######## mem_arb ########
mem_arb/registers.png
Scale bar: 20 um. Other sequential cells in the stronger grey, the rest of the logic in the fainter grey.
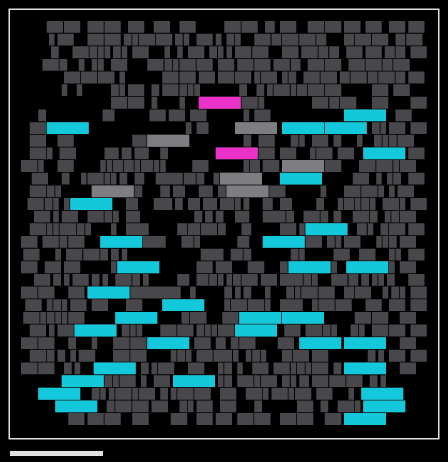

File: src/rtl/mem_arb_pkg.sv
// Shared constants, request bundle type and the 2-way round-robin pick used by mem_arb.
package mem_arb_pkg;

  localparam int NUM_REQ = 2;
  localparam int ADDR_W  = 32;
  localparam int CNT_W   = 16;
  localparam int DATA_W  = 16;

  typedef struct packed {
    logic              valid;
    logic              we;
    logic [ADDR_W-1:0] addr;
    logic [DATA_W-1:0] wdata;
  } req_t;

  // Contention goes to the requester the pointer names; otherwise the sole requester wins.
  function automatic logic [1:0] rr_pick(input logic [1:0] req, input logic ptr);
    if (&req) return ptr ? 2'b10 : 2'b01;
    return req;
  endfunction

endpackage

File: src/rtl/rr_arb2.sv
// Two-way round-robin arbiter: combinational grant, 1-bit pointer that flips only on contention.
module rr_arb2
  import mem_arb_pkg::*;
(
  input  logic       clk,
  input  logic       reset_n,
  input  logic [1:0] i_req,
  output logic [1:0] o_gnt
);

  logic r_ptr;

  assign o_gnt = rr_pick(i_req, r_ptr);

  // NOTE: state registers use non-blocking assignment so every flop samples pre-edge values.
  always_ff @(posedge clk or negedge reset_n) begin
    if (!reset_n)   r_ptr <= 1'b0;
    else if (&i_req) r_ptr <= ~r_ptr;
  end

endmodule

File: src/rtl/mem_arb.sv
// Two-requester arbiter onto a memory with independent read/write ports (read-first, latency 1).
// Optional MEM_ARB_STATS_EN adds saturating per-requester accept counters on grant_cnt.
module mem_arb
  import mem_arb_pkg::*;
#(
  parameter int WID_MEM   = 16,
  parameter int DEPTH_MEM = 1024
) (
  input  logic                           clk,
  input  logic                           reset_n,
  input  logic [NUM_REQ-1:0]             req_valid,
  output logic [NUM_REQ-1:0]             req_ready,
  input  logic [NUM_REQ-1:0]             req_we,
  input  logic [NUM_REQ-1:0][ADDR_W-1:0] req_addr,
  input  logic [NUM_REQ-1:0][WID_MEM-1:0] req_wdata,
  output logic [NUM_REQ-1:0]             rsp_valid,
  output logic [WID_MEM-1:0]             rsp_rdata,
  output logic [NUM_REQ-1:0]             rsp_err,
  output logic [ADDR_W-1:0]              mem_raddr,
  output logic [ADDR_W-1:0]              mem_waddr,
  output logic                           mem_we,
  output logic [WID_MEM-1:0]             mem_din,
  input  logic [WID_MEM-1:0]             mem_dout
`ifdef MEM_ARB_STATS_EN
  ,
  output logic [NUM_REQ-1:0][CNT_W-1:0]  grant_cnt
`endif
);

  logic [1:0]        w_rd_req, w_wr_req, w_rd_arb, w_wr_arb, w_rd_gnt, w_wr_gnt;
  logic              w_rd_sel, w_wr_sel, w_rd_any, w_wr_any, w_rd_oor, w_wr_oor;
  logic [ADDR_W-1:0] w_rd_addr, w_wr_addr;
  logic [ADDR_W-1:0] r_raddr;
  logic [1:0]        r_rsp_valid, r_rd_err, r_wr_err;

  assign w_rd_req = req_valid & ~req_we;
  assign w_wr_req = req_valid &  req_we;

  rr_arb2 u_rd_arb (.clk(clk), .reset_n(reset_n), .i_req(w_rd_req), .o_gnt(w_rd_arb));
  rr_arb2 u_wr_arb (.clk(clk), .reset_n(reset_n), .i_req(w_wr_req), .o_gnt(w_wr_arb));

  // Grants are forced low while reset is held so nothing is accepted during reset.
  assign w_rd_gnt  = w_rd_arb & {2{reset_n}};
  assign w_wr_gnt  = w_wr_arb & {2{reset_n}};
  assign req_ready = w_rd_gnt | w_wr_gnt;

  assign w_rd_sel  = w_rd_gnt[1];
  assign w_wr_sel  = w_wr_gnt[1];
  assign w_rd_any  = |w_rd_gnt;
  assign w_wr_any  = |w_wr_gnt;
  assign w_rd_addr = req_addr[w_rd_sel];
  assign w_wr_addr = req_addr[w_wr_sel];
  assign w_rd_oor  = w_rd_addr >= ADDR_W'(DEPTH_MEM);
  assign w_wr_oor  = w_wr_addr >= ADDR_W'(DEPTH_MEM);

  assign mem_raddr = w_rd_any ? w_rd_addr : r_raddr;
  assign mem_we    = w_wr_any & ~w_wr_oor;
  assign mem_waddr = w_wr_any ? w_wr_addr : '0;
  assign mem_din   = w_wr_any ? req_wdata[w_wr_sel] : '0;

  always_ff @(posedge clk or negedge reset_n) begin
    if (!reset_n) begin
      r_raddr     <= '0;
      r_rsp_valid <= '0;
      r_rd_err    <= '0;
      r_wr_err    <= '0;
    end else begin
      if (w_rd_any) r_raddr <= w_rd_addr;
      r_rsp_valid <= w_rd_gnt;
      r_rd_err    <= w_rd_gnt & {2{w_rd_oor}};
      r_wr_err    <= w_wr_gnt & {2{w_wr_oor}};
    end
  end

  assign rsp_valid = r_rsp_valid;
  assign rsp_err   = r_rd_err | r_wr_err;
  assign rsp_rdata = (|r_rsp_valid && !(|r_rd_err)) ? mem_dout : '0;

`ifdef MEM_ARB_STATS_EN
  logic [NUM_REQ-1:0][CNT_W-1:0] r_cnt;

  always_ff @(posedge clk or negedge reset_n) begin
    if (!reset_n) begin
      r_cnt <= '0;
    end else begin
      for (int i = 0; i < NUM_REQ; i++)
        if (req_ready[i] && req_valid[i] && (r_cnt[i] != '1)) r_cnt[i] <= r_cnt[i] + 1'b1;
    end
  end

  assign grant_cnt = r_cnt;
`endif

endmodule

File: config.mk
export PLATFORM = sky130hd
export DESIGN_NAME = mem_arb
export DESIGN_NICKNAME = d
export VERILOG_FILES = /design/src/rtl/mem_arb_pkg.sv /design/src/rtl/rr_arb2.sv /design/src/rtl/mem_arb.sv
export SDC_FILE = /design/constraint.sdc
export NUM_CORES = 1
export LEC_CHECK = 0
export CORE_MARGIN = 2
export CORE_UTILIZATION = 36
export CTS_CLUSTER_DIAMETER = 80
export CTS_CLUSTER_SIZE = 20
export DETAILED_ROUTE_END_ITERATION = 12
export HOLD_SLACK_MARGIN = 0.08
export PLACE_DENSITY_LB_ADDON = 0.3
export SLEW_MARGIN = 20
export SYNTH_ARGS = -nofsm -noshare
export SYNTH_HDL_FRONTEND = slang
export SYNTH_SLANG_ARGS = --single-unit
File: constraint.sdc
create_clock -name clk -period 5.4 [get_ports clk]
set_clock_uncertainty 0.05 [all_clocks]
set_input_delay 1.08 -clock clk [delete_from_list [all_inputs] [get_ports clk]]
set_output_delay 1.08 -clock clk [all_outputs]
set_load 0.01 [all_outputs]
######## prbs_led_status ########
`src/rtl/prbs_led_pkg.sv`:
```
// Shared definitions for the PRBS LED status block: FSM state encoding,
// LED bit positions and the LED pattern decode used by the top level.
package prbs_led_pkg;

  typedef enum logic [1:0] {
    IDLE     = 2'd0,
    ARMED    = 2'd1,
    VERIFIED = 2'd2,
    FAULT    = 2'd3
  } state_t;

  localparam int LED_HB    = 0;
  localparam int LED_STATE = 1;
  localparam int LED_FAULT = 2;
  localparam int LED_ERR   = 3;

  // LED image for a given test state, blink phase and error-activity flag.
  function automatic logic [3:0] led_pattern(input state_t st, input logic phase,
                                             input logic err_act);
    logic [3:0] l;
    l = '0;
    l[LED_HB] = phase;
    case (st)
      ARMED:    l[LED_STATE] = phase;
      VERIFIED: l[LED_STATE] = 1'b1;
      default:  l[LED_STATE] = 1'b0;
    endcase
    l[LED_FAULT] = (st == FAULT);
    l[LED_ERR]   = err_act;
    return l;
  endfunction

endpackage

```
`src/rtl/led_tick_gen.sv`:
```
// Blink prescaler: counts 0..TICK_DIV-1 and wraps, flagging the last count
// as a one-cycle tick. clr restarts the count from zero.
module led_tick_gen #(
  parameter int TICK_DIV = 20_000_000
) (
  input  logic clk,
  input  logic reset_n,
  input  logic clr,
  output logic tick
);

  localparam int               CNT_W = (TICK_DIV > 1) ? $clog2(TICK_DIV) : 1;
  localparam logic [CNT_W-1:0] LAST  = CNT_W'(TICK_DIV - 1);

  logic [CNT_W-1:0] prescaler;

  // Free-running prescaler with wrap and synchronous clear.
  // NOTE: sequential state uses <= so every flop samples pre-edge values;
  // a blocking = here would let later statements see the updated count.
  always_ff @(posedge clk or negedge reset_n) begin
    if (!reset_n) begin
      prescaler <= '0;
    end else if (clr || prescaler == LAST) begin
      prescaler <= '0;
    end else begin
      prescaler <= prescaler + CNT_W'(1);
    end
  end

  assign tick = (prescaler == LAST);

endmodule

```
`src/rtl/prbs_led_status.sv`:
```
// PRBS test status indicator: tracks the test FSM (IDLE/ARMED/VERIFIED/FAULT),
// drives heartbeat, state, fault and stretched error-activity LEDs, and
// counts unexpected post-verification error cycles.
// Build option: define PRBS_LED_ERRCNT_EN to build the saturating err_count;
// otherwise err_count is tied to zero.
module prbs_led_status
  import prbs_led_pkg::*;
#(
  parameter int TICK_DIV      = 20_000_000,
  parameter int STRETCH_TICKS = 2,
  parameter int ERR_CNT_W     = 16
) (
  input  logic                 clk,
  input  logic                 reset_n,
  input  logic                 pll_lock,
  input  logic [2:0]           rx_prbs_mode,
  input  logic                 prbs_test_pass,
  input  logic                 rx_prbs_err,
  input  logic                 error_inject,
  input  logic                 clear_fault,
  output logic [3:0]           led,
  output logic [ERR_CNT_W-1:0] err_count,
  output logic                 fault
);

  localparam int               STR_W        = $clog2(STRETCH_TICKS + 1);
  localparam logic [STR_W-1:0] STRETCH_LOAD = STR_W'(STRETCH_TICKS);

  state_t           state;
  logic             phase;
  logic             tick;
  logic [STR_W-1:0] stretch;
  logic             mode_on;

  assign mode_on = (rx_prbs_mode != 3'd0);
  assign fault   = (state == FAULT);

  led_tick_gen #(.TICK_DIV(TICK_DIV)) u_tick (
    .clk     (clk),
    .reset_n (reset_n),
    .clr     (pll_lock),
    .tick    (tick)
  );

  // Test FSM, blink phase and registered LED image (LEDs lag state by a cycle).
  always_ff @(posedge clk or negedge reset_n) begin
    if (!reset_n) begin
      state <= IDLE;
      phase <= 1'b0;
      led   <= '0;
    end else if (pll_lock) begin
      state <= IDLE;
      phase <= 1'b0;
      led   <= '0;
    end else begin
      if (tick) phase <= ~phase;
      led <= led_pattern(state, phase, stretch != '0);
      if (!mode_on) begin
        state <= IDLE;
      end else begin
        case (state)
          IDLE:     state <= ARMED;
          ARMED:    if (prbs_test_pass) state <= VERIFIED;
          VERIFIED: if (rx_prbs_err && !error_inject) state <= FAULT;
          FAULT:    if (clear_fault) state <= VERIFIED;
        endcase
      end
    end
  end

  // Error-activity stretcher: reload on any error outside IDLE, drain on ticks.
  always_ff @(posedge clk or negedge reset_n) begin
    if (!reset_n) begin
      stretch <= '0;
    end else if (pll_lock) begin
      stretch <= '0;
    end else if (rx_prbs_err && state != IDLE) begin
      stretch <= STRETCH_LOAD;
    end else if (tick && stretch != '0) begin
      stretch <= stretch - STR_W'(1);
    end
  end

`ifdef PRBS_LED_ERRCNT_EN
  logic [ERR_CNT_W-1:0] err_cnt_q;
  logic                 cnt_clr;
  logic                 cnt_inc;

  // Clearing on entry to ARMED and on clear_fault takes precedence over counting.
  assign cnt_clr = clear_fault || (state == IDLE && mode_on);
  assign cnt_inc = rx_prbs_err && !error_inject && (state == VERIFIED || state == FAULT);

  // Saturating count of unexpected error cycles after verification.
  always_ff @(posedge clk or negedge reset_n) begin
    if (!reset_n) begin
      err_cnt_q <= '0;
    end else if (pll_lock || cnt_clr) begin
      err_cnt_q <= '0;
    end else if (cnt_inc && err_cnt_q != '1) begin
      err_cnt_q <= err_cnt_q + ERR_CNT_W'(1);
    end
  end

  assign err_count = err_cnt_q;
`else
  assign err_count = '0;
`endif

endmodule
```
`config.mk`:
```
export PLATFORM = sky130hd
export DESIGN_NAME = prbs_led_status
export DESIGN_NICKNAME = d
export VERILOG_FILES = /design/src/rtl/prbs_led_pkg.sv /design/src/rtl/led_tick_gen.sv /design/src/rtl/prbs_led_status.sv
export SDC_FILE = /design/constraint.sdc
export NUM_CORES = 1
export LEC_CHECK = 0
export CORE_ASPECT_RATIO = 1.75
export CORE_UTILIZATION = 45
export DETAILED_ROUTE_END_ITERATION = 10
export MAX_ROUTING_LAYER = met4
export PLACE_DENSITY = 0.69
export SYNTH_ARGS = -nofsm -noshare
export SYNTH_HDL_FRONTEND = slang
export SYNTH_SLANG_ARGS = --single-unit
```
`constraint.sdc`:
```
create_clock -name clk -period 4.85 [get_ports clk]
set_input_delay 0.97 -clock clk [delete_from_list [all_inputs] [get_ports clk]]
set_output_delay 0.97 -clock clk [all_outputs]
set_load 0.005 [all_outputs]
```
######## tx_word_serializer ########
<file path="src/rtl/serdes_tx_pkg.sv">
// Purpose: shared types and constants for the TX word serializer slice.
// Latency: n/a (declarations only).
// Backpressure: n/a.
package serdes_tx_pkg;

    typedef enum logic [1:0] {
        IDLE  = 2'd0,
        START = 2'd1,
        SHIFT = 2'd2,
        GAP   = 2'd3
    } tx_ser_state_e;

    localparam int WORD_W_DEFAULT = 32;
    localparam int FRAME_CNT_W    = 16;

endpackage

</file>
<file path="src/rtl/tx_sync_fifo.sv">
// Purpose: small synchronous FIFO with show-ahead read data, no write-to-read bypass.
// Latency: a word pushed at edge T is visible on rdata / poppable from edge T+1.
// Backpressure: pushes while full are dropped (caller gates with !full); pops while empty ignored.
module tx_sync_fifo #(
    parameter int WIDTH = 32,
    parameter int DEPTH = 4
) (
    input  logic             clk,
    input  logic             rst_n,
    input  logic             push,
    input  logic [WIDTH-1:0] wdata,
    input  logic             pop,
    output logic [WIDTH-1:0] rdata,
    output logic             full,
    output logic             empty
);

    localparam int AW = $clog2(DEPTH);
    localparam int PW = AW + 1;

    logic [WIDTH-1:0] mem [DEPTH];
    logic [PW-1:0]    wr_ptr;
    logic [PW-1:0]    rd_ptr;
    logic             do_push;
    logic             do_pop;

    // Extra pointer MSB tells a full ring from an empty one.
    assign full    = (wr_ptr[PW-1] != rd_ptr[PW-1]) && (wr_ptr[AW-1:0] == rd_ptr[AW-1:0]);
    assign empty   = (wr_ptr == rd_ptr);
    assign do_push = push && !full;
    assign do_pop  = pop && !empty;
    assign rdata   = mem[rd_ptr[AW-1:0]];

    // Storage array; contents need no reset since the pointers gate visibility.
    always_ff @(posedge clk) begin
        if (do_push) begin
            mem[wr_ptr[AW-1:0]] <= wdata;
        end
    end

    // Read/write pointers, free-running and wrapping naturally.
    always_ff @(posedge clk or negedge rst_n) begin
        if (!rst_n) begin
            wr_ptr <= '0;
            rd_ptr <= '0;
        end else begin
            if (do_push) wr_ptr <= wr_ptr + PW'(1);
            if (do_pop)  rd_ptr <= rd_ptr + PW'(1);
        end
    end

endmodule

</file>
<file path="src/rtl/tx_word_serializer.sv">
// Purpose: buffer parallel words and emit each as a scrambler burst (start pulse + WORD_W serial bits).
// Latency: push at edge T -> pop T+1 -> scr_start after T+2 -> first bit after T+3.
// Backpressure: s_ready = !fifo_full; a low scr_done in GAP stalls the FSM while the FIFO keeps filling.
module tx_word_serializer
    import serdes_tx_pkg::*;
#(
    parameter int WORD_W     = WORD_W_DEFAULT,
    parameter int FIFO_DEPTH = 4,
    parameter bit MSB_FIRST  = 1'b1
) (
    input  logic                   clk,
    input  logic                   rst_n,
    input  logic [WORD_W-1:0]      s_data,
    input  logic                   s_valid,
    output logic                   s_ready,
    output logic                   scr_start,
    output logic                   scr_in,
    input  logic                   scr_done,
    output logic                   busy,
    output logic [FRAME_CNT_W-1:0] frame_cnt
);

    localparam int             CNT_W    = $clog2(WORD_W);
    localparam logic [CNT_W-1:0] LAST_BIT = CNT_W'(WORD_W - 1);

    tx_ser_state_e     state;
    tx_ser_state_e     state_nxt;
    logic              pop;
    logic              push;
    logic              fifo_full;
    logic              fifo_empty;
    logic [WORD_W-1:0] fifo_rdata;
    logic [WORD_W-1:0] shreg;
    logic [CNT_W-1:0]  bit_cnt;
    logic              ser_bit;

    assign s_ready = !fifo_full;
    assign push    = s_valid && s_ready;
    assign ser_bit = MSB_FIRST ? shreg[WORD_W-1] : shreg[0];

    tx_sync_fifo #(
        .WIDTH (WORD_W),
        .DEPTH (FIFO_DEPTH)
    ) u_fifo (
        .clk   (clk),
        .rst_n (rst_n),
        .push  (push),
        .wdata (s_data),
        .pop   (pop),
        .rdata (fifo_rdata),
        .full  (fifo_full),
        .empty (fifo_empty)
    );

    // FSM state register.
    always_ff @(posedge clk or negedge rst_n) begin
        if (!rst_n) begin
            state <= IDLE;
        end else begin
            state <= state_nxt;
        end
    end

    // Next-state decode; the pop is taken only on the IDLE->START transition.
    always_comb begin
        state_nxt = state;
        pop       = 1'b0;
        case (state)
            IDLE: begin
                if (!fifo_empty) begin
                    pop       = 1'b1;
                    state_nxt = START;
                end
            end
            START: state_nxt = SHIFT;
            SHIFT: begin
                if (bit_cnt == LAST_BIT) state_nxt = GAP;
            end
            GAP: begin
                if (scr_done) state_nxt = IDLE;
            end
            default: state_nxt = IDLE;
        endcase
    end

    // Datapath: shift register, bit/frame counters and registered scrambler-side outputs.
    always_ff @(posedge clk or negedge rst_n) begin
        if (!rst_n) begin
            shreg     <= '0;
            bit_cnt   <= '0;
            frame_cnt <= '0;
            scr_start <= 1'b0;
            scr_in    <= 1'b0;
            busy      <= 1'b0;
        end else begin
            scr_start <= (state == START);
            scr_in    <= (state == SHIFT) ? ser_bit : 1'b0;
            busy      <= (state != IDLE);
            if (pop) begin
                shreg <= fifo_rdata;
            end else if (state == SHIFT) begin
                shreg <= MSB_FIRST ? {shreg[WORD_W-2:0], 1'b0} : {1'b0, shreg[WORD_W-1:1]};
            end
            if (state == START) begin
                bit_cnt   <= '0;
                frame_cnt <= frame_cnt + FRAME_CNT_W'(1);
            end else if (state == SHIFT) begin
                bit_cnt <= bit_cnt + CNT_W'(1);
            end
        end
    end

endmodule

</file>
<file path="config.mk">
export PLATFORM = sky130hd
export DESIGN_NAME = tx_word_serializer
export DESIGN_NICKNAME = d
export VERILOG_FILES = /design/src/rtl/serdes_tx_pkg.sv /design/src/rtl/tx_sync_fifo.sv /design/src/rtl/tx_word_serializer.sv
export SDC_FILE = /design/constraint.sdc
export NUM_CORES = 1
export LEC_CHECK = 0
export CORE_MARGIN = 4
export CORE_UTILIZATION = 62
export CTS_CLUSTER_DIAMETER = 200
export DETAILED_ROUTE_END_ITERATION = 10
export DONT_BUFFER_PORTS = 1
export PLACE_DENSITY = 0.78
export SYNTH_ARGS = -nofsm -noshare
export SYNTH_HDL_FRONTEND = slang
export SYNTH_SLANG_ARGS = --single-unit
</file>
<file path="constraint.sdc">
create_clock -name clk -period 6.9 [get_ports clk]
set_input_delay 0.69 -clock clk [delete_from_list [all_inputs] [get_ports clk]]
set_output_delay 0.69 -clock clk [all_outputs]
set_load 0.05 [all_outputs]
</file>
prbs_led_status/wire_density.png
The die is cut into 10 by 18 equal tiles; dark purple is low, yellow is high, scaled to the fullest tile. Values are wire area over tile area, all layers added.
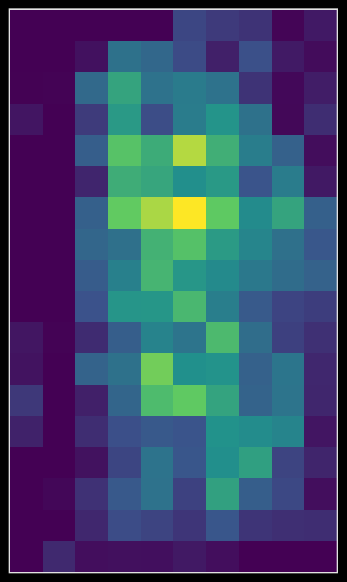
- tiles over half the peak: 18%
- densest ninth of the die: middle
- fullest tile: 0.52

==> out/metrics.yaml, prbs_led_status <==
cp_top_family: "simple AND/OR/NAND/NOR gates"
clk_pin_slew_worst_paths_ps: 60
ys_sh_mux: 0.005096
slowest_stage: "o21bai_2"
comb_power_mw: 0.104
seq_cell_count: 34
power_mw: 0.6153
hold_start: "u_tick.prescaler[0]"
power.density_nw_per_um2: 285.2
cts_buffers: 5
ir_worst_vdd_mv: 0.1635
outcome: "finished, final reports clean"
seq_power_share: 0.505
ys_cells: 204
fp_util: 0.4733
wire_per_inst_um: 14.97
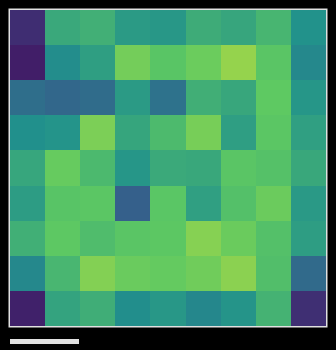
mem_arb/density.png
Scale bar: 20 um. The die is cut into 9 by 9 equal tiles; dark purple is low, yellow is high, 0 to 100% covered.
- mean over tiles: 60%
- fullest tile: 84%
- emptiest ninth of the die: top left
- tiles over 75% full: 19%

About mem_arb/registers.png:
- `r_raddr`: cyan (placed flops 32; where widely spread)
- `r_wr_err`: magenta (placed flops 2)
- not coloured: 6

==> out/metrics.yaml, mem_arb <==
outcome: "finished, final reports clean"
finalInstanceArea_um2: 5196
slowest_delay_ps: 590
topCellsByArea: "dfrtp_1, nand2_1, mux2i_1"
slowest_stage: "clkdlybuf4s50_1"
rrSetupSlack_ps: 3350
logic_family: "simple AND/OR/NAND/NOR gates"
required_ps: 4270
track_usage: 0.2604
fp_nets: 502
num_vias: 3499
r2r.worst_path.cells: 5
postCtsHoldBufs: 0
drive_above_1_share: 0.04545
ys_sh_mux: 0.1184
met1_usage: 0.3457
rows: 32
tx_word_serializer/density.png
Scale bar: 20 um. The die is cut into 12 by 12 equal tiles; dark purple is low, yellow is high, 0 to 100% covered.
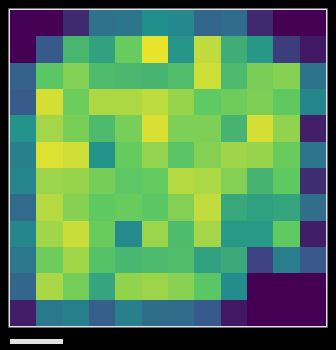
- tiles over 75% full: 42%
- fullest tile: 97%
- emptiest ninth of the die: bottom right

tx_word_serializer/final_clocks.png
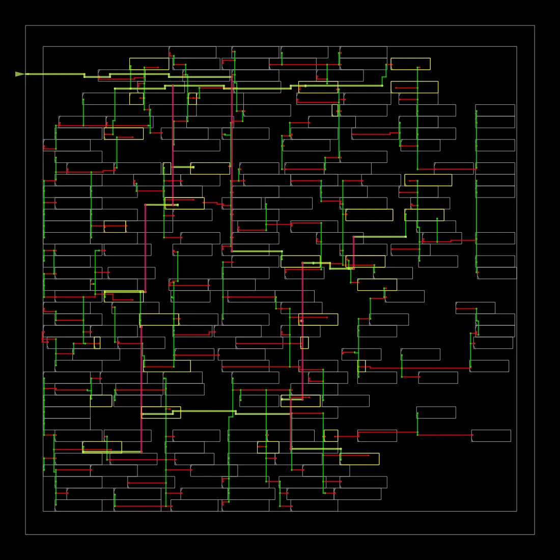
TritonCTS buffer count: 17
Final Skew: 7.132 ps
Clk. pwr: 1.03 mW

==> out/metrics.yaml, tx_word_serializer <==
clockNetworkAreaShare: 0.07464
cts_resized: 0
ant_nets: 0
max_freq_mhz: 355.2
required_ps: 7000
finalCritPeriodShare: 0.4080
r2r.worst_path.cells: 5
netlist_area_um2: 7661
fp.dieArea_um2: 14200
finalInstanceArea_um2: 8466
top_power_group: "sequential cells"
outcome: "finished, final reports clean"
warnings: 32
edf_count: 128
ys_sh_mux: 0.1419
num-fill-cells: 736
synth_seq_share: 0.7108
die_width_um: 119.2
crit_chain: "buf_4 -> xnor2_1 -> a31oi_2 -> and2_1 -> buf_4"
drt_iter0_drc: 243
comb_area_frac: 0.2419
io_buffers: 0

## Gallery

Signal wires by layer.
Two of the layers only.
(a)
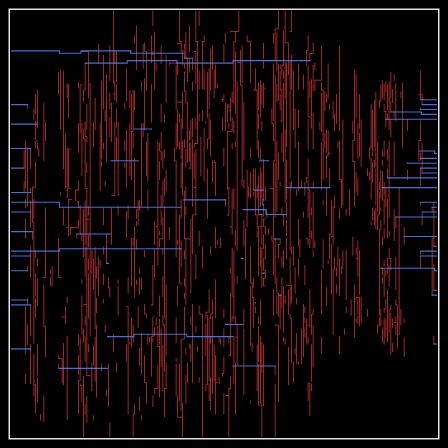
(b)
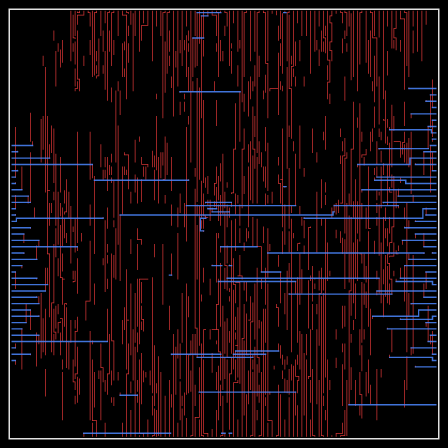
(c)
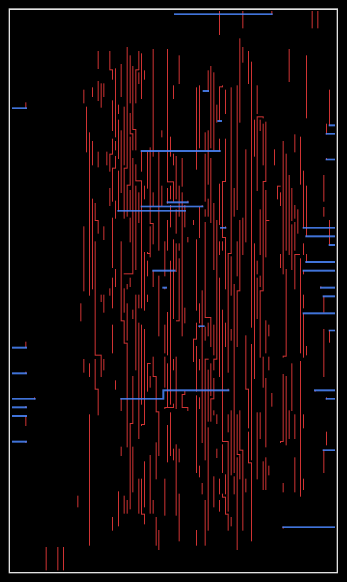
| from | picture |
|---|---|
| tx_word_serializer | (a) |
| mem_arb | (b) |
| prbs_led_status | (c) |
Of these, least wire: (c)


######## recirc_ctrl ########
recirc_ctrl/wire_density.png
The die is cut into 14 by 28 equal tiles; dark purple is low, yellow is high, scaled to the fullest tile. Values are wire area over tile area, all layers added.
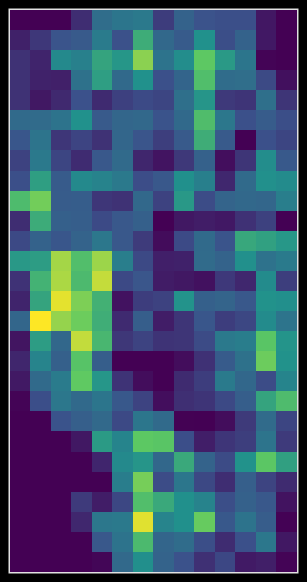

--- src/rtl/recirc_pkg.sv ---
// recirc_pkg: shared state encodings and defaults for the
// recirculation link-bring-up controller.
package recirc_pkg;

  typedef logic [1:0] state_t;

  localparam state_t ST_RESET  = 2'd0;
  localparam state_t ST_WAIT   = 2'd1;
  localparam state_t ST_LOCK   = 2'd2;
  localparam state_t ST_ACTIVE = 2'd3;

  localparam int DEF_DATA_W = 8;

endpackage

--- src/rtl/lane_router.sv ---
// lane_router: registered two-way steer for one lane.
// sel=1 drives the pass-through side, sel=0 the recirculation side.
module lane_router
  import recirc_pkg::*;
#(
  parameter int DATA_W = DEF_DATA_W
) (
  input  logic              clk,
  input  logic              reset,
  input  logic              sel,
  input  logic [DATA_W-1:0] data,
  input  logic              valid,
  output logic [DATA_W-1:0] data_out,
  output logic              valid_out,
  output logic [DATA_W-1:0] data_r,
  output logic              valid_r
);

  // Unselected data bus keeps its last word; only its valid drops.
  always_ff @(posedge clk) begin
    if (reset) begin
      data_out  <= '0;
      valid_out <= 1'b0;
      data_r    <= '0;
      valid_r   <= 1'b0;
    end else if (sel) begin
      data_out  <= data;
      valid_out <= valid;
      valid_r   <= 1'b0;
    end else begin
      data_r    <= data;
      valid_r   <= valid;
      valid_out <= 1'b0;
    end
  end

endmodule

--- src/rtl/recirc_ctrl.sv ---
// recirc_ctrl: idle_out debounce FSM and four-lane steering.
// Optional RECIRC_STATS_EN adds a saturating recirc_count.
module recirc_ctrl
  import recirc_pkg::*;
#(
  parameter int DATA_W   = DEF_DATA_W,
  parameter int IDLE_CNT = 4
`ifdef RECIRC_STATS_EN
  ,
  parameter int CNT_W    = 8
`endif
) (
  input  logic              clk_f,
  input  logic              reset,
  input  logic              idle_out,
  input  logic [DATA_W-1:0] data_0,
  input  logic [DATA_W-1:0] data_1,
  input  logic [DATA_W-1:0] data_2,
  input  logic [DATA_W-1:0] data_3,
  input  logic              valid_0,
  input  logic              valid_1,
  input  logic              valid_2,
  input  logic              valid_3,
  output logic [DATA_W-1:0] data_0_out,
  output logic [DATA_W-1:0] data_1_out,
  output logic [DATA_W-1:0] data_2_out,
  output logic [DATA_W-1:0] data_3_out,
  output logic              valid_0_out,
  output logic              valid_1_out,
  output logic              valid_2_out,
  output logic              valid_3_out,
  output logic [DATA_W-1:0] data_0r,
  output logic [DATA_W-1:0] data_1r,
  output logic [DATA_W-1:0] data_2r,
  output logic [DATA_W-1:0] data_3r,
  output logic              valid_0r,
  output logic              valid_1r,
  output logic              valid_2r,
  output logic              valid_3r,
  output logic              active,
  output logic [1:0]        state
`ifdef RECIRC_STATS_EN
  ,
  output logic [CNT_W-1:0]  recirc_count
`endif
);

  localparam logic [7:0] LOCK_LAST = 8'(IDLE_CNT - 1);

  state_t     st_q;
  state_t     st_d;
  logic [7:0] lock_q;
  logic [7:0] lock_d;
  logic       sel;

  logic [DATA_W-1:0] din [4];
  logic [DATA_W-1:0] qo  [4];
  logic [DATA_W-1:0] qr  [4];
  logic [3:0]        vin;
  logic [3:0]        vo;
  logic [3:0]        vr;

  always_comb begin
    st_d   = st_q;
    lock_d = lock_q;
    unique case (st_q)
      ST_RESET: begin
        st_d = ST_WAIT;
      end
      ST_WAIT: begin
        if (idle_out) begin
          if (IDLE_CNT == 1) begin
            st_d = ST_ACTIVE;
          end else begin
            st_d   = ST_LOCK;
            lock_d = 8'd1;
          end
        end
      end
      ST_LOCK: begin
        if (!idle_out) begin
          st_d   = ST_WAIT;
          lock_d = '0;
        end else if (lock_q == LOCK_LAST) begin
          st_d = ST_ACTIVE;
        end else begin
          lock_d = lock_q + 8'd1;
        end
      end
      ST_ACTIVE: begin
        if (!idle_out) begin
          st_d   = ST_WAIT;
          lock_d = '0;
        end
      end
      default: begin
        st_d   = ST_RESET;
        lock_d = '0;
      end
    endcase
  end

  always_ff @(posedge clk_f) begin
    if (reset) begin
      st_q   <= ST_RESET;
      lock_q <= '0;
      active <= 1'b0;
    end else begin
      st_q   <= st_d;
      lock_q <= lock_d;
      active <= (st_d == ST_ACTIVE);
    end
  end

  assign state = st_q;

  // Route follows the pre-transition state so each word lands once.
  assign sel = (st_q == ST_ACTIVE);

  assign din[0] = data_0;
  assign din[1] = data_1;
  assign din[2] = data_2;
  assign din[3] = data_3;
  assign vin    = {valid_3, valid_2, valid_1, valid_0};

  for (genvar i = 0; i < 4; i++) begin : g_lane
    lane_router #(
      .DATA_W(DATA_W)
    ) u_lane (
      .clk      (clk_f),
      .reset    (reset),
      .sel      (sel),
      .data     (din[i]),
      .valid    (vin[i]),
      .data_out (qo[i]),
      .valid_out(vo[i]),
      .data_r   (qr[i]),
      .valid_r  (vr[i])
    );
  end

  assign data_0_out  = qo[0];
  assign data_1_out  = qo[1];
  assign data_2_out  = qo[2];
  assign data_3_out  = qo[3];
  assign valid_0_out = vo[0];
  assign valid_1_out = vo[1];
  assign valid_2_out = vo[2];
  assign valid_3_out = vo[3];
  assign data_0r     = qr[0];
  assign data_1r     = qr[1];
  assign data_2r     = qr[2];
  assign data_3r     = qr[3];
  assign valid_0r    = vr[0];
  assign valid_1r    = vr[1];
  assign valid_2r    = vr[2];
  assign valid_3r    = vr[3];

`ifdef RECIRC_STATS_EN
  logic [2:0]     n_r;
  logic [CNT_W:0] sum;

  always_comb begin
    n_r = '0;
    if (!sel) begin
      for (int i = 0; i < 4; i++) begin
        n_r = n_r + {2'b00, vin[i]};
      end
    end
  end

  assign sum = {1'b0, recirc_count} + (CNT_W+1)'(n_r);

  always_ff @(posedge clk_f) begin
    if (reset) begin
      recirc_count <= '0;
    end else if (sum[CNT_W]) begin
      recirc_count <= '1;
    end else begin
      recirc_count <= sum[CNT_W-1:0];
    end
  end
`endif

endmodule
--- config.mk ---
export PLATFORM = sky130hd
export DESIGN_NAME = recirc_ctrl
export DESIGN_NICKNAME = d
export VERILOG_FILES = /design/src/rtl/recirc_pkg.sv /design/src/rtl/lane_router.sv /design/src/rtl/recirc_ctrl.sv
export SDC_FILE = /design/constraint.sdc
export NUM_CORES = 1
export LEC_CHECK = 0
export CAP_MARGIN = 10
export CORE_ASPECT_RATIO = 2
export CORE_MARGIN = 1.5
export CORE_UTILIZATION = 35
export CTS_BUF_LIST = sky130_fd_sc_hd__clkbuf_4
export DETAILED_ROUTE_END_ITERATION = 16
export GPL_ROUTABILITY_DRIVEN = 0
export PLACE_DENSITY_LB_ADDON = 0.2
export SYNTH_ARGS = -nofsm -noshare
export SYNTH_HDL_FRONTEND = slang
export SYNTH_HIERARCHICAL = 1
export SYNTH_SLANG_ARGS = --single-unit
--- constraint.sdc ---
create_clock -name clk_f -period 2.1 [get_ports clk_f]
set_input_delay 0.21 -clock clk_f [delete_from_list [all_inputs] [get_ports clk_f]]
set_output_delay 0.21 -clock clk_f [all_outputs]
set_load 0.01 [all_outputs]
######## multiplier_datapath ########
--- config.mk ---
export PLATFORM = sky130hd
export DESIGN_NAME = multiplier_datapath
export DESIGN_NICKNAME = d
export VERILOG_FILES = /design/src/rtl/multiplier_datapath_pkg.sv /design/src/rtl/multiplier_datapath_alu.sv /design/src/rtl/multiplier_datapath.sv
export SDC_FILE = /design/constraint.sdc
export NUM_CORES = 1
export LEC_CHECK = 0
export ABC_AREA = 1
export CAP_MARGIN = 0
export CORE_MARGIN = 2
export CORE_UTILIZATION = 30
export CTS_CLUSTER_DIAMETER = 100
export DETAILED_ROUTE_END_ITERATION = 8
export DONT_BUFFER_PORTS = 1
export PLACE_DENSITY_LB_ADDON = 0.1
export SYNTH_ARGS = -nofsm -noshare
export SYNTH_HDL_FRONTEND = slang
export SYNTH_SLANG_ARGS = --single-unit
export TNS_END_PERCENT = 100
--- constraint.sdc ---
create_clock -name clk -period 2 [get_ports clk]
set_clock_uncertainty 0.05 [all_clocks]
set_input_delay 0.2 -clock clk [delete_from_list [all_inputs] [get_ports clk]]
set_output_delay 0.2 -clock clk [all_outputs]
set_load 0.02 [all_outputs]
--- src/rtl/multiplier_datapath_pkg.sv ---
// Shared definitions for the multiplier datapath and its control unit:
// data width, ALU opcodes and write-data source codes.
package multiplier_datapath_pkg;

  localparam int DATA_W   = 8;
  localparam int NUM_REGS = 16;
  localparam int ADDR_W   = 4;

  typedef enum logic [1:0] {
    OP_AND = 2'd0,
    OP_OR  = 2'd1,
    OP_ADD = 2'd2,
    OP_SUB = 2'd3
  } alu_op_e;

  typedef enum logic [2:0] {
    SRC_A     = 3'd0,
    SRC_B     = 3'd1,
    SRC_CONST = 3'd2,
    SRC_ALU   = 3'd3,
    SRC_REG   = 3'd4
  } src_sel_e;

endpackage

--- src/rtl/multiplier_datapath_alu.sv ---
// Combinational 4-function ALU; carry-out doubles as the no-borrow flag on SUB
// so the control unit can use one flag for both loop styles.
module dp_alu
  import multiplier_datapath_pkg::*;
#(
  parameter int W = DATA_W
) (
  input  logic [W-1:0] i_x,
  input  logic [W-1:0] i_y,
  input  logic [1:0]   i_insSel,
  output logic [W-1:0] o_aluOut,
  output logic         o_co,
  output logic         o_z
);

  logic [W:0] w_sum;
  logic [W:0] w_diff;

  assign w_sum  = {1'b0, i_x} + {1'b0, i_y};
  assign w_diff = {1'b0, i_x} + {1'b0, ~i_y} + {{W{1'b0}}, 1'b1};

  always_comb begin
    o_aluOut = '0;
    o_co     = 1'b0;
    case (alu_op_e'(i_insSel))
      OP_AND: o_aluOut = i_x & i_y;
      OP_OR:  o_aluOut = i_x | i_y;
      OP_ADD: {o_co, o_aluOut} = w_sum;
      OP_SUB: {o_co, o_aluOut} = w_diff;
      default: begin
        o_aluOut = '0;
        o_co     = 1'b0;
      end
    endcase
  end

  assign o_z = ~|o_aluOut;

endmodule

--- src/rtl/multiplier_datapath.sv ---
// Repeated-add multiplier datapath: 16-entry register file, write-data mux,
// read mux and ALU on fixed operands R1/R2. All sequencing lives in control_unit.
module multiplier_datapath
  import multiplier_datapath_pkg::*;
#(
  parameter int DW = DATA_W
) (
  input  logic              clk,
  input  logic              reset,
  input  logic [DW-1:0]     A,
  input  logic [DW-1:0]     B,
  input  logic [DW-1:0]     CUconst,
  input  logic [1:0]        InsSel,
  input  logic [2:0]        InMuxAdd,
  input  logic [ADDR_W-1:0] OutMuxAdd,
  input  logic [ADDR_W-1:0] RegAdd,
  input  logic              we,
  output logic [DW-1:0]     RegOut,
  output logic [DW-1:0]     ALUout,
  output logic [DW-1:0]     Result,
  output logic              CO,
  output logic              Z
);

  logic [DW-1:0] r_regs [NUM_REGS];
  logic [DW-1:0] w_inMux;
  logic [DW-1:0] w_aluOut;

  always_comb begin
    w_inMux = '0;
    case (InMuxAdd)
      SRC_A:     w_inMux = A;
      SRC_B:     w_inMux = B;
      SRC_CONST: w_inMux = CUconst;
      SRC_ALU:   w_inMux = w_aluOut;
      SRC_REG:   w_inMux = RegOut;
      default:   w_inMux = '0;
    endcase
  end

  // Reset takes priority so a write issued alongside it never survives.
  always_ff @(posedge clk) begin
    if (!reset) begin
      for (int i = 0; i < NUM_REGS; i++) r_regs[i] <= '0;
    end else if (we) begin
      r_regs[RegAdd] <= w_inMux;
    end
  end

  assign RegOut = r_regs[OutMuxAdd];
  assign Result = r_regs[3];
  assign ALUout = w_aluOut;

  dp_alu #(.W(DW)) uAlu (
    .i_x      (r_regs[1]),
    .i_y      (r_regs[2]),
    .i_insSel (InsSel),
    .o_aluOut (w_aluOut),
    .o_co     (CO),
    .o_z      (Z)
  );

endmodule
######## spi_adc_rx_multi_flat ########
--- src/rtl/spi_adc_rx_pkg.sv ---
// spi_adc_rx_pkg: shared definitions for the multi-channel SPI ADC receiver.
// Holds the FSM state encoding, the default parameter set and the counter-width helper.
// No ports; imported by the interface, the top and the sclk prescaler.
package spi_adc_rx_pkg;

  typedef enum logic [2:0] {
    ST_IDLE  = 3'd0,
    ST_SETUP = 3'd1,
    ST_SHIFT = 3'd2,
    ST_QUIET = 3'd3,
    ST_DONE  = 3'd4
  } state_t;

  localparam int DEF_NCH     = 2;
  localparam int DEF_DW      = 12;
  localparam int DEF_LEAD    = 4;
  localparam int DEF_FRAME   = 16;
  localparam int DEF_CLK_DIV = 2;
  localparam int DEF_QUIET   = 4;
  localparam int SEQ_W       = 8;

  // Bits needed to hold the values 0..n-1; never narrower than one bit.
  function automatic int idx_w(input int n);
    return (n > 1) ? $clog2(n) : 1;
  endfunction

endpackage

--- src/rtl/spi_adc_rx_multi_if.sv ---
// spi_adc_rx_multi_if: ADC pins plus control and sample handshake of the receiver.
// master = receiver side (drives sclk/ncs/data/valid/ovr/busy), slave = pins/consumer side.
// SPI_ADC_RX_SEQ_EN adds the 8-bit frame sequence number seq.
interface spi_adc_rx_multi_if #(
  parameter int NCH = spi_adc_rx_pkg::DEF_NCH,
  parameter int DW  = spi_adc_rx_pkg::DEF_DW
);
  logic [NCH-1:0]    sdata;
  logic              sclk;
  logic              ncs;
  logic              start;
  logic              cont;
  logic [NCH*DW-1:0] data;
  logic              valid;
  logic              ack;
  logic              ovr;
  logic              busy;
`ifdef SPI_ADC_RX_SEQ_EN
  logic [spi_adc_rx_pkg::SEQ_W-1:0] seq;
`endif

  modport master (
    input  sdata, start, cont, ack,
    output sclk, ncs, data, valid, ovr, busy
`ifdef SPI_ADC_RX_SEQ_EN
    , output seq
`endif
  );

  modport slave (
    output sdata, start, cont, ack,
    input  sclk, ncs, data, valid, ovr, busy
`ifdef SPI_ADC_RX_SEQ_EN
    , input seq
`endif
  );

endinterface

--- src/rtl/spi_adc_clk_gen.sv ---
// spi_adc_clk_gen: CLK_DIV prescaler producing the sclk level and per-bit strobes while enabled.
// Latency: sclk low for CLK_DIV cycles then high for CLK_DIV cycles per bit; strobes are combinational.
// Backpressure: none; disabling clears the phase so the next enable starts on a fresh low half.
// Ports: clk, rst (sync, active high), en (SHIFT state), sclk (idles high),
//        sample (last low cycle: sdata captured on the 0->1 edge), bit_end (last high cycle of a bit).
module spi_adc_clk_gen
  import spi_adc_rx_pkg::*;
#(
  parameter int CLK_DIV = DEF_CLK_DIV
) (
  input  logic clk,
  input  logic rst,
  input  logic en,
  output logic sclk,
  output logic sample,
  output logic bit_end
);
  localparam int W = idx_w(CLK_DIV);

  logic [W-1:0] div_cnt;
  logic         phase;   // 0 = low half of the bit, 1 = high half
  logic         last;

  assign last = (div_cnt == W'(CLK_DIV - 1));

  always_ff @(posedge clk) begin
    if (rst || !en) begin
      div_cnt <= '0;
      phase   <= 1'b0;
    end else if (last) begin
      div_cnt <= '0;
      phase   <= ~phase;
    end else begin
      div_cnt <= div_cnt + W'(1);
    end
  end

  assign sclk    = !en || phase;
  assign sample  = en && !phase && last;
  assign bit_end = en && phase && last;

endmodule

--- src/rtl/spi_adc_rx_multi.sv ---
// spi_adc_rx_multi: NCH-lane SPI ADC receiver, shared sclk/ncs, single-shot or continuous conversion.
// Latency: DONE 1+CLK_DIV+2*CLK_DIV*FRAME+QUIET cycles after start; data/valid/ovr registered one cycle later.
// Backpressure: none toward the ADC; an unacknowledged set is overwritten and flagged by a one-cycle ovr.
// Ports: clk, rst (sync, active high), bus (spi_adc_rx_multi_if.master): sdata/sclk/ncs pins,
//        start/cont control, data/valid/ack/ovr handshake, busy. Needs LEAD+DW <= FRAME, DW >= 2.
// Optional macro SPI_ADC_RX_SEQ_EN: adds bus.seq, a frame number loaded alongside data (first set = 1).
module spi_adc_rx_multi
  import spi_adc_rx_pkg::*;
#(
  parameter int NCH     = DEF_NCH,
  parameter int DW      = DEF_DW,
  parameter int LEAD    = DEF_LEAD,
  parameter int FRAME   = DEF_FRAME,
  parameter int CLK_DIV = DEF_CLK_DIV,
  parameter int QUIET   = DEF_QUIET
) (
  input  logic               clk,
  input  logic               rst,
  spi_adc_rx_multi_if.master bus
);
  localparam int CMAX0 = (FRAME > QUIET) ? FRAME : QUIET;
  localparam int CMAX  = (CMAX0 > CLK_DIV) ? CMAX0 : CLK_DIV;
  // One wider than the largest count so LEAD+DW == FRAME still fits in compares.
  localparam int CW    = idx_w(CMAX + 1);

  state_t                 state, state_nxt;
  logic [CW-1:0]          cnt;     // SETUP/QUIET: clk cycles, SHIFT: bit index
  logic                   shift_en;
  logic                   sclk_lvl;
  logic                   sample;
  logic                   bit_end;
  logic                   in_win;
  logic [NCH-1:0][DW-1:0] sh;
  logic [NCH-1:0][DW-1:0] data_q;
  logic                   valid_q;
  logic                   ovr_q;

  assign shift_en = (state == ST_SHIFT);

  spi_adc_clk_gen #(.CLK_DIV(CLK_DIV)) u_clk_gen (
    .clk     (clk),
    .rst     (rst),
    .en      (shift_en),
    .sclk    (sclk_lvl),
    .sample  (sample),
    .bit_end (bit_end)
  );

  always_comb begin
    state_nxt = state;
    case (state)
      ST_IDLE:  if (bus.start || bus.cont)                  state_nxt = ST_SETUP;
      ST_SETUP: if (cnt == CW'(CLK_DIV - 1))                state_nxt = ST_SHIFT;
      ST_SHIFT: if (bit_end && (cnt == CW'(FRAME - 1)))     state_nxt = ST_QUIET;
      ST_QUIET: if (cnt == CW'(QUIET - 1))                  state_nxt = ST_DONE;
      ST_DONE:  state_nxt = bus.cont ? ST_SETUP : ST_IDLE;
      default:  state_nxt = ST_IDLE;
    endcase
  end

  always_ff @(posedge clk) begin
    if (rst) begin
      state <= ST_IDLE;
      cnt   <= '0;
    end else begin
      state <= state_nxt;
      if (state_nxt != state)
        cnt <= '0;
      else if ((state == ST_SETUP) || (state == ST_QUIET) || ((state == ST_SHIFT) && bit_end))
        cnt <= cnt + CW'(1);
    end
  end

  // During SHIFT cnt is the index of the bit currently on the wire.
  assign in_win = (cnt >= CW'(LEAD)) && (cnt < CW'(LEAD + DW));

  always_ff @(posedge clk) begin
    if (rst) begin
      sh <= '0;
    end else if (sample && in_win) begin
      for (int i = 0; i < NCH; i++)
        sh[i] <= {sh[i][DW-2:0], bus.sdata[i]};
    end
  end

  // An ack landing in the DONE cycle is consumed by the new set, so valid stays up without ovr.
  always_ff @(posedge clk) begin
    if (rst) begin
      data_q  <= '0;
      valid_q <= 1'b0;
      ovr_q   <= 1'b0;
    end else begin
      ovr_q <= 1'b0;
      if (state == ST_DONE) begin
        data_q  <= sh;
        valid_q <= 1'b1;
        ovr_q   <= valid_q && !bus.ack;
      end else if (bus.ack) begin
        valid_q <= 1'b0;
      end
    end
  end

`ifdef SPI_ADC_RX_SEQ_EN
  logic [SEQ_W-1:0] seq_q;

  always_ff @(posedge clk) begin
    if (rst)
      seq_q <= '0;
    else if (state == ST_DONE)
      seq_q <= seq_q + SEQ_W'(1);
  end

  assign bus.seq = seq_q;
`endif

  assign bus.sclk  = sclk_lvl;
  assign bus.ncs   = !((state == ST_SETUP) || (state == ST_SHIFT));
  assign bus.busy  = (state != ST_IDLE);
  assign bus.data  = data_q;
  assign bus.valid = valid_q;
  assign bus.ovr   = ovr_q;

endmodule

--- src/flat_wrapper.sv ---
// flat-port wrapper written by rule: the top's interface ports become plain ports
module spi_adc_rx_multi_flat import spi_adc_rx_pkg::*;
#(
  parameter int NCH     = DEF_NCH,
  parameter int DW      = DEF_DW,
  parameter int LEAD    = DEF_LEAD,
  parameter int FRAME   = DEF_FRAME,
  parameter int CLK_DIV = DEF_CLK_DIV,
  parameter int QUIET   = DEF_QUIET
)
  (clk, rst, bus_sdata, bus_start, bus_cont, bus_ack, bus_sclk, bus_ncs, bus_data, bus_valid, bus_ovr, bus_busy);
  spi_adc_rx_multi_if #(.NCH(NCH), .DW(DW)) bus_i ();
  input  logic clk;
  input  logic rst;
  input wire logic [$bits(bus_i.sdata)-1:0] bus_sdata;
  input wire logic [$bits(bus_i.start)-1:0] bus_start;
  input wire logic [$bits(bus_i.cont)-1:0] bus_cont;
  input wire logic [$bits(bus_i.ack)-1:0] bus_ack;
  output wire logic [$bits(bus_i.sclk)-1:0] bus_sclk;
  output wire logic [$bits(bus_i.ncs)-1:0] bus_ncs;
  output wire logic [$bits(bus_i.data)-1:0] bus_data;
  output wire logic [$bits(bus_i.valid)-1:0] bus_valid;
  output wire logic [$bits(bus_i.ovr)-1:0] bus_ovr;
  output wire logic [$bits(bus_i.busy)-1:0] bus_busy;
  assign bus_i.sdata = bus_sdata;
  assign bus_i.start = bus_start;
  assign bus_i.cont = bus_cont;
  assign bus_i.ack = bus_ack;
  assign bus_sclk = bus_i.sclk;
  assign bus_ncs = bus_i.ncs;
  assign bus_data = bus_i.data;
  assign bus_valid = bus_i.valid;
  assign bus_ovr = bus_i.ovr;
  assign bus_busy = bus_i.busy;
  spi_adc_rx_multi #(.NCH(NCH), .DW(DW), .LEAD(LEAD), .FRAME(FRAME), .CLK_DIV(CLK_DIV), .QUIET(QUIET)) u_core (.clk(clk), .rst(rst), .bus(bus_i));
endmodule
--- config.mk ---
export PLATFORM = sky130hd
export DESIGN_NAME = spi_adc_rx_multi_flat
export DESIGN_NICKNAME = d
export VERILOG_FILES = /design/src/rtl/spi_adc_rx_pkg.sv /design/src/rtl/spi_adc_rx_multi_if.sv /design/src/rtl/spi_adc_clk_gen.sv /design/src/rtl/spi_adc_rx_multi.sv /design/src/flat_wrapper.sv
export SDC_FILE = /design/constraint.sdc
export NUM_CORES = 1
export LEC_CHECK = 0
export CORE_AREA = 2 2 78 80
export CTS_BUF_LIST = sky130_fd_sc_hd__clkbuf_8
export DETAILED_ROUTE_END_ITERATION = 10
export DIE_AREA = 0 0 80 82
export GPL_ROUTABILITY_DRIVEN = 0
export PLACE_DENSITY = 0.75
export SYNTH_ARGS = -nofsm -noshare
export SYNTH_HDL_FRONTEND = slang
export SYNTH_HIERARCHICAL = 1
export SYNTH_SLANG_ARGS = --single-unit
--- constraint.sdc ---
create_clock -name clk -period 5.2 [get_ports clk]
set_clock_uncertainty 0.15 [all_clocks]
set_input_delay 1.04 -clock clk [delete_from_list [all_inputs] [get_ports clk]]
set_output_delay 1.04 -clock clk [all_outputs]
set_load 0.05 [all_outputs]
recirc_ctrl/registers.png
Scale bar: 20 um. Other sequential cells in the stronger grey, the rest of the logic in the fainter grey.
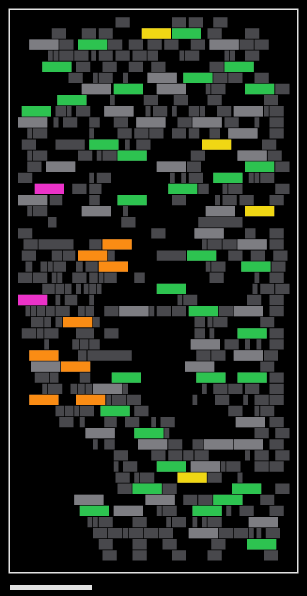
- `lock_q`: orange (placed flops 8; where left middle)
- `g_lane.u_lane/valid_r`: yellow (placed flops 4)
- `g_lane.u_lane/data_r`: green (placed flops 32)
- `state`: magenta (placed flops 2)

recirc_ctrl/density.png
Scale bar: 20 um. The die is cut into 7 by 14 equal tiles; dark purple is low, yellow is high, 0 to 100% covered.
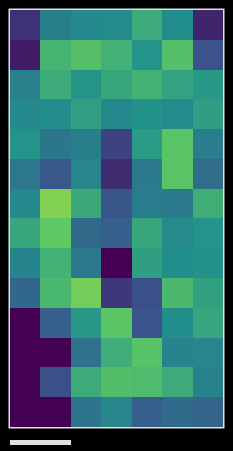
- tiles over 75% full: 2.0%
- fullest tile: 81%
- mean over tiles: 45%
- nearly empty tiles: 7.1%
- emptiest ninth of the die: bottom left

About recirc_ctrl/wire_density.png:
- densest ninth of the die: left middle
- fullest tile: 0.40
- emptiest ninth of the die: bottom left

==> out/metrics.yaml, recirc_ctrl <==
critPathKind: "reg2reg"
p_int_mw: 2.359
fin_nets: 446
clockBufferDepth: 2
cap_violations: 0
cts_tree: "done"
synth.most_common_cell: "dfxtp_1"
max_slew_margin: 0.6555
seq_power_share: 0.538
ys_area_um2: 3174
slowest_delay_ps: 470
edf_count: 0
num-fill-cells: 835
outcome: "finished, final reports clean"
postCtsHoldBufs: 0
largest_class: "registers"
fin_setup_tns_ps: 0
met3_usage: 0.04170
reg.largest.list: "g_lane.u_lane/data_out x32, g_lane.u_lane/data_r x32, lock_q x8"
hp-class: "in2reg"
fp.dieArea_um2: 9684
ioPinCount: 114
ff_type: "dfxtp_1"
viasPerCell: 4.735
dpl_cell_area_um2: 4309
fin_cells: 514
fin_skew_ps: 20.49
crit_path_start: "lock_q[0]"
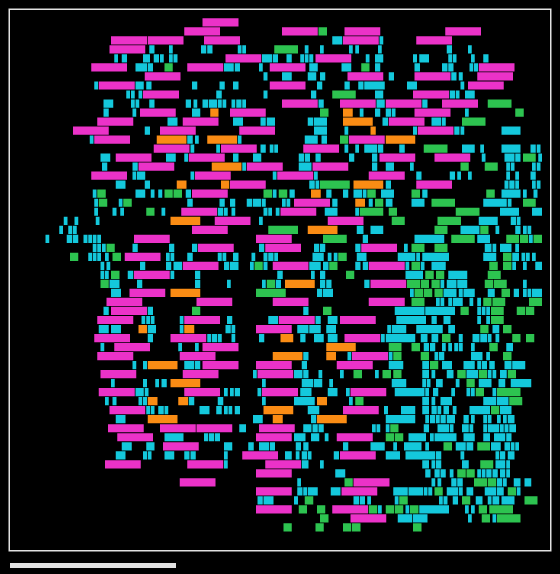
multiplier_datapath/cell_classes.png
Scale bar: 50 um.
- all other logic: cyan (cells 675)
- other buffers and delay cells: green (cells 139)
- flip-flops: magenta (cells 128)
- clock drivers and dummy loads: orange (cells 32)

==> out/metrics.yaml, multiplier_datapath <==
power.density_nw_per_um2: 721.1
async_flop_share: 0
yosysUniqueCellTypes: 36
crit_arrival_ps: 2400
fin_ws_ps: -649.5
ys_sh_mux: 0
comb_area_frac: 0.3660
core_area_um2: 24960
setup_viol: 139
ant_nets: 0
insertion_delay_ps: 420
die_h_um: 162.8
p_clk_mw: 2.88
p_int_mw: 5.227
clockPowerShare: 0.392
outcome: "finished with violations"
fin_crit_ps: 2650
slowest_stage: "edfxtp_1"
violations: "setup timing"
spi_adc_rx_multi_flat/wire_density.png
The die is cut into 16 by 16 equal tiles; dark purple is low, yellow is high, scaled to the fullest tile. Values are wire area over tile area, all layers added.
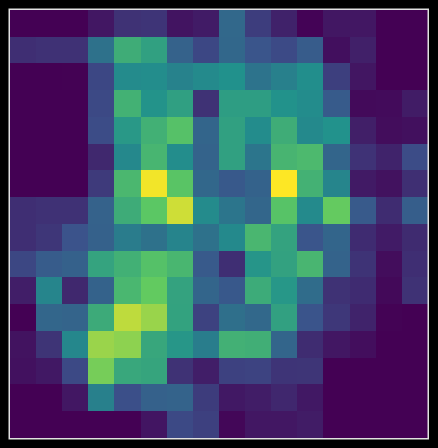
- mean over tiles: 0.11
- fullest tile: 0.40
- emptiest ninth of the die: bottom right
- tiles over half the peak: 22%
- densest ninth of the die: middle
- nearly empty tiles: 20%

==> out/metrics.yaml, spi_adc_rx_multi_flat <==
outcome: "finished, final reports clean"
cp-endpoint: "bus_sclk"
drtPass1Iterations: 4
largest_class: "registers"
power.density_nw_per_um2: 324.6
synth.cellmix.compoundShare: 0.1650
combGateArea_um2: 1070
slowest_stage: "clkdlybuf4s50_1"
cap_violations: 0
synth_top_area_share: 0.4997
syn_inst: 284
comb_power_mw: 0.0944
top_cells_by_count: "nand2_1, dfxtp_1, a21oi_1, a21oi_2, nor2_1"
finalInstanceArea_um2: 2904
rr_startpoint: "u_core/state[1]"
fin_nets: 323
logic_family: "simple AND/OR/NAND/NOR gates"
yosys.area_share.adder: 0.02082
topCellsByArea: "dfxtp_1, nand2_1, a21oi_1"
area_growth_pct: 20.82
fin_cells: 392
slowest_delay_ps: 710
fin_setup_tns_ps: 0
r2r.worst_path.cells: 6
power_mw: 0.9426
taps: 75

######## xor_absorb_stage ########
xor_absorb_stage/final_clocks.png
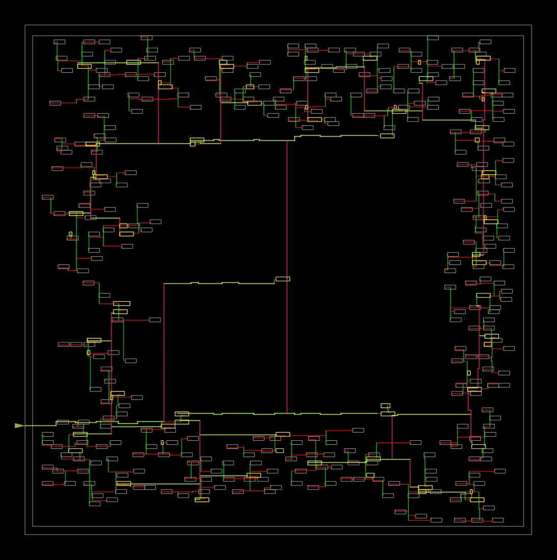

[src/rtl/xor_absorb_stage.sv]
`default_nettype none
// ============================================================================
// xor_absorb_stage: ASCON input stage - absorbs a padded rate block, key and domain bit
// Revision: 1.0
// ============================================================================

package xor_absorb_pkg;
   typedef logic [4:0][63:0] t_state_array;
endpackage

module xor_absorb_stage
   import xor_absorb_pkg::*;
#(
   parameter int RATE_WORDS = 1,
   parameter int CNT_WIDTH  = 16,
   localparam int BYTES_W   = $clog2(8*RATE_WORDS+1)
) (
   input  logic                    i_clock,
   input  logic                    i_reset_n,
   input  t_state_array            i_state,
   input  logic                    i_valid,
   output logic                    o_ready,
   input  logic [64*RATE_WORDS-1:0] i_data,
   input  logic [BYTES_W-1:0]      i_data_bytes,
   input  logic [127:0]            i_key,
   input  logic                    i_enable_xor_data,
   input  logic                    i_enable_pad,
   input  logic                    i_enable_xor_key,
   input  logic                    i_domain_sep,
   input  logic                    i_clear_count,
   output t_state_array            o_state,
   output logic                    o_valid,
   input  logic                    i_ready,
   output logic [CNT_WIDTH-1:0]    o_block_count
);

   localparam int NBYTES = 8 * RATE_WORDS;
   localparam logic [CNT_WIDTH-1:0] CNT_ONE = CNT_WIDTH'(1);

   generate
      if (RATE_WORDS != 1 && RATE_WORDS != 2) begin : g_bad_rate
         $error("xor_absorb_stage: RATE_WORDS must be 1 or 2");
      end
   endgenerate

   typedef enum logic [0:0] {EMPTY = 1'b0, FULL = 1'b1} fsm_t;

   fsm_t                      fsm_q;
   fsm_t                      fsm_d;
   logic                      accept;
   logic                      absorb;
   int                        pad_len;
   logic [64*RATE_WORDS-1:0]  block;
   t_state_array              next_state;
   t_state_array              state_q;
   logic [CNT_WIDTH-1:0]      count_q;

   assign o_valid       = (fsm_q == FULL);
   assign o_ready       = !o_valid || i_ready;
   assign accept        = i_valid && o_ready;
   assign absorb        = accept && i_enable_xor_data;
   assign o_state       = state_q;
   assign o_block_count = count_q;

   always_ff @(posedge i_clock) begin
      if (!i_reset_n) fsm_q <= EMPTY;
      else            fsm_q <= fsm_d;
   end

   always_comb begin
      fsm_d = fsm_q;
      case (fsm_q)
         EMPTY:   if (accept) fsm_d = FULL;
         FULL:    if (i_ready && !accept) fsm_d = EMPTY;
         default: fsm_d = EMPTY;
      endcase
   end

   // Byte b lives in row b/8, big-endian within the row; lengths past the block are clamped
   always_comb begin
      pad_len = 32'(i_data_bytes);
      if (pad_len > NBYTES) pad_len = NBYTES;
      block = i_data;
      if (i_enable_pad) begin
         for (int b = 0; b < NBYTES; b++) begin
            if (b == pad_len)     block[64*(b/8) + 56 - 8*(b%8) +: 8] = 8'h80;
            else if (b > pad_len) block[64*(b/8) + 56 - 8*(b%8) +: 8] = 8'h00;
         end
      end
   end

   // Domain bit is applied last so it lands on row 4 even when the key reaches row 3
   always_comb begin
      next_state = i_state;
      if (i_enable_xor_data) begin
         for (int w = 0; w < RATE_WORDS; w++)
            next_state[w] = i_state[w] ^ block[64*w +: 64];
      end
      if (i_enable_xor_key) begin
         next_state[RATE_WORDS]   = next_state[RATE_WORDS]   ^ i_key[127:64];
         next_state[RATE_WORDS+1] = next_state[RATE_WORDS+1] ^ i_key[63:0];
      end
      if (i_domain_sep) next_state[4][0] = ~next_state[4][0];
   end

   always_ff @(posedge i_clock) begin
      if (!i_reset_n)  state_q <= '0;
      else if (accept) state_q <= next_state;
   end

   always_ff @(posedge i_clock) begin
      if (!i_reset_n)                    count_q <= '0;
      else if (i_clear_count)            count_q <= absorb ? CNT_ONE : '0;
      else if (absorb && !(&count_q))    count_q <= count_q + CNT_ONE;
   end

endmodule

`default_nettype wire

[config.mk]
export PLATFORM = sky130hd
export DESIGN_NAME = xor_absorb_stage
export DESIGN_NICKNAME = d
export VERILOG_FILES = /design/src/rtl/xor_absorb_stage.sv
export SDC_FILE = /design/constraint.sdc
export NUM_CORES = 1
export LEC_CHECK = 0
export CAP_MARGIN = 30
export CORE_AREA = 5 5 332 334
export CTS_CLUSTER_SIZE = 20
export DETAILED_ROUTE_END_ITERATION = 6
export DIE_AREA = 0 0 337 339
export GPL_ROUTABILITY_DRIVEN = 0
export PLACE_DENSITY = 0.44
export SLEW_MARGIN = 30
export SYNTH_ARGS = -nofsm -noshare
export SYNTH_HDL_FRONTEND = slang
export SYNTH_SLANG_ARGS = --single-unit
[constraint.sdc]
create_clock -name i_clock -period 3.8 [get_ports i_clock]
set_input_delay 0.38 -clock i_clock [delete_from_list [all_inputs] [get_ports i_clock]]
set_output_delay 0.38 -clock i_clock [all_outputs]
set_load 0.02 [all_outputs]
######## ibutterfly_pipe ########
==> config.mk <==
export PLATFORM = sky130hd
export DESIGN_NAME = ibutterfly_pipe
export DESIGN_NICKNAME = d
export VERILOG_FILES = /design/src/rtl/fft_pkg.sv /design/src/rtl/cplx_conj_mul.sv /design/src/rtl/ibutterfly_pipe.sv
export SDC_FILE = /design/constraint.sdc
export NUM_CORES = 2
export LEC_CHECK = 0
export ABC_AREA = 1
export CAP_MARGIN = 20
export CORE_MARGIN = 2
export CORE_UTILIZATION = 59
export DETAILED_ROUTE_END_ITERATION = 8
export PLACE_DENSITY_LB_ADDON = 0.1
export SKIP_LAST_GASP = 1
export SLEW_MARGIN = 30
export SYNTH_ARGS = -nofsm -noshare
export SYNTH_HDL_FRONTEND = slang
export SYNTH_SLANG_ARGS = --single-unit
==> constraint.sdc <==
create_clock -name clk_i -period 6.95 [get_ports clk_i]
set_input_delay 1.39 -clock clk_i [delete_from_list [all_inputs] [get_ports clk_i]]
set_output_delay 1.39 -clock clk_i [all_outputs]
set_load 0.02 [all_outputs]
==> src/rtl/fft_pkg.sv <==
// fft_pkg -- shared types and constants for the FFT datapath blocks.
//   cplx_t : packed complex sample at the default 16-bit component width.
//   CRE/CIM: index of the real/imaginary component inside a complex word.
package fft_pkg;
   localparam int FFT_DW = 16;
   localparam int CRE    = 0;
   localparam int CIM    = 1;

   typedef logic [1:0][FFT_DW-1:0] cplx_t;
endpackage

==> src/rtl/cplx_conj_mul.sv <==
// cplx_conj_mul -- combinational full-width complex multiply p = d * conj(w).
//   d_i : [1:0][DATA_WIDTH:0]  operand (sum/difference width), signed
//   w_i : [1:0][FRAC_BITS:0]   twiddle, Q1.FRAC_BITS, signed
//   p_o : [1:0][PW-1:0]        unshifted result, product width plus one guard bit
module cplx_conj_mul
   import fft_pkg::*;
#(
   parameter int DATA_WIDTH = 16,
   parameter int FRAC_BITS  = 15,
   localparam int DW1 = DATA_WIDTH + 1,
   localparam int PW  = DW1 + FRAC_BITS + 2
) (
   input  logic [1:0][DW1-1:0]     d_i,
   input  logic [1:0][FRAC_BITS:0] w_i,
   output logic [1:0][PW-1:0]      p_o
);
   logic signed [PW-1:0] rr, ii, ir, ri;

   // Operands are extended to the result width first so each product is
   // computed at full precision regardless of context sizing.
   assign rr = PW'($signed(d_i[CRE])) * PW'($signed(w_i[CRE]));
   assign ii = PW'($signed(d_i[CIM])) * PW'($signed(w_i[CIM]));
   assign ir = PW'($signed(d_i[CIM])) * PW'($signed(w_i[CRE]));
   assign ri = PW'($signed(d_i[CRE])) * PW'($signed(w_i[CIM]));

   assign p_o[CRE] = rr + ii;
   assign p_o[CIM] = ir - ri;
endmodule

==> src/rtl/ibutterfly_pipe.sv <==
// ibutterfly_pipe -- two-stage pipelined DIF inverse radix-2 butterfly.
//   a = x + y ; b = (x - y) * conj(W), optional 1/2 scaling, saturation.
// Ports:
//   clk_i, rst_i (sync, active high)
//   valid_i/ready_o, twid_i, x_i, y_i : input beat
//   valid_o/ready_i, a_o, b_o         : output beat
//   sat_o                             : sticky saturation flag
// Build option: define IBFLY_ROUND_EN for round-half-up at the final shift;
// otherwise every shift truncates (floor).
module ibutterfly_pipe
   import fft_pkg::*;
#(
   parameter int DATA_WIDTH = 16,
   parameter int FRAC_BITS  = 15,
   parameter int SCALE      = 1
) (
   input  logic                        clk_i,
   input  logic                        rst_i,
   input  logic                        valid_i,
   output logic                        ready_o,
   input  logic [1:0][FRAC_BITS:0]     twid_i,
   input  logic [1:0][DATA_WIDTH-1:0]  x_i,
   input  logic [1:0][DATA_WIDTH-1:0]  y_i,
   output logic                        valid_o,
   input  logic                        ready_i,
   output logic [1:0][DATA_WIDTH-1:0]  a_o,
   output logic [1:0][DATA_WIDTH-1:0]  b_o,
   output logic                        sat_o
);
   localparam int DW1 = DATA_WIDTH + 1;
   localparam int AW  = DATA_WIDTH + 2;      // sum plus room for the rounding add
   localparam int WW  = FRAC_BITS + 1;
   localparam int PW  = DW1 + WW + 1;
   localparam int RW  = PW + 1;              // headroom for the rounding add
   localparam int BSH = FRAC_BITS + ((SCALE == 1) ? 1 : 0);
`ifdef IBFLY_ROUND_EN
   localparam int RND_EN = 1;
`else
   localparam int RND_EN = 0;
`endif
   // With scaling, the product shift and the 1/2 shift collapse into one
   // shift by BSH, so a single half-LSB constant rounds the whole thing.
   localparam logic signed [RW-1:0] BRND = (RND_EN == 1) ? (RW'(1) << (BSH - 1)) : '0;
   localparam logic signed [AW-1:0] ARND = ((RND_EN == 1) && (SCALE == 1)) ? AW'(1) : '0;
   localparam logic signed [RW-1:0] MAXV = RW'((64'(1) << (DATA_WIDTH - 1)) - 64'(1));
   localparam logic signed [RW-1:0] MINV = -MAXV - RW'(1);

   logic                         s1_vld_q, s1_vld_d, s2_vld_q, s2_vld_d;
   logic                         s2_sat_q, s2_sat_d, sat_q, sat_d;
   logic [1:0][AW-1:0]           s1_a_q, s1_a_d;
   logic [1:0][DW1-1:0]          s1_d_q, s1_d_d;
   logic [1:0][WW-1:0]           s1_w_q, s1_w_d;
   logic [1:0][DATA_WIDTH-1:0]   s2_a_q, s2_a_d, s2_b_q, s2_b_d;
   logic [1:0][PW-1:0]           prod;
   logic                         s2_adv, in_fire;
   logic signed [AW-1:0]         sum_t [2];
   logic signed [RW-1:0]         b_t   [2];
   logic [DATA_WIDTH:0]          sa_t  [2];
   logic [DATA_WIDTH:0]          sb_t  [2];

   function automatic logic [DATA_WIDTH:0] sat_fn(input logic signed [RW-1:0] v);
      if (v > MAXV)      return {1'b1, MAXV[DATA_WIDTH-1:0]};
      else if (v < MINV) return {1'b1, MINV[DATA_WIDTH-1:0]};
      else               return {1'b0, v[DATA_WIDTH-1:0]};
   endfunction

   cplx_conj_mul #(.DATA_WIDTH(DATA_WIDTH), .FRAC_BITS(FRAC_BITS)) u_cmul (
      .d_i (s1_d_q),
      .w_i (s1_w_q),
      .p_o (prod)
   );

   always_comb begin
      // S1 moves into S2 exactly when S2 can take a beat.
      s2_adv   = !s2_vld_q || ready_i;
      ready_o  = !s1_vld_q || s2_adv;
      in_fire  = valid_i && ready_o;

      s1_vld_d = ready_o ? valid_i : s1_vld_q;
      s1_a_d   = s1_a_q;
      s1_d_d   = s1_d_q;
      s1_w_d   = s1_w_q;
      s2_vld_d = s2_adv ? s1_vld_q : s2_vld_q;
      s2_a_d   = s2_a_q;
      s2_b_d   = s2_b_q;
      s2_sat_d = s2_sat_q;
      sat_d    = sat_q | (s2_vld_q && ready_i && s2_sat_q);

      for (int c = 0; c < 2; c++) begin
         sum_t[c] = AW'($signed(x_i[c])) + AW'($signed(y_i[c]));
         b_t[c]   = (RW'($signed(prod[c])) + BRND) >>> BSH;
         sa_t[c]  = sat_fn(RW'($signed(s1_a_q[c])));
         sb_t[c]  = sat_fn(b_t[c]);
      end

      if (in_fire) begin
         for (int c = 0; c < 2; c++) begin
            s1_a_d[c] = (SCALE == 1) ? AW'((sum_t[c] + ARND) >>> 1) : sum_t[c];
            s1_d_d[c] = DW1'($signed(x_i[c])) - DW1'($signed(y_i[c]));
         end
         s1_w_d = twid_i;
      end

      if (s2_adv && s1_vld_q) begin
         for (int c = 0; c < 2; c++) begin
            s2_a_d[c] = sa_t[c][DATA_WIDTH-1:0];
            s2_b_d[c] = sb_t[c][DATA_WIDTH-1:0];
         end
         s2_sat_d = sa_t[0][DATA_WIDTH] | sa_t[1][DATA_WIDTH]
                  | sb_t[0][DATA_WIDTH] | sb_t[1][DATA_WIDTH];
      end
   end

   always_ff @(posedge clk_i) begin
      if (rst_i) begin
         s1_vld_q <= 1'b0;
         s2_vld_q <= 1'b0;
         s2_sat_q <= 1'b0;
         sat_q    <= 1'b0;
         s1_a_q   <= '0;
         s1_d_q   <= '0;
         s1_w_q   <= '0;
         s2_a_q   <= '0;
         s2_b_q   <= '0;
      end else begin
         s1_vld_q <= s1_vld_d;
         s2_vld_q <= s2_vld_d;
         s2_sat_q <= s2_sat_d;
         sat_q    <= sat_d;
         s1_a_q   <= s1_a_d;
         s1_d_q   <= s1_d_d;
         s1_w_q   <= s1_w_d;
         s2_a_q   <= s2_a_d;
         s2_b_q   <= s2_b_d;
      end
   end

   assign valid_o = s2_vld_q;
   assign a_o     = s2_a_q;
   assign b_o     = s2_b_q;
   assign sat_o   = sat_q;
endmodule

######## uart_tx_core_flat ########
### src/rtl/uart_tx_core_if.sv
// uart_tx_core_if
// Parallel-side request bundle and serial-line outputs of the UART transmitter.
//   Prescale   : clock cycles per serial bit (0..4 are treated as 5)
//   P_Data     : parallel word to send
//   Data_Valid : request strobe qualifying P_Data
//   PAR_EN     : 1 = parity bit included in the frame
//   PAR_TYP    : 0 = even parity, 1 = odd parity
//   TX_OUT     : serial line, idles high
//   Busy       : high while a frame is in progress
// master = requester (register/FIFO read logic), slave = transmitter.
interface uart_tx_core_if #(
  parameter int DATA_WIDTH = 8
);
  logic [4:0]            Prescale;
  logic [DATA_WIDTH-1:0] P_Data;
  logic                  Data_Valid;
  logic                  PAR_EN;
  logic                  PAR_TYP;
  logic                  TX_OUT;
  logic                  Busy;

  modport master (
    output Prescale, P_Data, Data_Valid, PAR_EN, PAR_TYP,
    input  TX_OUT, Busy
  );

  modport slave (
    input  Prescale, P_Data, Data_Valid, PAR_EN, PAR_TYP,
    output TX_OUT, Busy
  );
endinterface

### src/rtl/uart_tx_core.sv
// uart_tx_core
// UART transmitter: serialises a parallel word LSB first as
// start bit, DATA_WIDTH data bits, optional parity bit, one stop bit.
// Every bit is held for Ps clock cycles, Ps = Prescale clamped to >= 5.
// Ports:
//   CLK   : clock, all logic on the rising edge
//   Reset : synchronous active-high reset
//   bus   : uart_tx_core_if.slave (request inputs, TX_OUT / Busy outputs)
// Frame settings are latched at acceptance so later input changes do not
// disturb the frame in flight. A request presented in the last stop-bit
// cycle starts the next frame without an idle gap.
module uart_tx_core #(
  parameter int DATA_WIDTH = 8
) (
  input logic          CLK,
  input logic          Reset,
  uart_tx_core_if.slave bus
);

  localparam int BIT_W = (DATA_WIDTH > 1) ? $clog2(DATA_WIDTH) : 1;
  localparam logic [BIT_W-1:0] LAST_IDX = BIT_W'(DATA_WIDTH - 1);

  typedef enum logic [2:0] {
    IDLE   = 3'd0,
    START  = 3'd1,
    DATA   = 3'd2,
    PARITY = 3'd3,
    STOP   = 3'd4
  } state_t;

  state_t                state_r;
  logic [4:0]            edge_cnt_r;
  logic [BIT_W-1:0]      bit_idx_r;
  logic [DATA_WIDTH-1:0] shift_r;
  logic                  par_en_r;
  logic                  par_bit_r;
  logic [4:0]            ps_r;
  logic                  tx_out_r;
  logic                  busy_r;

  logic [4:0]            ps_clamp_s;
  logic                  par_calc_s;
  logic                  last_edge_s;

  // Even parity is the XOR of the data bits; odd parity is its inverse.
  function automatic logic calc_parity(input logic [DATA_WIDTH-1:0] data,
                                       input logic                  odd);
    return (^data) ^ odd;
  endfunction

  // Acceptance-time values and end-of-bit detection.
  always_comb begin
    ps_clamp_s  = (bus.Prescale < 5'd5) ? 5'd5 : bus.Prescale;
    par_calc_s  = calc_parity(bus.P_Data, bus.PAR_TYP);
    last_edge_s = (edge_cnt_r == (ps_r - 5'd1));
  end

  // Transmit FSM with registered line and busy outputs.
  always_ff @(posedge CLK) begin
    if (Reset) begin
      state_r    <= IDLE;
      edge_cnt_r <= 5'd0;
      bit_idx_r  <= '0;
      shift_r    <= '0;
      par_en_r   <= 1'b0;
      par_bit_r  <= 1'b0;
      ps_r       <= 5'd0;
      tx_out_r   <= 1'b1;
      busy_r     <= 1'b0;
    end else begin
      case (state_r)
        IDLE: begin
          edge_cnt_r <= 5'd0;
          bit_idx_r  <= '0;
          if (bus.Data_Valid) begin
            shift_r   <= bus.P_Data;
            par_en_r  <= bus.PAR_EN;
            par_bit_r <= par_calc_s;
            ps_r      <= ps_clamp_s;
            state_r   <= START;
            tx_out_r  <= 1'b0;
            busy_r    <= 1'b1;
          end else begin
            tx_out_r  <= 1'b1;
            busy_r    <= 1'b0;
          end
        end

        START: begin
          if (last_edge_s) begin
            edge_cnt_r <= 5'd0;
            bit_idx_r  <= '0;
            state_r    <= DATA;
            tx_out_r   <= shift_r[0];
          end else begin
            edge_cnt_r <= edge_cnt_r + 5'd1;
          end
        end

        DATA: begin
          if (last_edge_s) begin
            edge_cnt_r <= 5'd0;
            if (bit_idx_r == LAST_IDX) begin
              if (par_en_r) begin
                state_r  <= PARITY;
                tx_out_r <= par_bit_r;
              end else begin
                state_r  <= STOP;
                tx_out_r <= 1'b1;
              end
            end else begin
              // The shifter keeps the next bit at position 1, so the line
              // updates in the same edge as the index.
              bit_idx_r <= bit_idx_r + 1'b1;
              tx_out_r  <= shift_r[1];
              shift_r   <= {1'b0, shift_r[DATA_WIDTH-1:1]};
            end
          end else begin
            edge_cnt_r <= edge_cnt_r + 5'd1;
          end
        end

        PARITY: begin
          if (last_edge_s) begin
            edge_cnt_r <= 5'd0;
            state_r    <= STOP;
            tx_out_r   <= 1'b1;
          end else begin
            edge_cnt_r <= edge_cnt_r + 5'd1;
          end
        end

        STOP: begin
          if (last_edge_s) begin
            edge_cnt_r <= 5'd0;
            bit_idx_r  <= '0;
            if (bus.Data_Valid) begin
              // Back-to-back request: next start bit follows with no gap.
              shift_r   <= bus.P_Data;
              par_en_r  <= bus.PAR_EN;
              par_bit_r <= par_calc_s;
              ps_r      <= ps_clamp_s;
              state_r   <= START;
              tx_out_r  <= 1'b0;
              busy_r    <= 1'b1;
            end else begin
              state_r   <= IDLE;
              tx_out_r  <= 1'b1;
              busy_r    <= 1'b0;
            end
          end else begin
            edge_cnt_r <= edge_cnt_r + 5'd1;
          end
        end

        default: begin
          // Unreachable encoding: return to a quiet idle line.
          state_r    <= IDLE;
          edge_cnt_r <= 5'd0;
          bit_idx_r  <= '0;
          tx_out_r   <= 1'b1;
          busy_r     <= 1'b0;
        end
      endcase
    end
  end

  assign bus.TX_OUT = tx_out_r;
  assign bus.Busy   = busy_r;

endmodule

### src/flat_wrapper.sv
// flat-port wrapper written by rule: the top's interface ports become plain ports
module uart_tx_core_flat 
#(
  parameter int DATA_WIDTH = 8
)
  (CLK, Reset, bus_Prescale, bus_P_Data, bus_Data_Valid, bus_PAR_EN, bus_PAR_TYP, bus_TX_OUT, bus_Busy);
  uart_tx_core_if #(.DATA_WIDTH(DATA_WIDTH)) bus_i ();
  input logic CLK;
  input logic Reset;
  input wire logic [$bits(bus_i.Prescale)-1:0] bus_Prescale;
  input wire logic [$bits(bus_i.P_Data)-1:0] bus_P_Data;
  input wire logic [$bits(bus_i.Data_Valid)-1:0] bus_Data_Valid;
  input wire logic [$bits(bus_i.PAR_EN)-1:0] bus_PAR_EN;
  input wire logic [$bits(bus_i.PAR_TYP)-1:0] bus_PAR_TYP;
  output wire logic [$bits(bus_i.TX_OUT)-1:0] bus_TX_OUT;
  output wire logic [$bits(bus_i.Busy)-1:0] bus_Busy;
  assign bus_i.Prescale = bus_Prescale;
  assign bus_i.P_Data = bus_P_Data;
  assign bus_i.Data_Valid = bus_Data_Valid;
  assign bus_i.PAR_EN = bus_PAR_EN;
  assign bus_i.PAR_TYP = bus_PAR_TYP;
  assign bus_TX_OUT = bus_i.TX_OUT;
  assign bus_Busy = bus_i.Busy;
  uart_tx_core #(.DATA_WIDTH(DATA_WIDTH)) u_core (.CLK(CLK), .Reset(Reset), .bus(bus_i));
endmodule
### config.mk
export PLATFORM = sky130hd
export DESIGN_NAME = uart_tx_core_flat
export DESIGN_NICKNAME = d
export VERILOG_FILES = /design/src/rtl/uart_tx_core_if.sv /design/src/rtl/uart_tx_core.sv /design/src/flat_wrapper.sv
export SDC_FILE = /design/constraint.sdc
export NUM_CORES = 1
export LEC_CHECK = 0
export CAP_MARGIN = 5
export CORE_ASPECT_RATIO = 0.6
export CORE_MARGIN = 2
export CORE_UTILIZATION = 60
export DETAILED_ROUTE_END_ITERATION = 12
export PLACE_DENSITY = 0.95
export SLEW_MARGIN = 10
export SYNTH_ARGS = -nofsm -noshare
export SYNTH_HDL_FRONTEND = slang
export SYNTH_SLANG_ARGS = --single-unit
### constraint.sdc
create_clock -name CLK -period 3.45 [get_ports CLK]
set_input_delay 0.8625 -clock CLK [delete_from_list [all_inputs] [get_ports CLK]]
set_output_delay 0.8625 -clock CLK [all_outputs]
set_load 0.02 [all_outputs]
######## imem_loader ########
==> src/rtl/imem_loader.sv <==
// imem_loader: boot loader that assembles a big-endian byte stream into instruction-memory words and holds the core in reset until done; define IMEM_LOADER_CSUM_EN for a trailing XOR checksum byte
module imem_loader #(
  parameter int ADDR_W = 9,
  parameter int BASE_ADDR = 0
) (
  input  logic              clk,
  input  logic              rst,
  input  logic              in_valid,
  input  logic [7:0]        in_data,
  output logic              in_ready,
  input  logic              start,
  output logic              imem_we,
  output logic [ADDR_W-1:0] imem_addr,
  output logic [31:0]       imem_wdata,
  output logic              core_rst,
  output logic              load_done,
  output logic              load_err
);
`ifdef IMEM_LOADER_CSUM_EN
  typedef enum logic [2:0] {HDR_HI, HDR_LO, DATA, CSUM, DONE, ERR} state_t;
  logic [7:0] csum_q;
`else
  typedef enum logic [2:0] {HDR_HI, HDR_LO, DATA, DONE, ERR} state_t;
`endif
  localparam logic [31:0] LIMIT = 32'((1 << ADDR_W) - BASE_ADDR);
  state_t            state_q;
  logic [15:0]       n_q;
  logic [23:0]       asm_q;
  logic [1:0]        bcnt_q;
  logic [ADDR_W-1:0] widx_q;
  logic              imem_we_q;
  logic [ADDR_W-1:0] imem_addr_q;
  logic [31:0]       imem_wdata_q;
  logic              core_rst_q;
  logic              load_done_q;
  logic              load_err_q;
  logic              acc;
  logic [15:0]       n_hdr;
  logic              last_word;
  assign in_ready   = (state_q != DONE) && (state_q != ERR);
  assign acc        = in_valid && in_ready;
  assign n_hdr      = {n_q[15:8], in_data};
  assign last_word  = 16'(widx_q) == n_q - 16'd1;
  assign imem_we    = imem_we_q;
  assign imem_addr  = imem_addr_q;
  assign imem_wdata = imem_wdata_q;
  assign core_rst   = core_rst_q;
  assign load_done  = load_done_q;
  assign load_err   = load_err_q;
  // Loader FSM: header parse, word assembly and write strobe, completion/error flags
  always_ff @(posedge clk or negedge rst) begin
    if (!rst) begin
      state_q      <= HDR_HI;
      n_q          <= '0;
      asm_q        <= '0;
      bcnt_q       <= '0;
      widx_q       <= '0;
      imem_we_q    <= 1'b0;
      imem_addr_q  <= '0;
      imem_wdata_q <= '0;
      core_rst_q   <= 1'b1;
      load_done_q  <= 1'b0;
      load_err_q   <= 1'b0;
`ifdef IMEM_LOADER_CSUM_EN
      csum_q       <= '0;
`endif
    end else begin
      imem_we_q <= 1'b0;
`ifdef IMEM_LOADER_CSUM_EN
      if (acc) csum_q <= csum_q ^ in_data;
`endif
      case (state_q)
        HDR_HI: if (acc) begin
          n_q[15:8] <= in_data;
          state_q   <= HDR_LO;
        end
        HDR_LO: if (acc) begin
          n_q <= n_hdr;
          if (32'(n_hdr) > LIMIT) begin
            state_q    <= ERR;
            load_err_q <= 1'b1;
          end else if (n_hdr == 16'd0) begin
`ifdef IMEM_LOADER_CSUM_EN
            state_q     <= CSUM;
`else
            state_q     <= DONE;
            load_done_q <= 1'b1;
            core_rst_q  <= 1'b0;
`endif
          end else begin
            state_q <= DATA;
          end
        end
        DATA: if (acc) begin
          bcnt_q <= bcnt_q + 2'd1;
          asm_q  <= {asm_q[15:0], in_data};
          if (bcnt_q == 2'd3) begin
            imem_we_q    <= 1'b1;
            imem_addr_q  <= ADDR_W'(BASE_ADDR) + widx_q;
            imem_wdata_q <= {asm_q, in_data};
            widx_q       <= widx_q + 1'b1;
`ifdef IMEM_LOADER_CSUM_EN
            if (last_word) state_q <= CSUM;
`else
            if (last_word) state_q <= DONE;
`endif
          end
        end
`ifdef IMEM_LOADER_CSUM_EN
        CSUM: if (acc) begin
          if (csum_q == in_data) begin
            state_q     <= DONE;
            load_done_q <= 1'b1;
            core_rst_q  <= 1'b0;
          end else begin
            state_q    <= ERR;
            load_err_q <= 1'b1;
          end
        end
`endif
        DONE, ERR: if (start) begin
          state_q     <= HDR_HI;
          core_rst_q  <= 1'b1;
          load_done_q <= 1'b0;
          load_err_q  <= 1'b0;
          widx_q      <= '0;
          bcnt_q      <= '0;
`ifdef IMEM_LOADER_CSUM_EN
          csum_q      <= '0;
`endif
        end else if (state_q == DONE && !load_done_q) begin
          // payload path: flag completion the cycle after the final write
          load_done_q <= 1'b1;
          core_rst_q  <= 1'b0;
        end
        default: state_q <= HDR_HI;
      endcase
    end
  end
endmodule
==> config.mk <==
export PLATFORM = sky130hd
export DESIGN_NAME = imem_loader
export DESIGN_NICKNAME = d
export VERILOG_FILES = /design/src/rtl/imem_loader.sv
export SDC_FILE = /design/constraint.sdc
export NUM_CORES = 1
export LEC_CHECK = 0
export CORE_MARGIN = 2
export CORE_UTILIZATION = 49
export DETAILED_ROUTE_END_ITERATION = 10
export PLACE_DENSITY = 0.86
export SLEW_MARGIN = 20
export SYNTH_ARGS = -nofsm -noshare
export SYNTH_HDL_FRONTEND = slang
export SYNTH_SLANG_ARGS = --single-unit
export TNS_END_PERCENT = 20
==> constraint.sdc <==
create_clock -name clk -period 2 [get_ports clk]
set_input_delay 0.6 -clock clk [delete_from_list [all_inputs] [get_ports clk]]
set_output_delay 0.6 -clock clk [all_outputs]
set_load 0.05 [all_outputs]
ibutterfly_pipe/registers.png
Scale bar: 100 um. Other sequential cells in the stronger grey, the rest of the logic in the fainter grey.
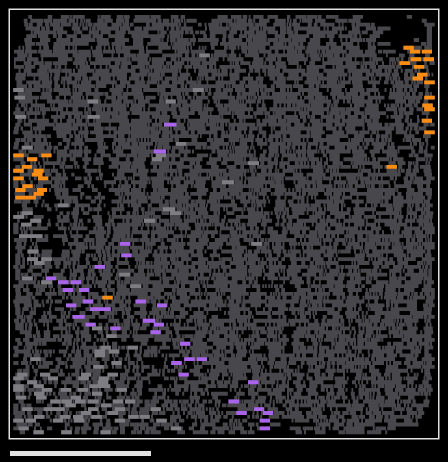
- `s1_d_q`: purple (placed flops 34)
- `b_o`: orange (placed flops 32)
- not coloured: 100

==> out/metrics.yaml, ibutterfly_pipe <==
outcome: "finished with violations"
violations: "setup timing"
startpoint_type: "flip-flop"
ff_type: "dfxtp_1"
buffer_area_frac: 0.1271
synth_top_area_share: 0.4699
lay_top_cells: "inv_1, nand2_1, fa_1"
fin_ws_ps: -180.9
ioPinCount: 167
dp_cells: 8254
syn_area_per_cell_um2: 7.893
critPathKind: "reg2reg"
fin_nets: 8877
cts_buffers: 17
hold_end: "sat_o"
finalHoldViolCount: 0
required_ps: 7330
fin_setup_tns_ps: -4076
largest_register_ffs: 34
io_buffers: 166
grt_pass1_wl_um: 254300
met3_usage: 0.06745
ys.flops: 166
async_flop_share: 0
fin_skew_ps: 19.89
synth_area_leader_cell: "fa_1"
setup_viol: 32
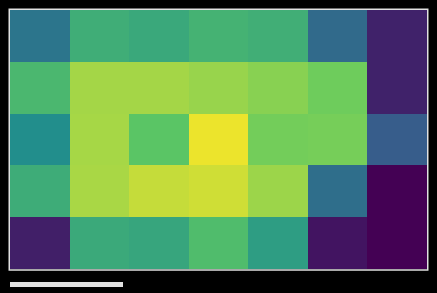
uart_tx_core_flat/density.png
Scale bar: 20 um. The die is cut into 7 by 5 equal tiles; dark purple is low, yellow is high, 0 to 100% covered.
- mean over tiles: 58%
- tiles over 75% full: 37%
- fullest tile: 97%
- nearly empty tiles: 5.7%
- densest ninth of the die: middle
- emptiest ninth of the die: bottom right

==> out/metrics.yaml, uart_tx_core_flat <==
n_antenna_cell: 0
fp_util: 0.6243
setup_viol: 0
outcome: "finished, final reports clean"
cap_violations: 0
hold_start: "u_core.shift_r[7]"
ys_warn_count: 0
ant_nets: 0
postCtsHoldBufs: 0
netlist_area_um2: 1769
drt-met1-wl_um: 1999
cp-end-kind: "flip-flop"
dp_cells: 250
top_layer_used: "met4"
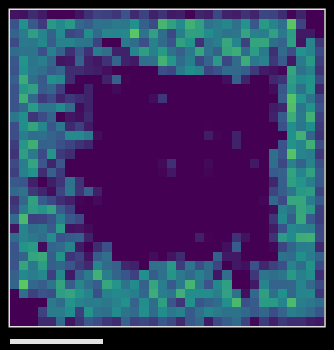
xor_absorb_stage/density.png
Scale bar: 100 um. The die is cut into 34 by 34 equal tiles; dark purple is low, yellow is high, 0 to 100% covered.
- emptiest ninth of the die: middle
- densest ninth of the die: bottom left
- mean over tiles: 21%

About xor_absorb_stage/final_clocks.png:
CTS sink cnt: 337
clock buffers: 63

==> out/metrics.yaml, xor_absorb_stage <==
synth_top_area_share: 0.4689
hold_end: "o_state[244]"
rows: 120
cts_setup_buffers: 0
met3WireLength_um: 7758
dp_cells: 3912
ff_type: "dfxtp_1"
ys.flops: 337
outcome: "finished, final reports clean"
ant_nets: 0
whs_path_depth: 3
antenna_found_initial: 8
final_util: 0.2434
max_freq_mhz: 422.6
hold-worst-slack_ps: 341.7
imem_loader/density.png
Scale bar: 20 um. The die is cut into 10 by 10 equal tiles; dark purple is low, yellow is high, 0 to 100% covered.
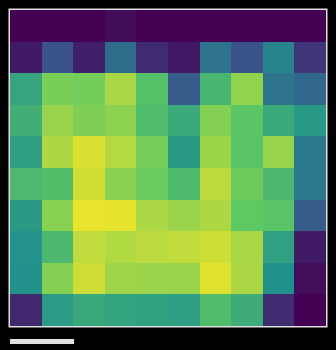
- fullest tile: 97%
- tiles over 75% full: 39%
- mean over tiles: 57%
- nearly empty tiles: 10%

==> out/metrics.yaml, imem_loader <==
dpl_cell_area_um2: 5320
clock-sinks: 99
cts_htree_levels: 3
largest_register_ffs: 32
cp-end-kind: "output port"
ys_warn_count: 0
drt-total-wl_um: 10070
fin_ws_ps: -74.12
violations: "setup timing"
rows: 34
slowest_delay_ps: 410
grt_pass1_wl_um: 16840
cap_violations: 0
outcome: "finished with violations"
viasPerCell: 5.540
setup_viol: 2
logic_family: "simple AND/OR/NAND/NOR gates"
critPathKind: "reg2out"
max_freq_mhz: 482.1
drv_slew: 0
fp_util: 0.5033
drive_above_1_share: 0.4032
fin_skew_ps: 18.57
rr_startpoint: "n_q[4]"
n_clock_buffer: 9
met3_usage: 0.03617


==> layout pictures side by side <==
Clock routing.
image #1
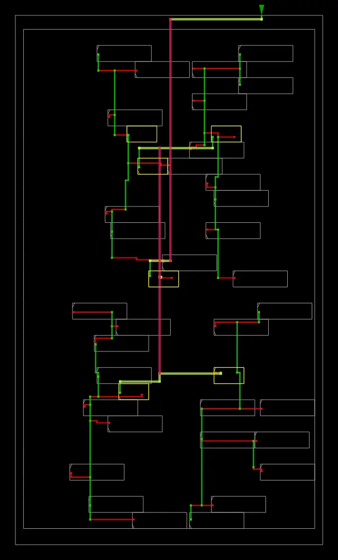
image #2
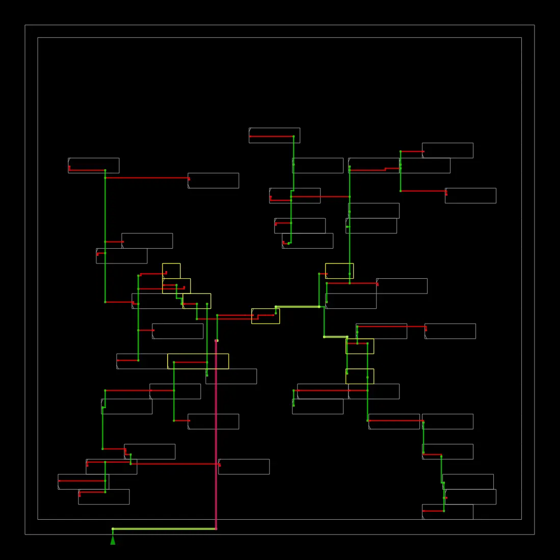
image #3
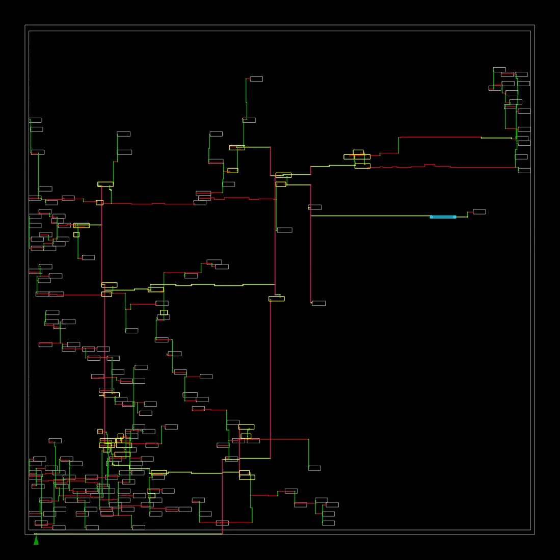
image #4
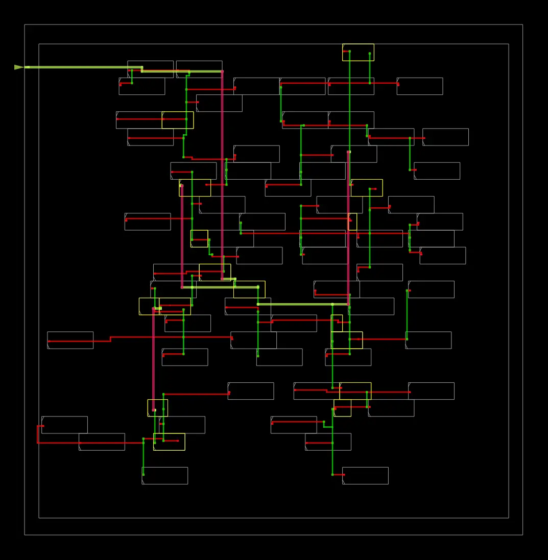
image #5
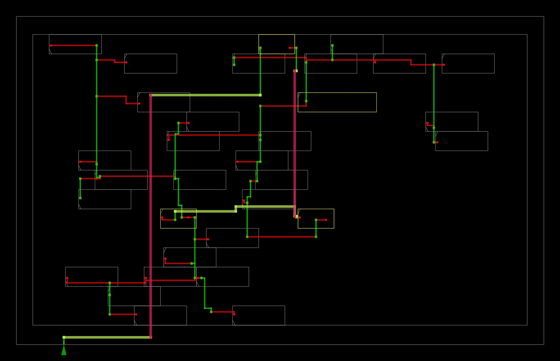
image #6
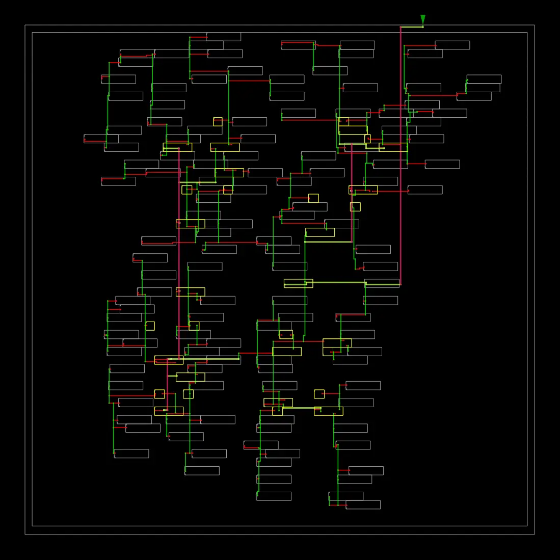
image #3: ibutterfly_pipe
image #6: multiplier_datapath
image #2: mem_arb
image #4: spi_adc_rx_multi_flat
image #1: prbs_led_status
image #5: uart_tx_core_flat
The one with the fewest clock buffers is image #5.
The one with the most sequential cells is image #3.


==> layout pictures side by side <==
Cell area per tile.
picture 1
Scale bar: 100 um. The die is cut into 30 by 30 equal tiles; dark purple is low, yellow is high, 0 to 100% covered.
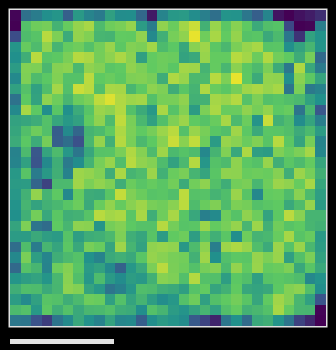
picture 2
Scale bar: 50 um. The die is cut into 16 by 16 equal tiles; dark purple is low, yellow is high, 0 to 100% covered.
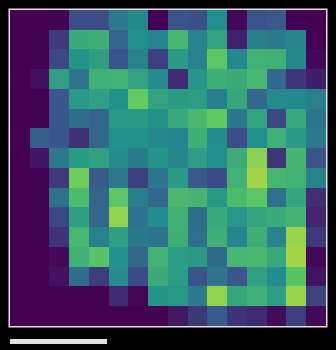
picture 3
Scale bar: 20 um. The die is cut into 8 by 8 equal tiles; dark purple is low, yellow is high, 0 to 100% covered.
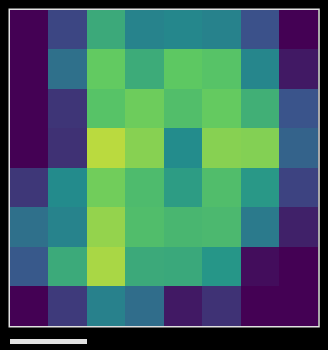
picture 4
Scale bar: 20 um. The die is cut into 5 by 9 equal tiles; dark purple is low, yellow is high, 0 to 100% covered.
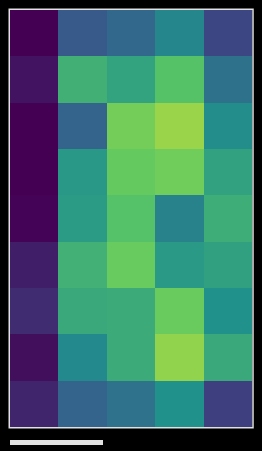
The one with the highest utilization is picture 1.
prbs_led_status is picture 4.
ibutterfly_pipe is picture 1.
multiplier_datapath is picture 2.
spi_adc_rx_multi_flat is picture 3.

Key to picture 2:
- mean over tiles: 37%
- fullest tile: 86%
- nearly empty tiles: 18%
- emptiest ninth of the die: bottom left

No activity file was given, so power comes from the tool's default toggle rates.
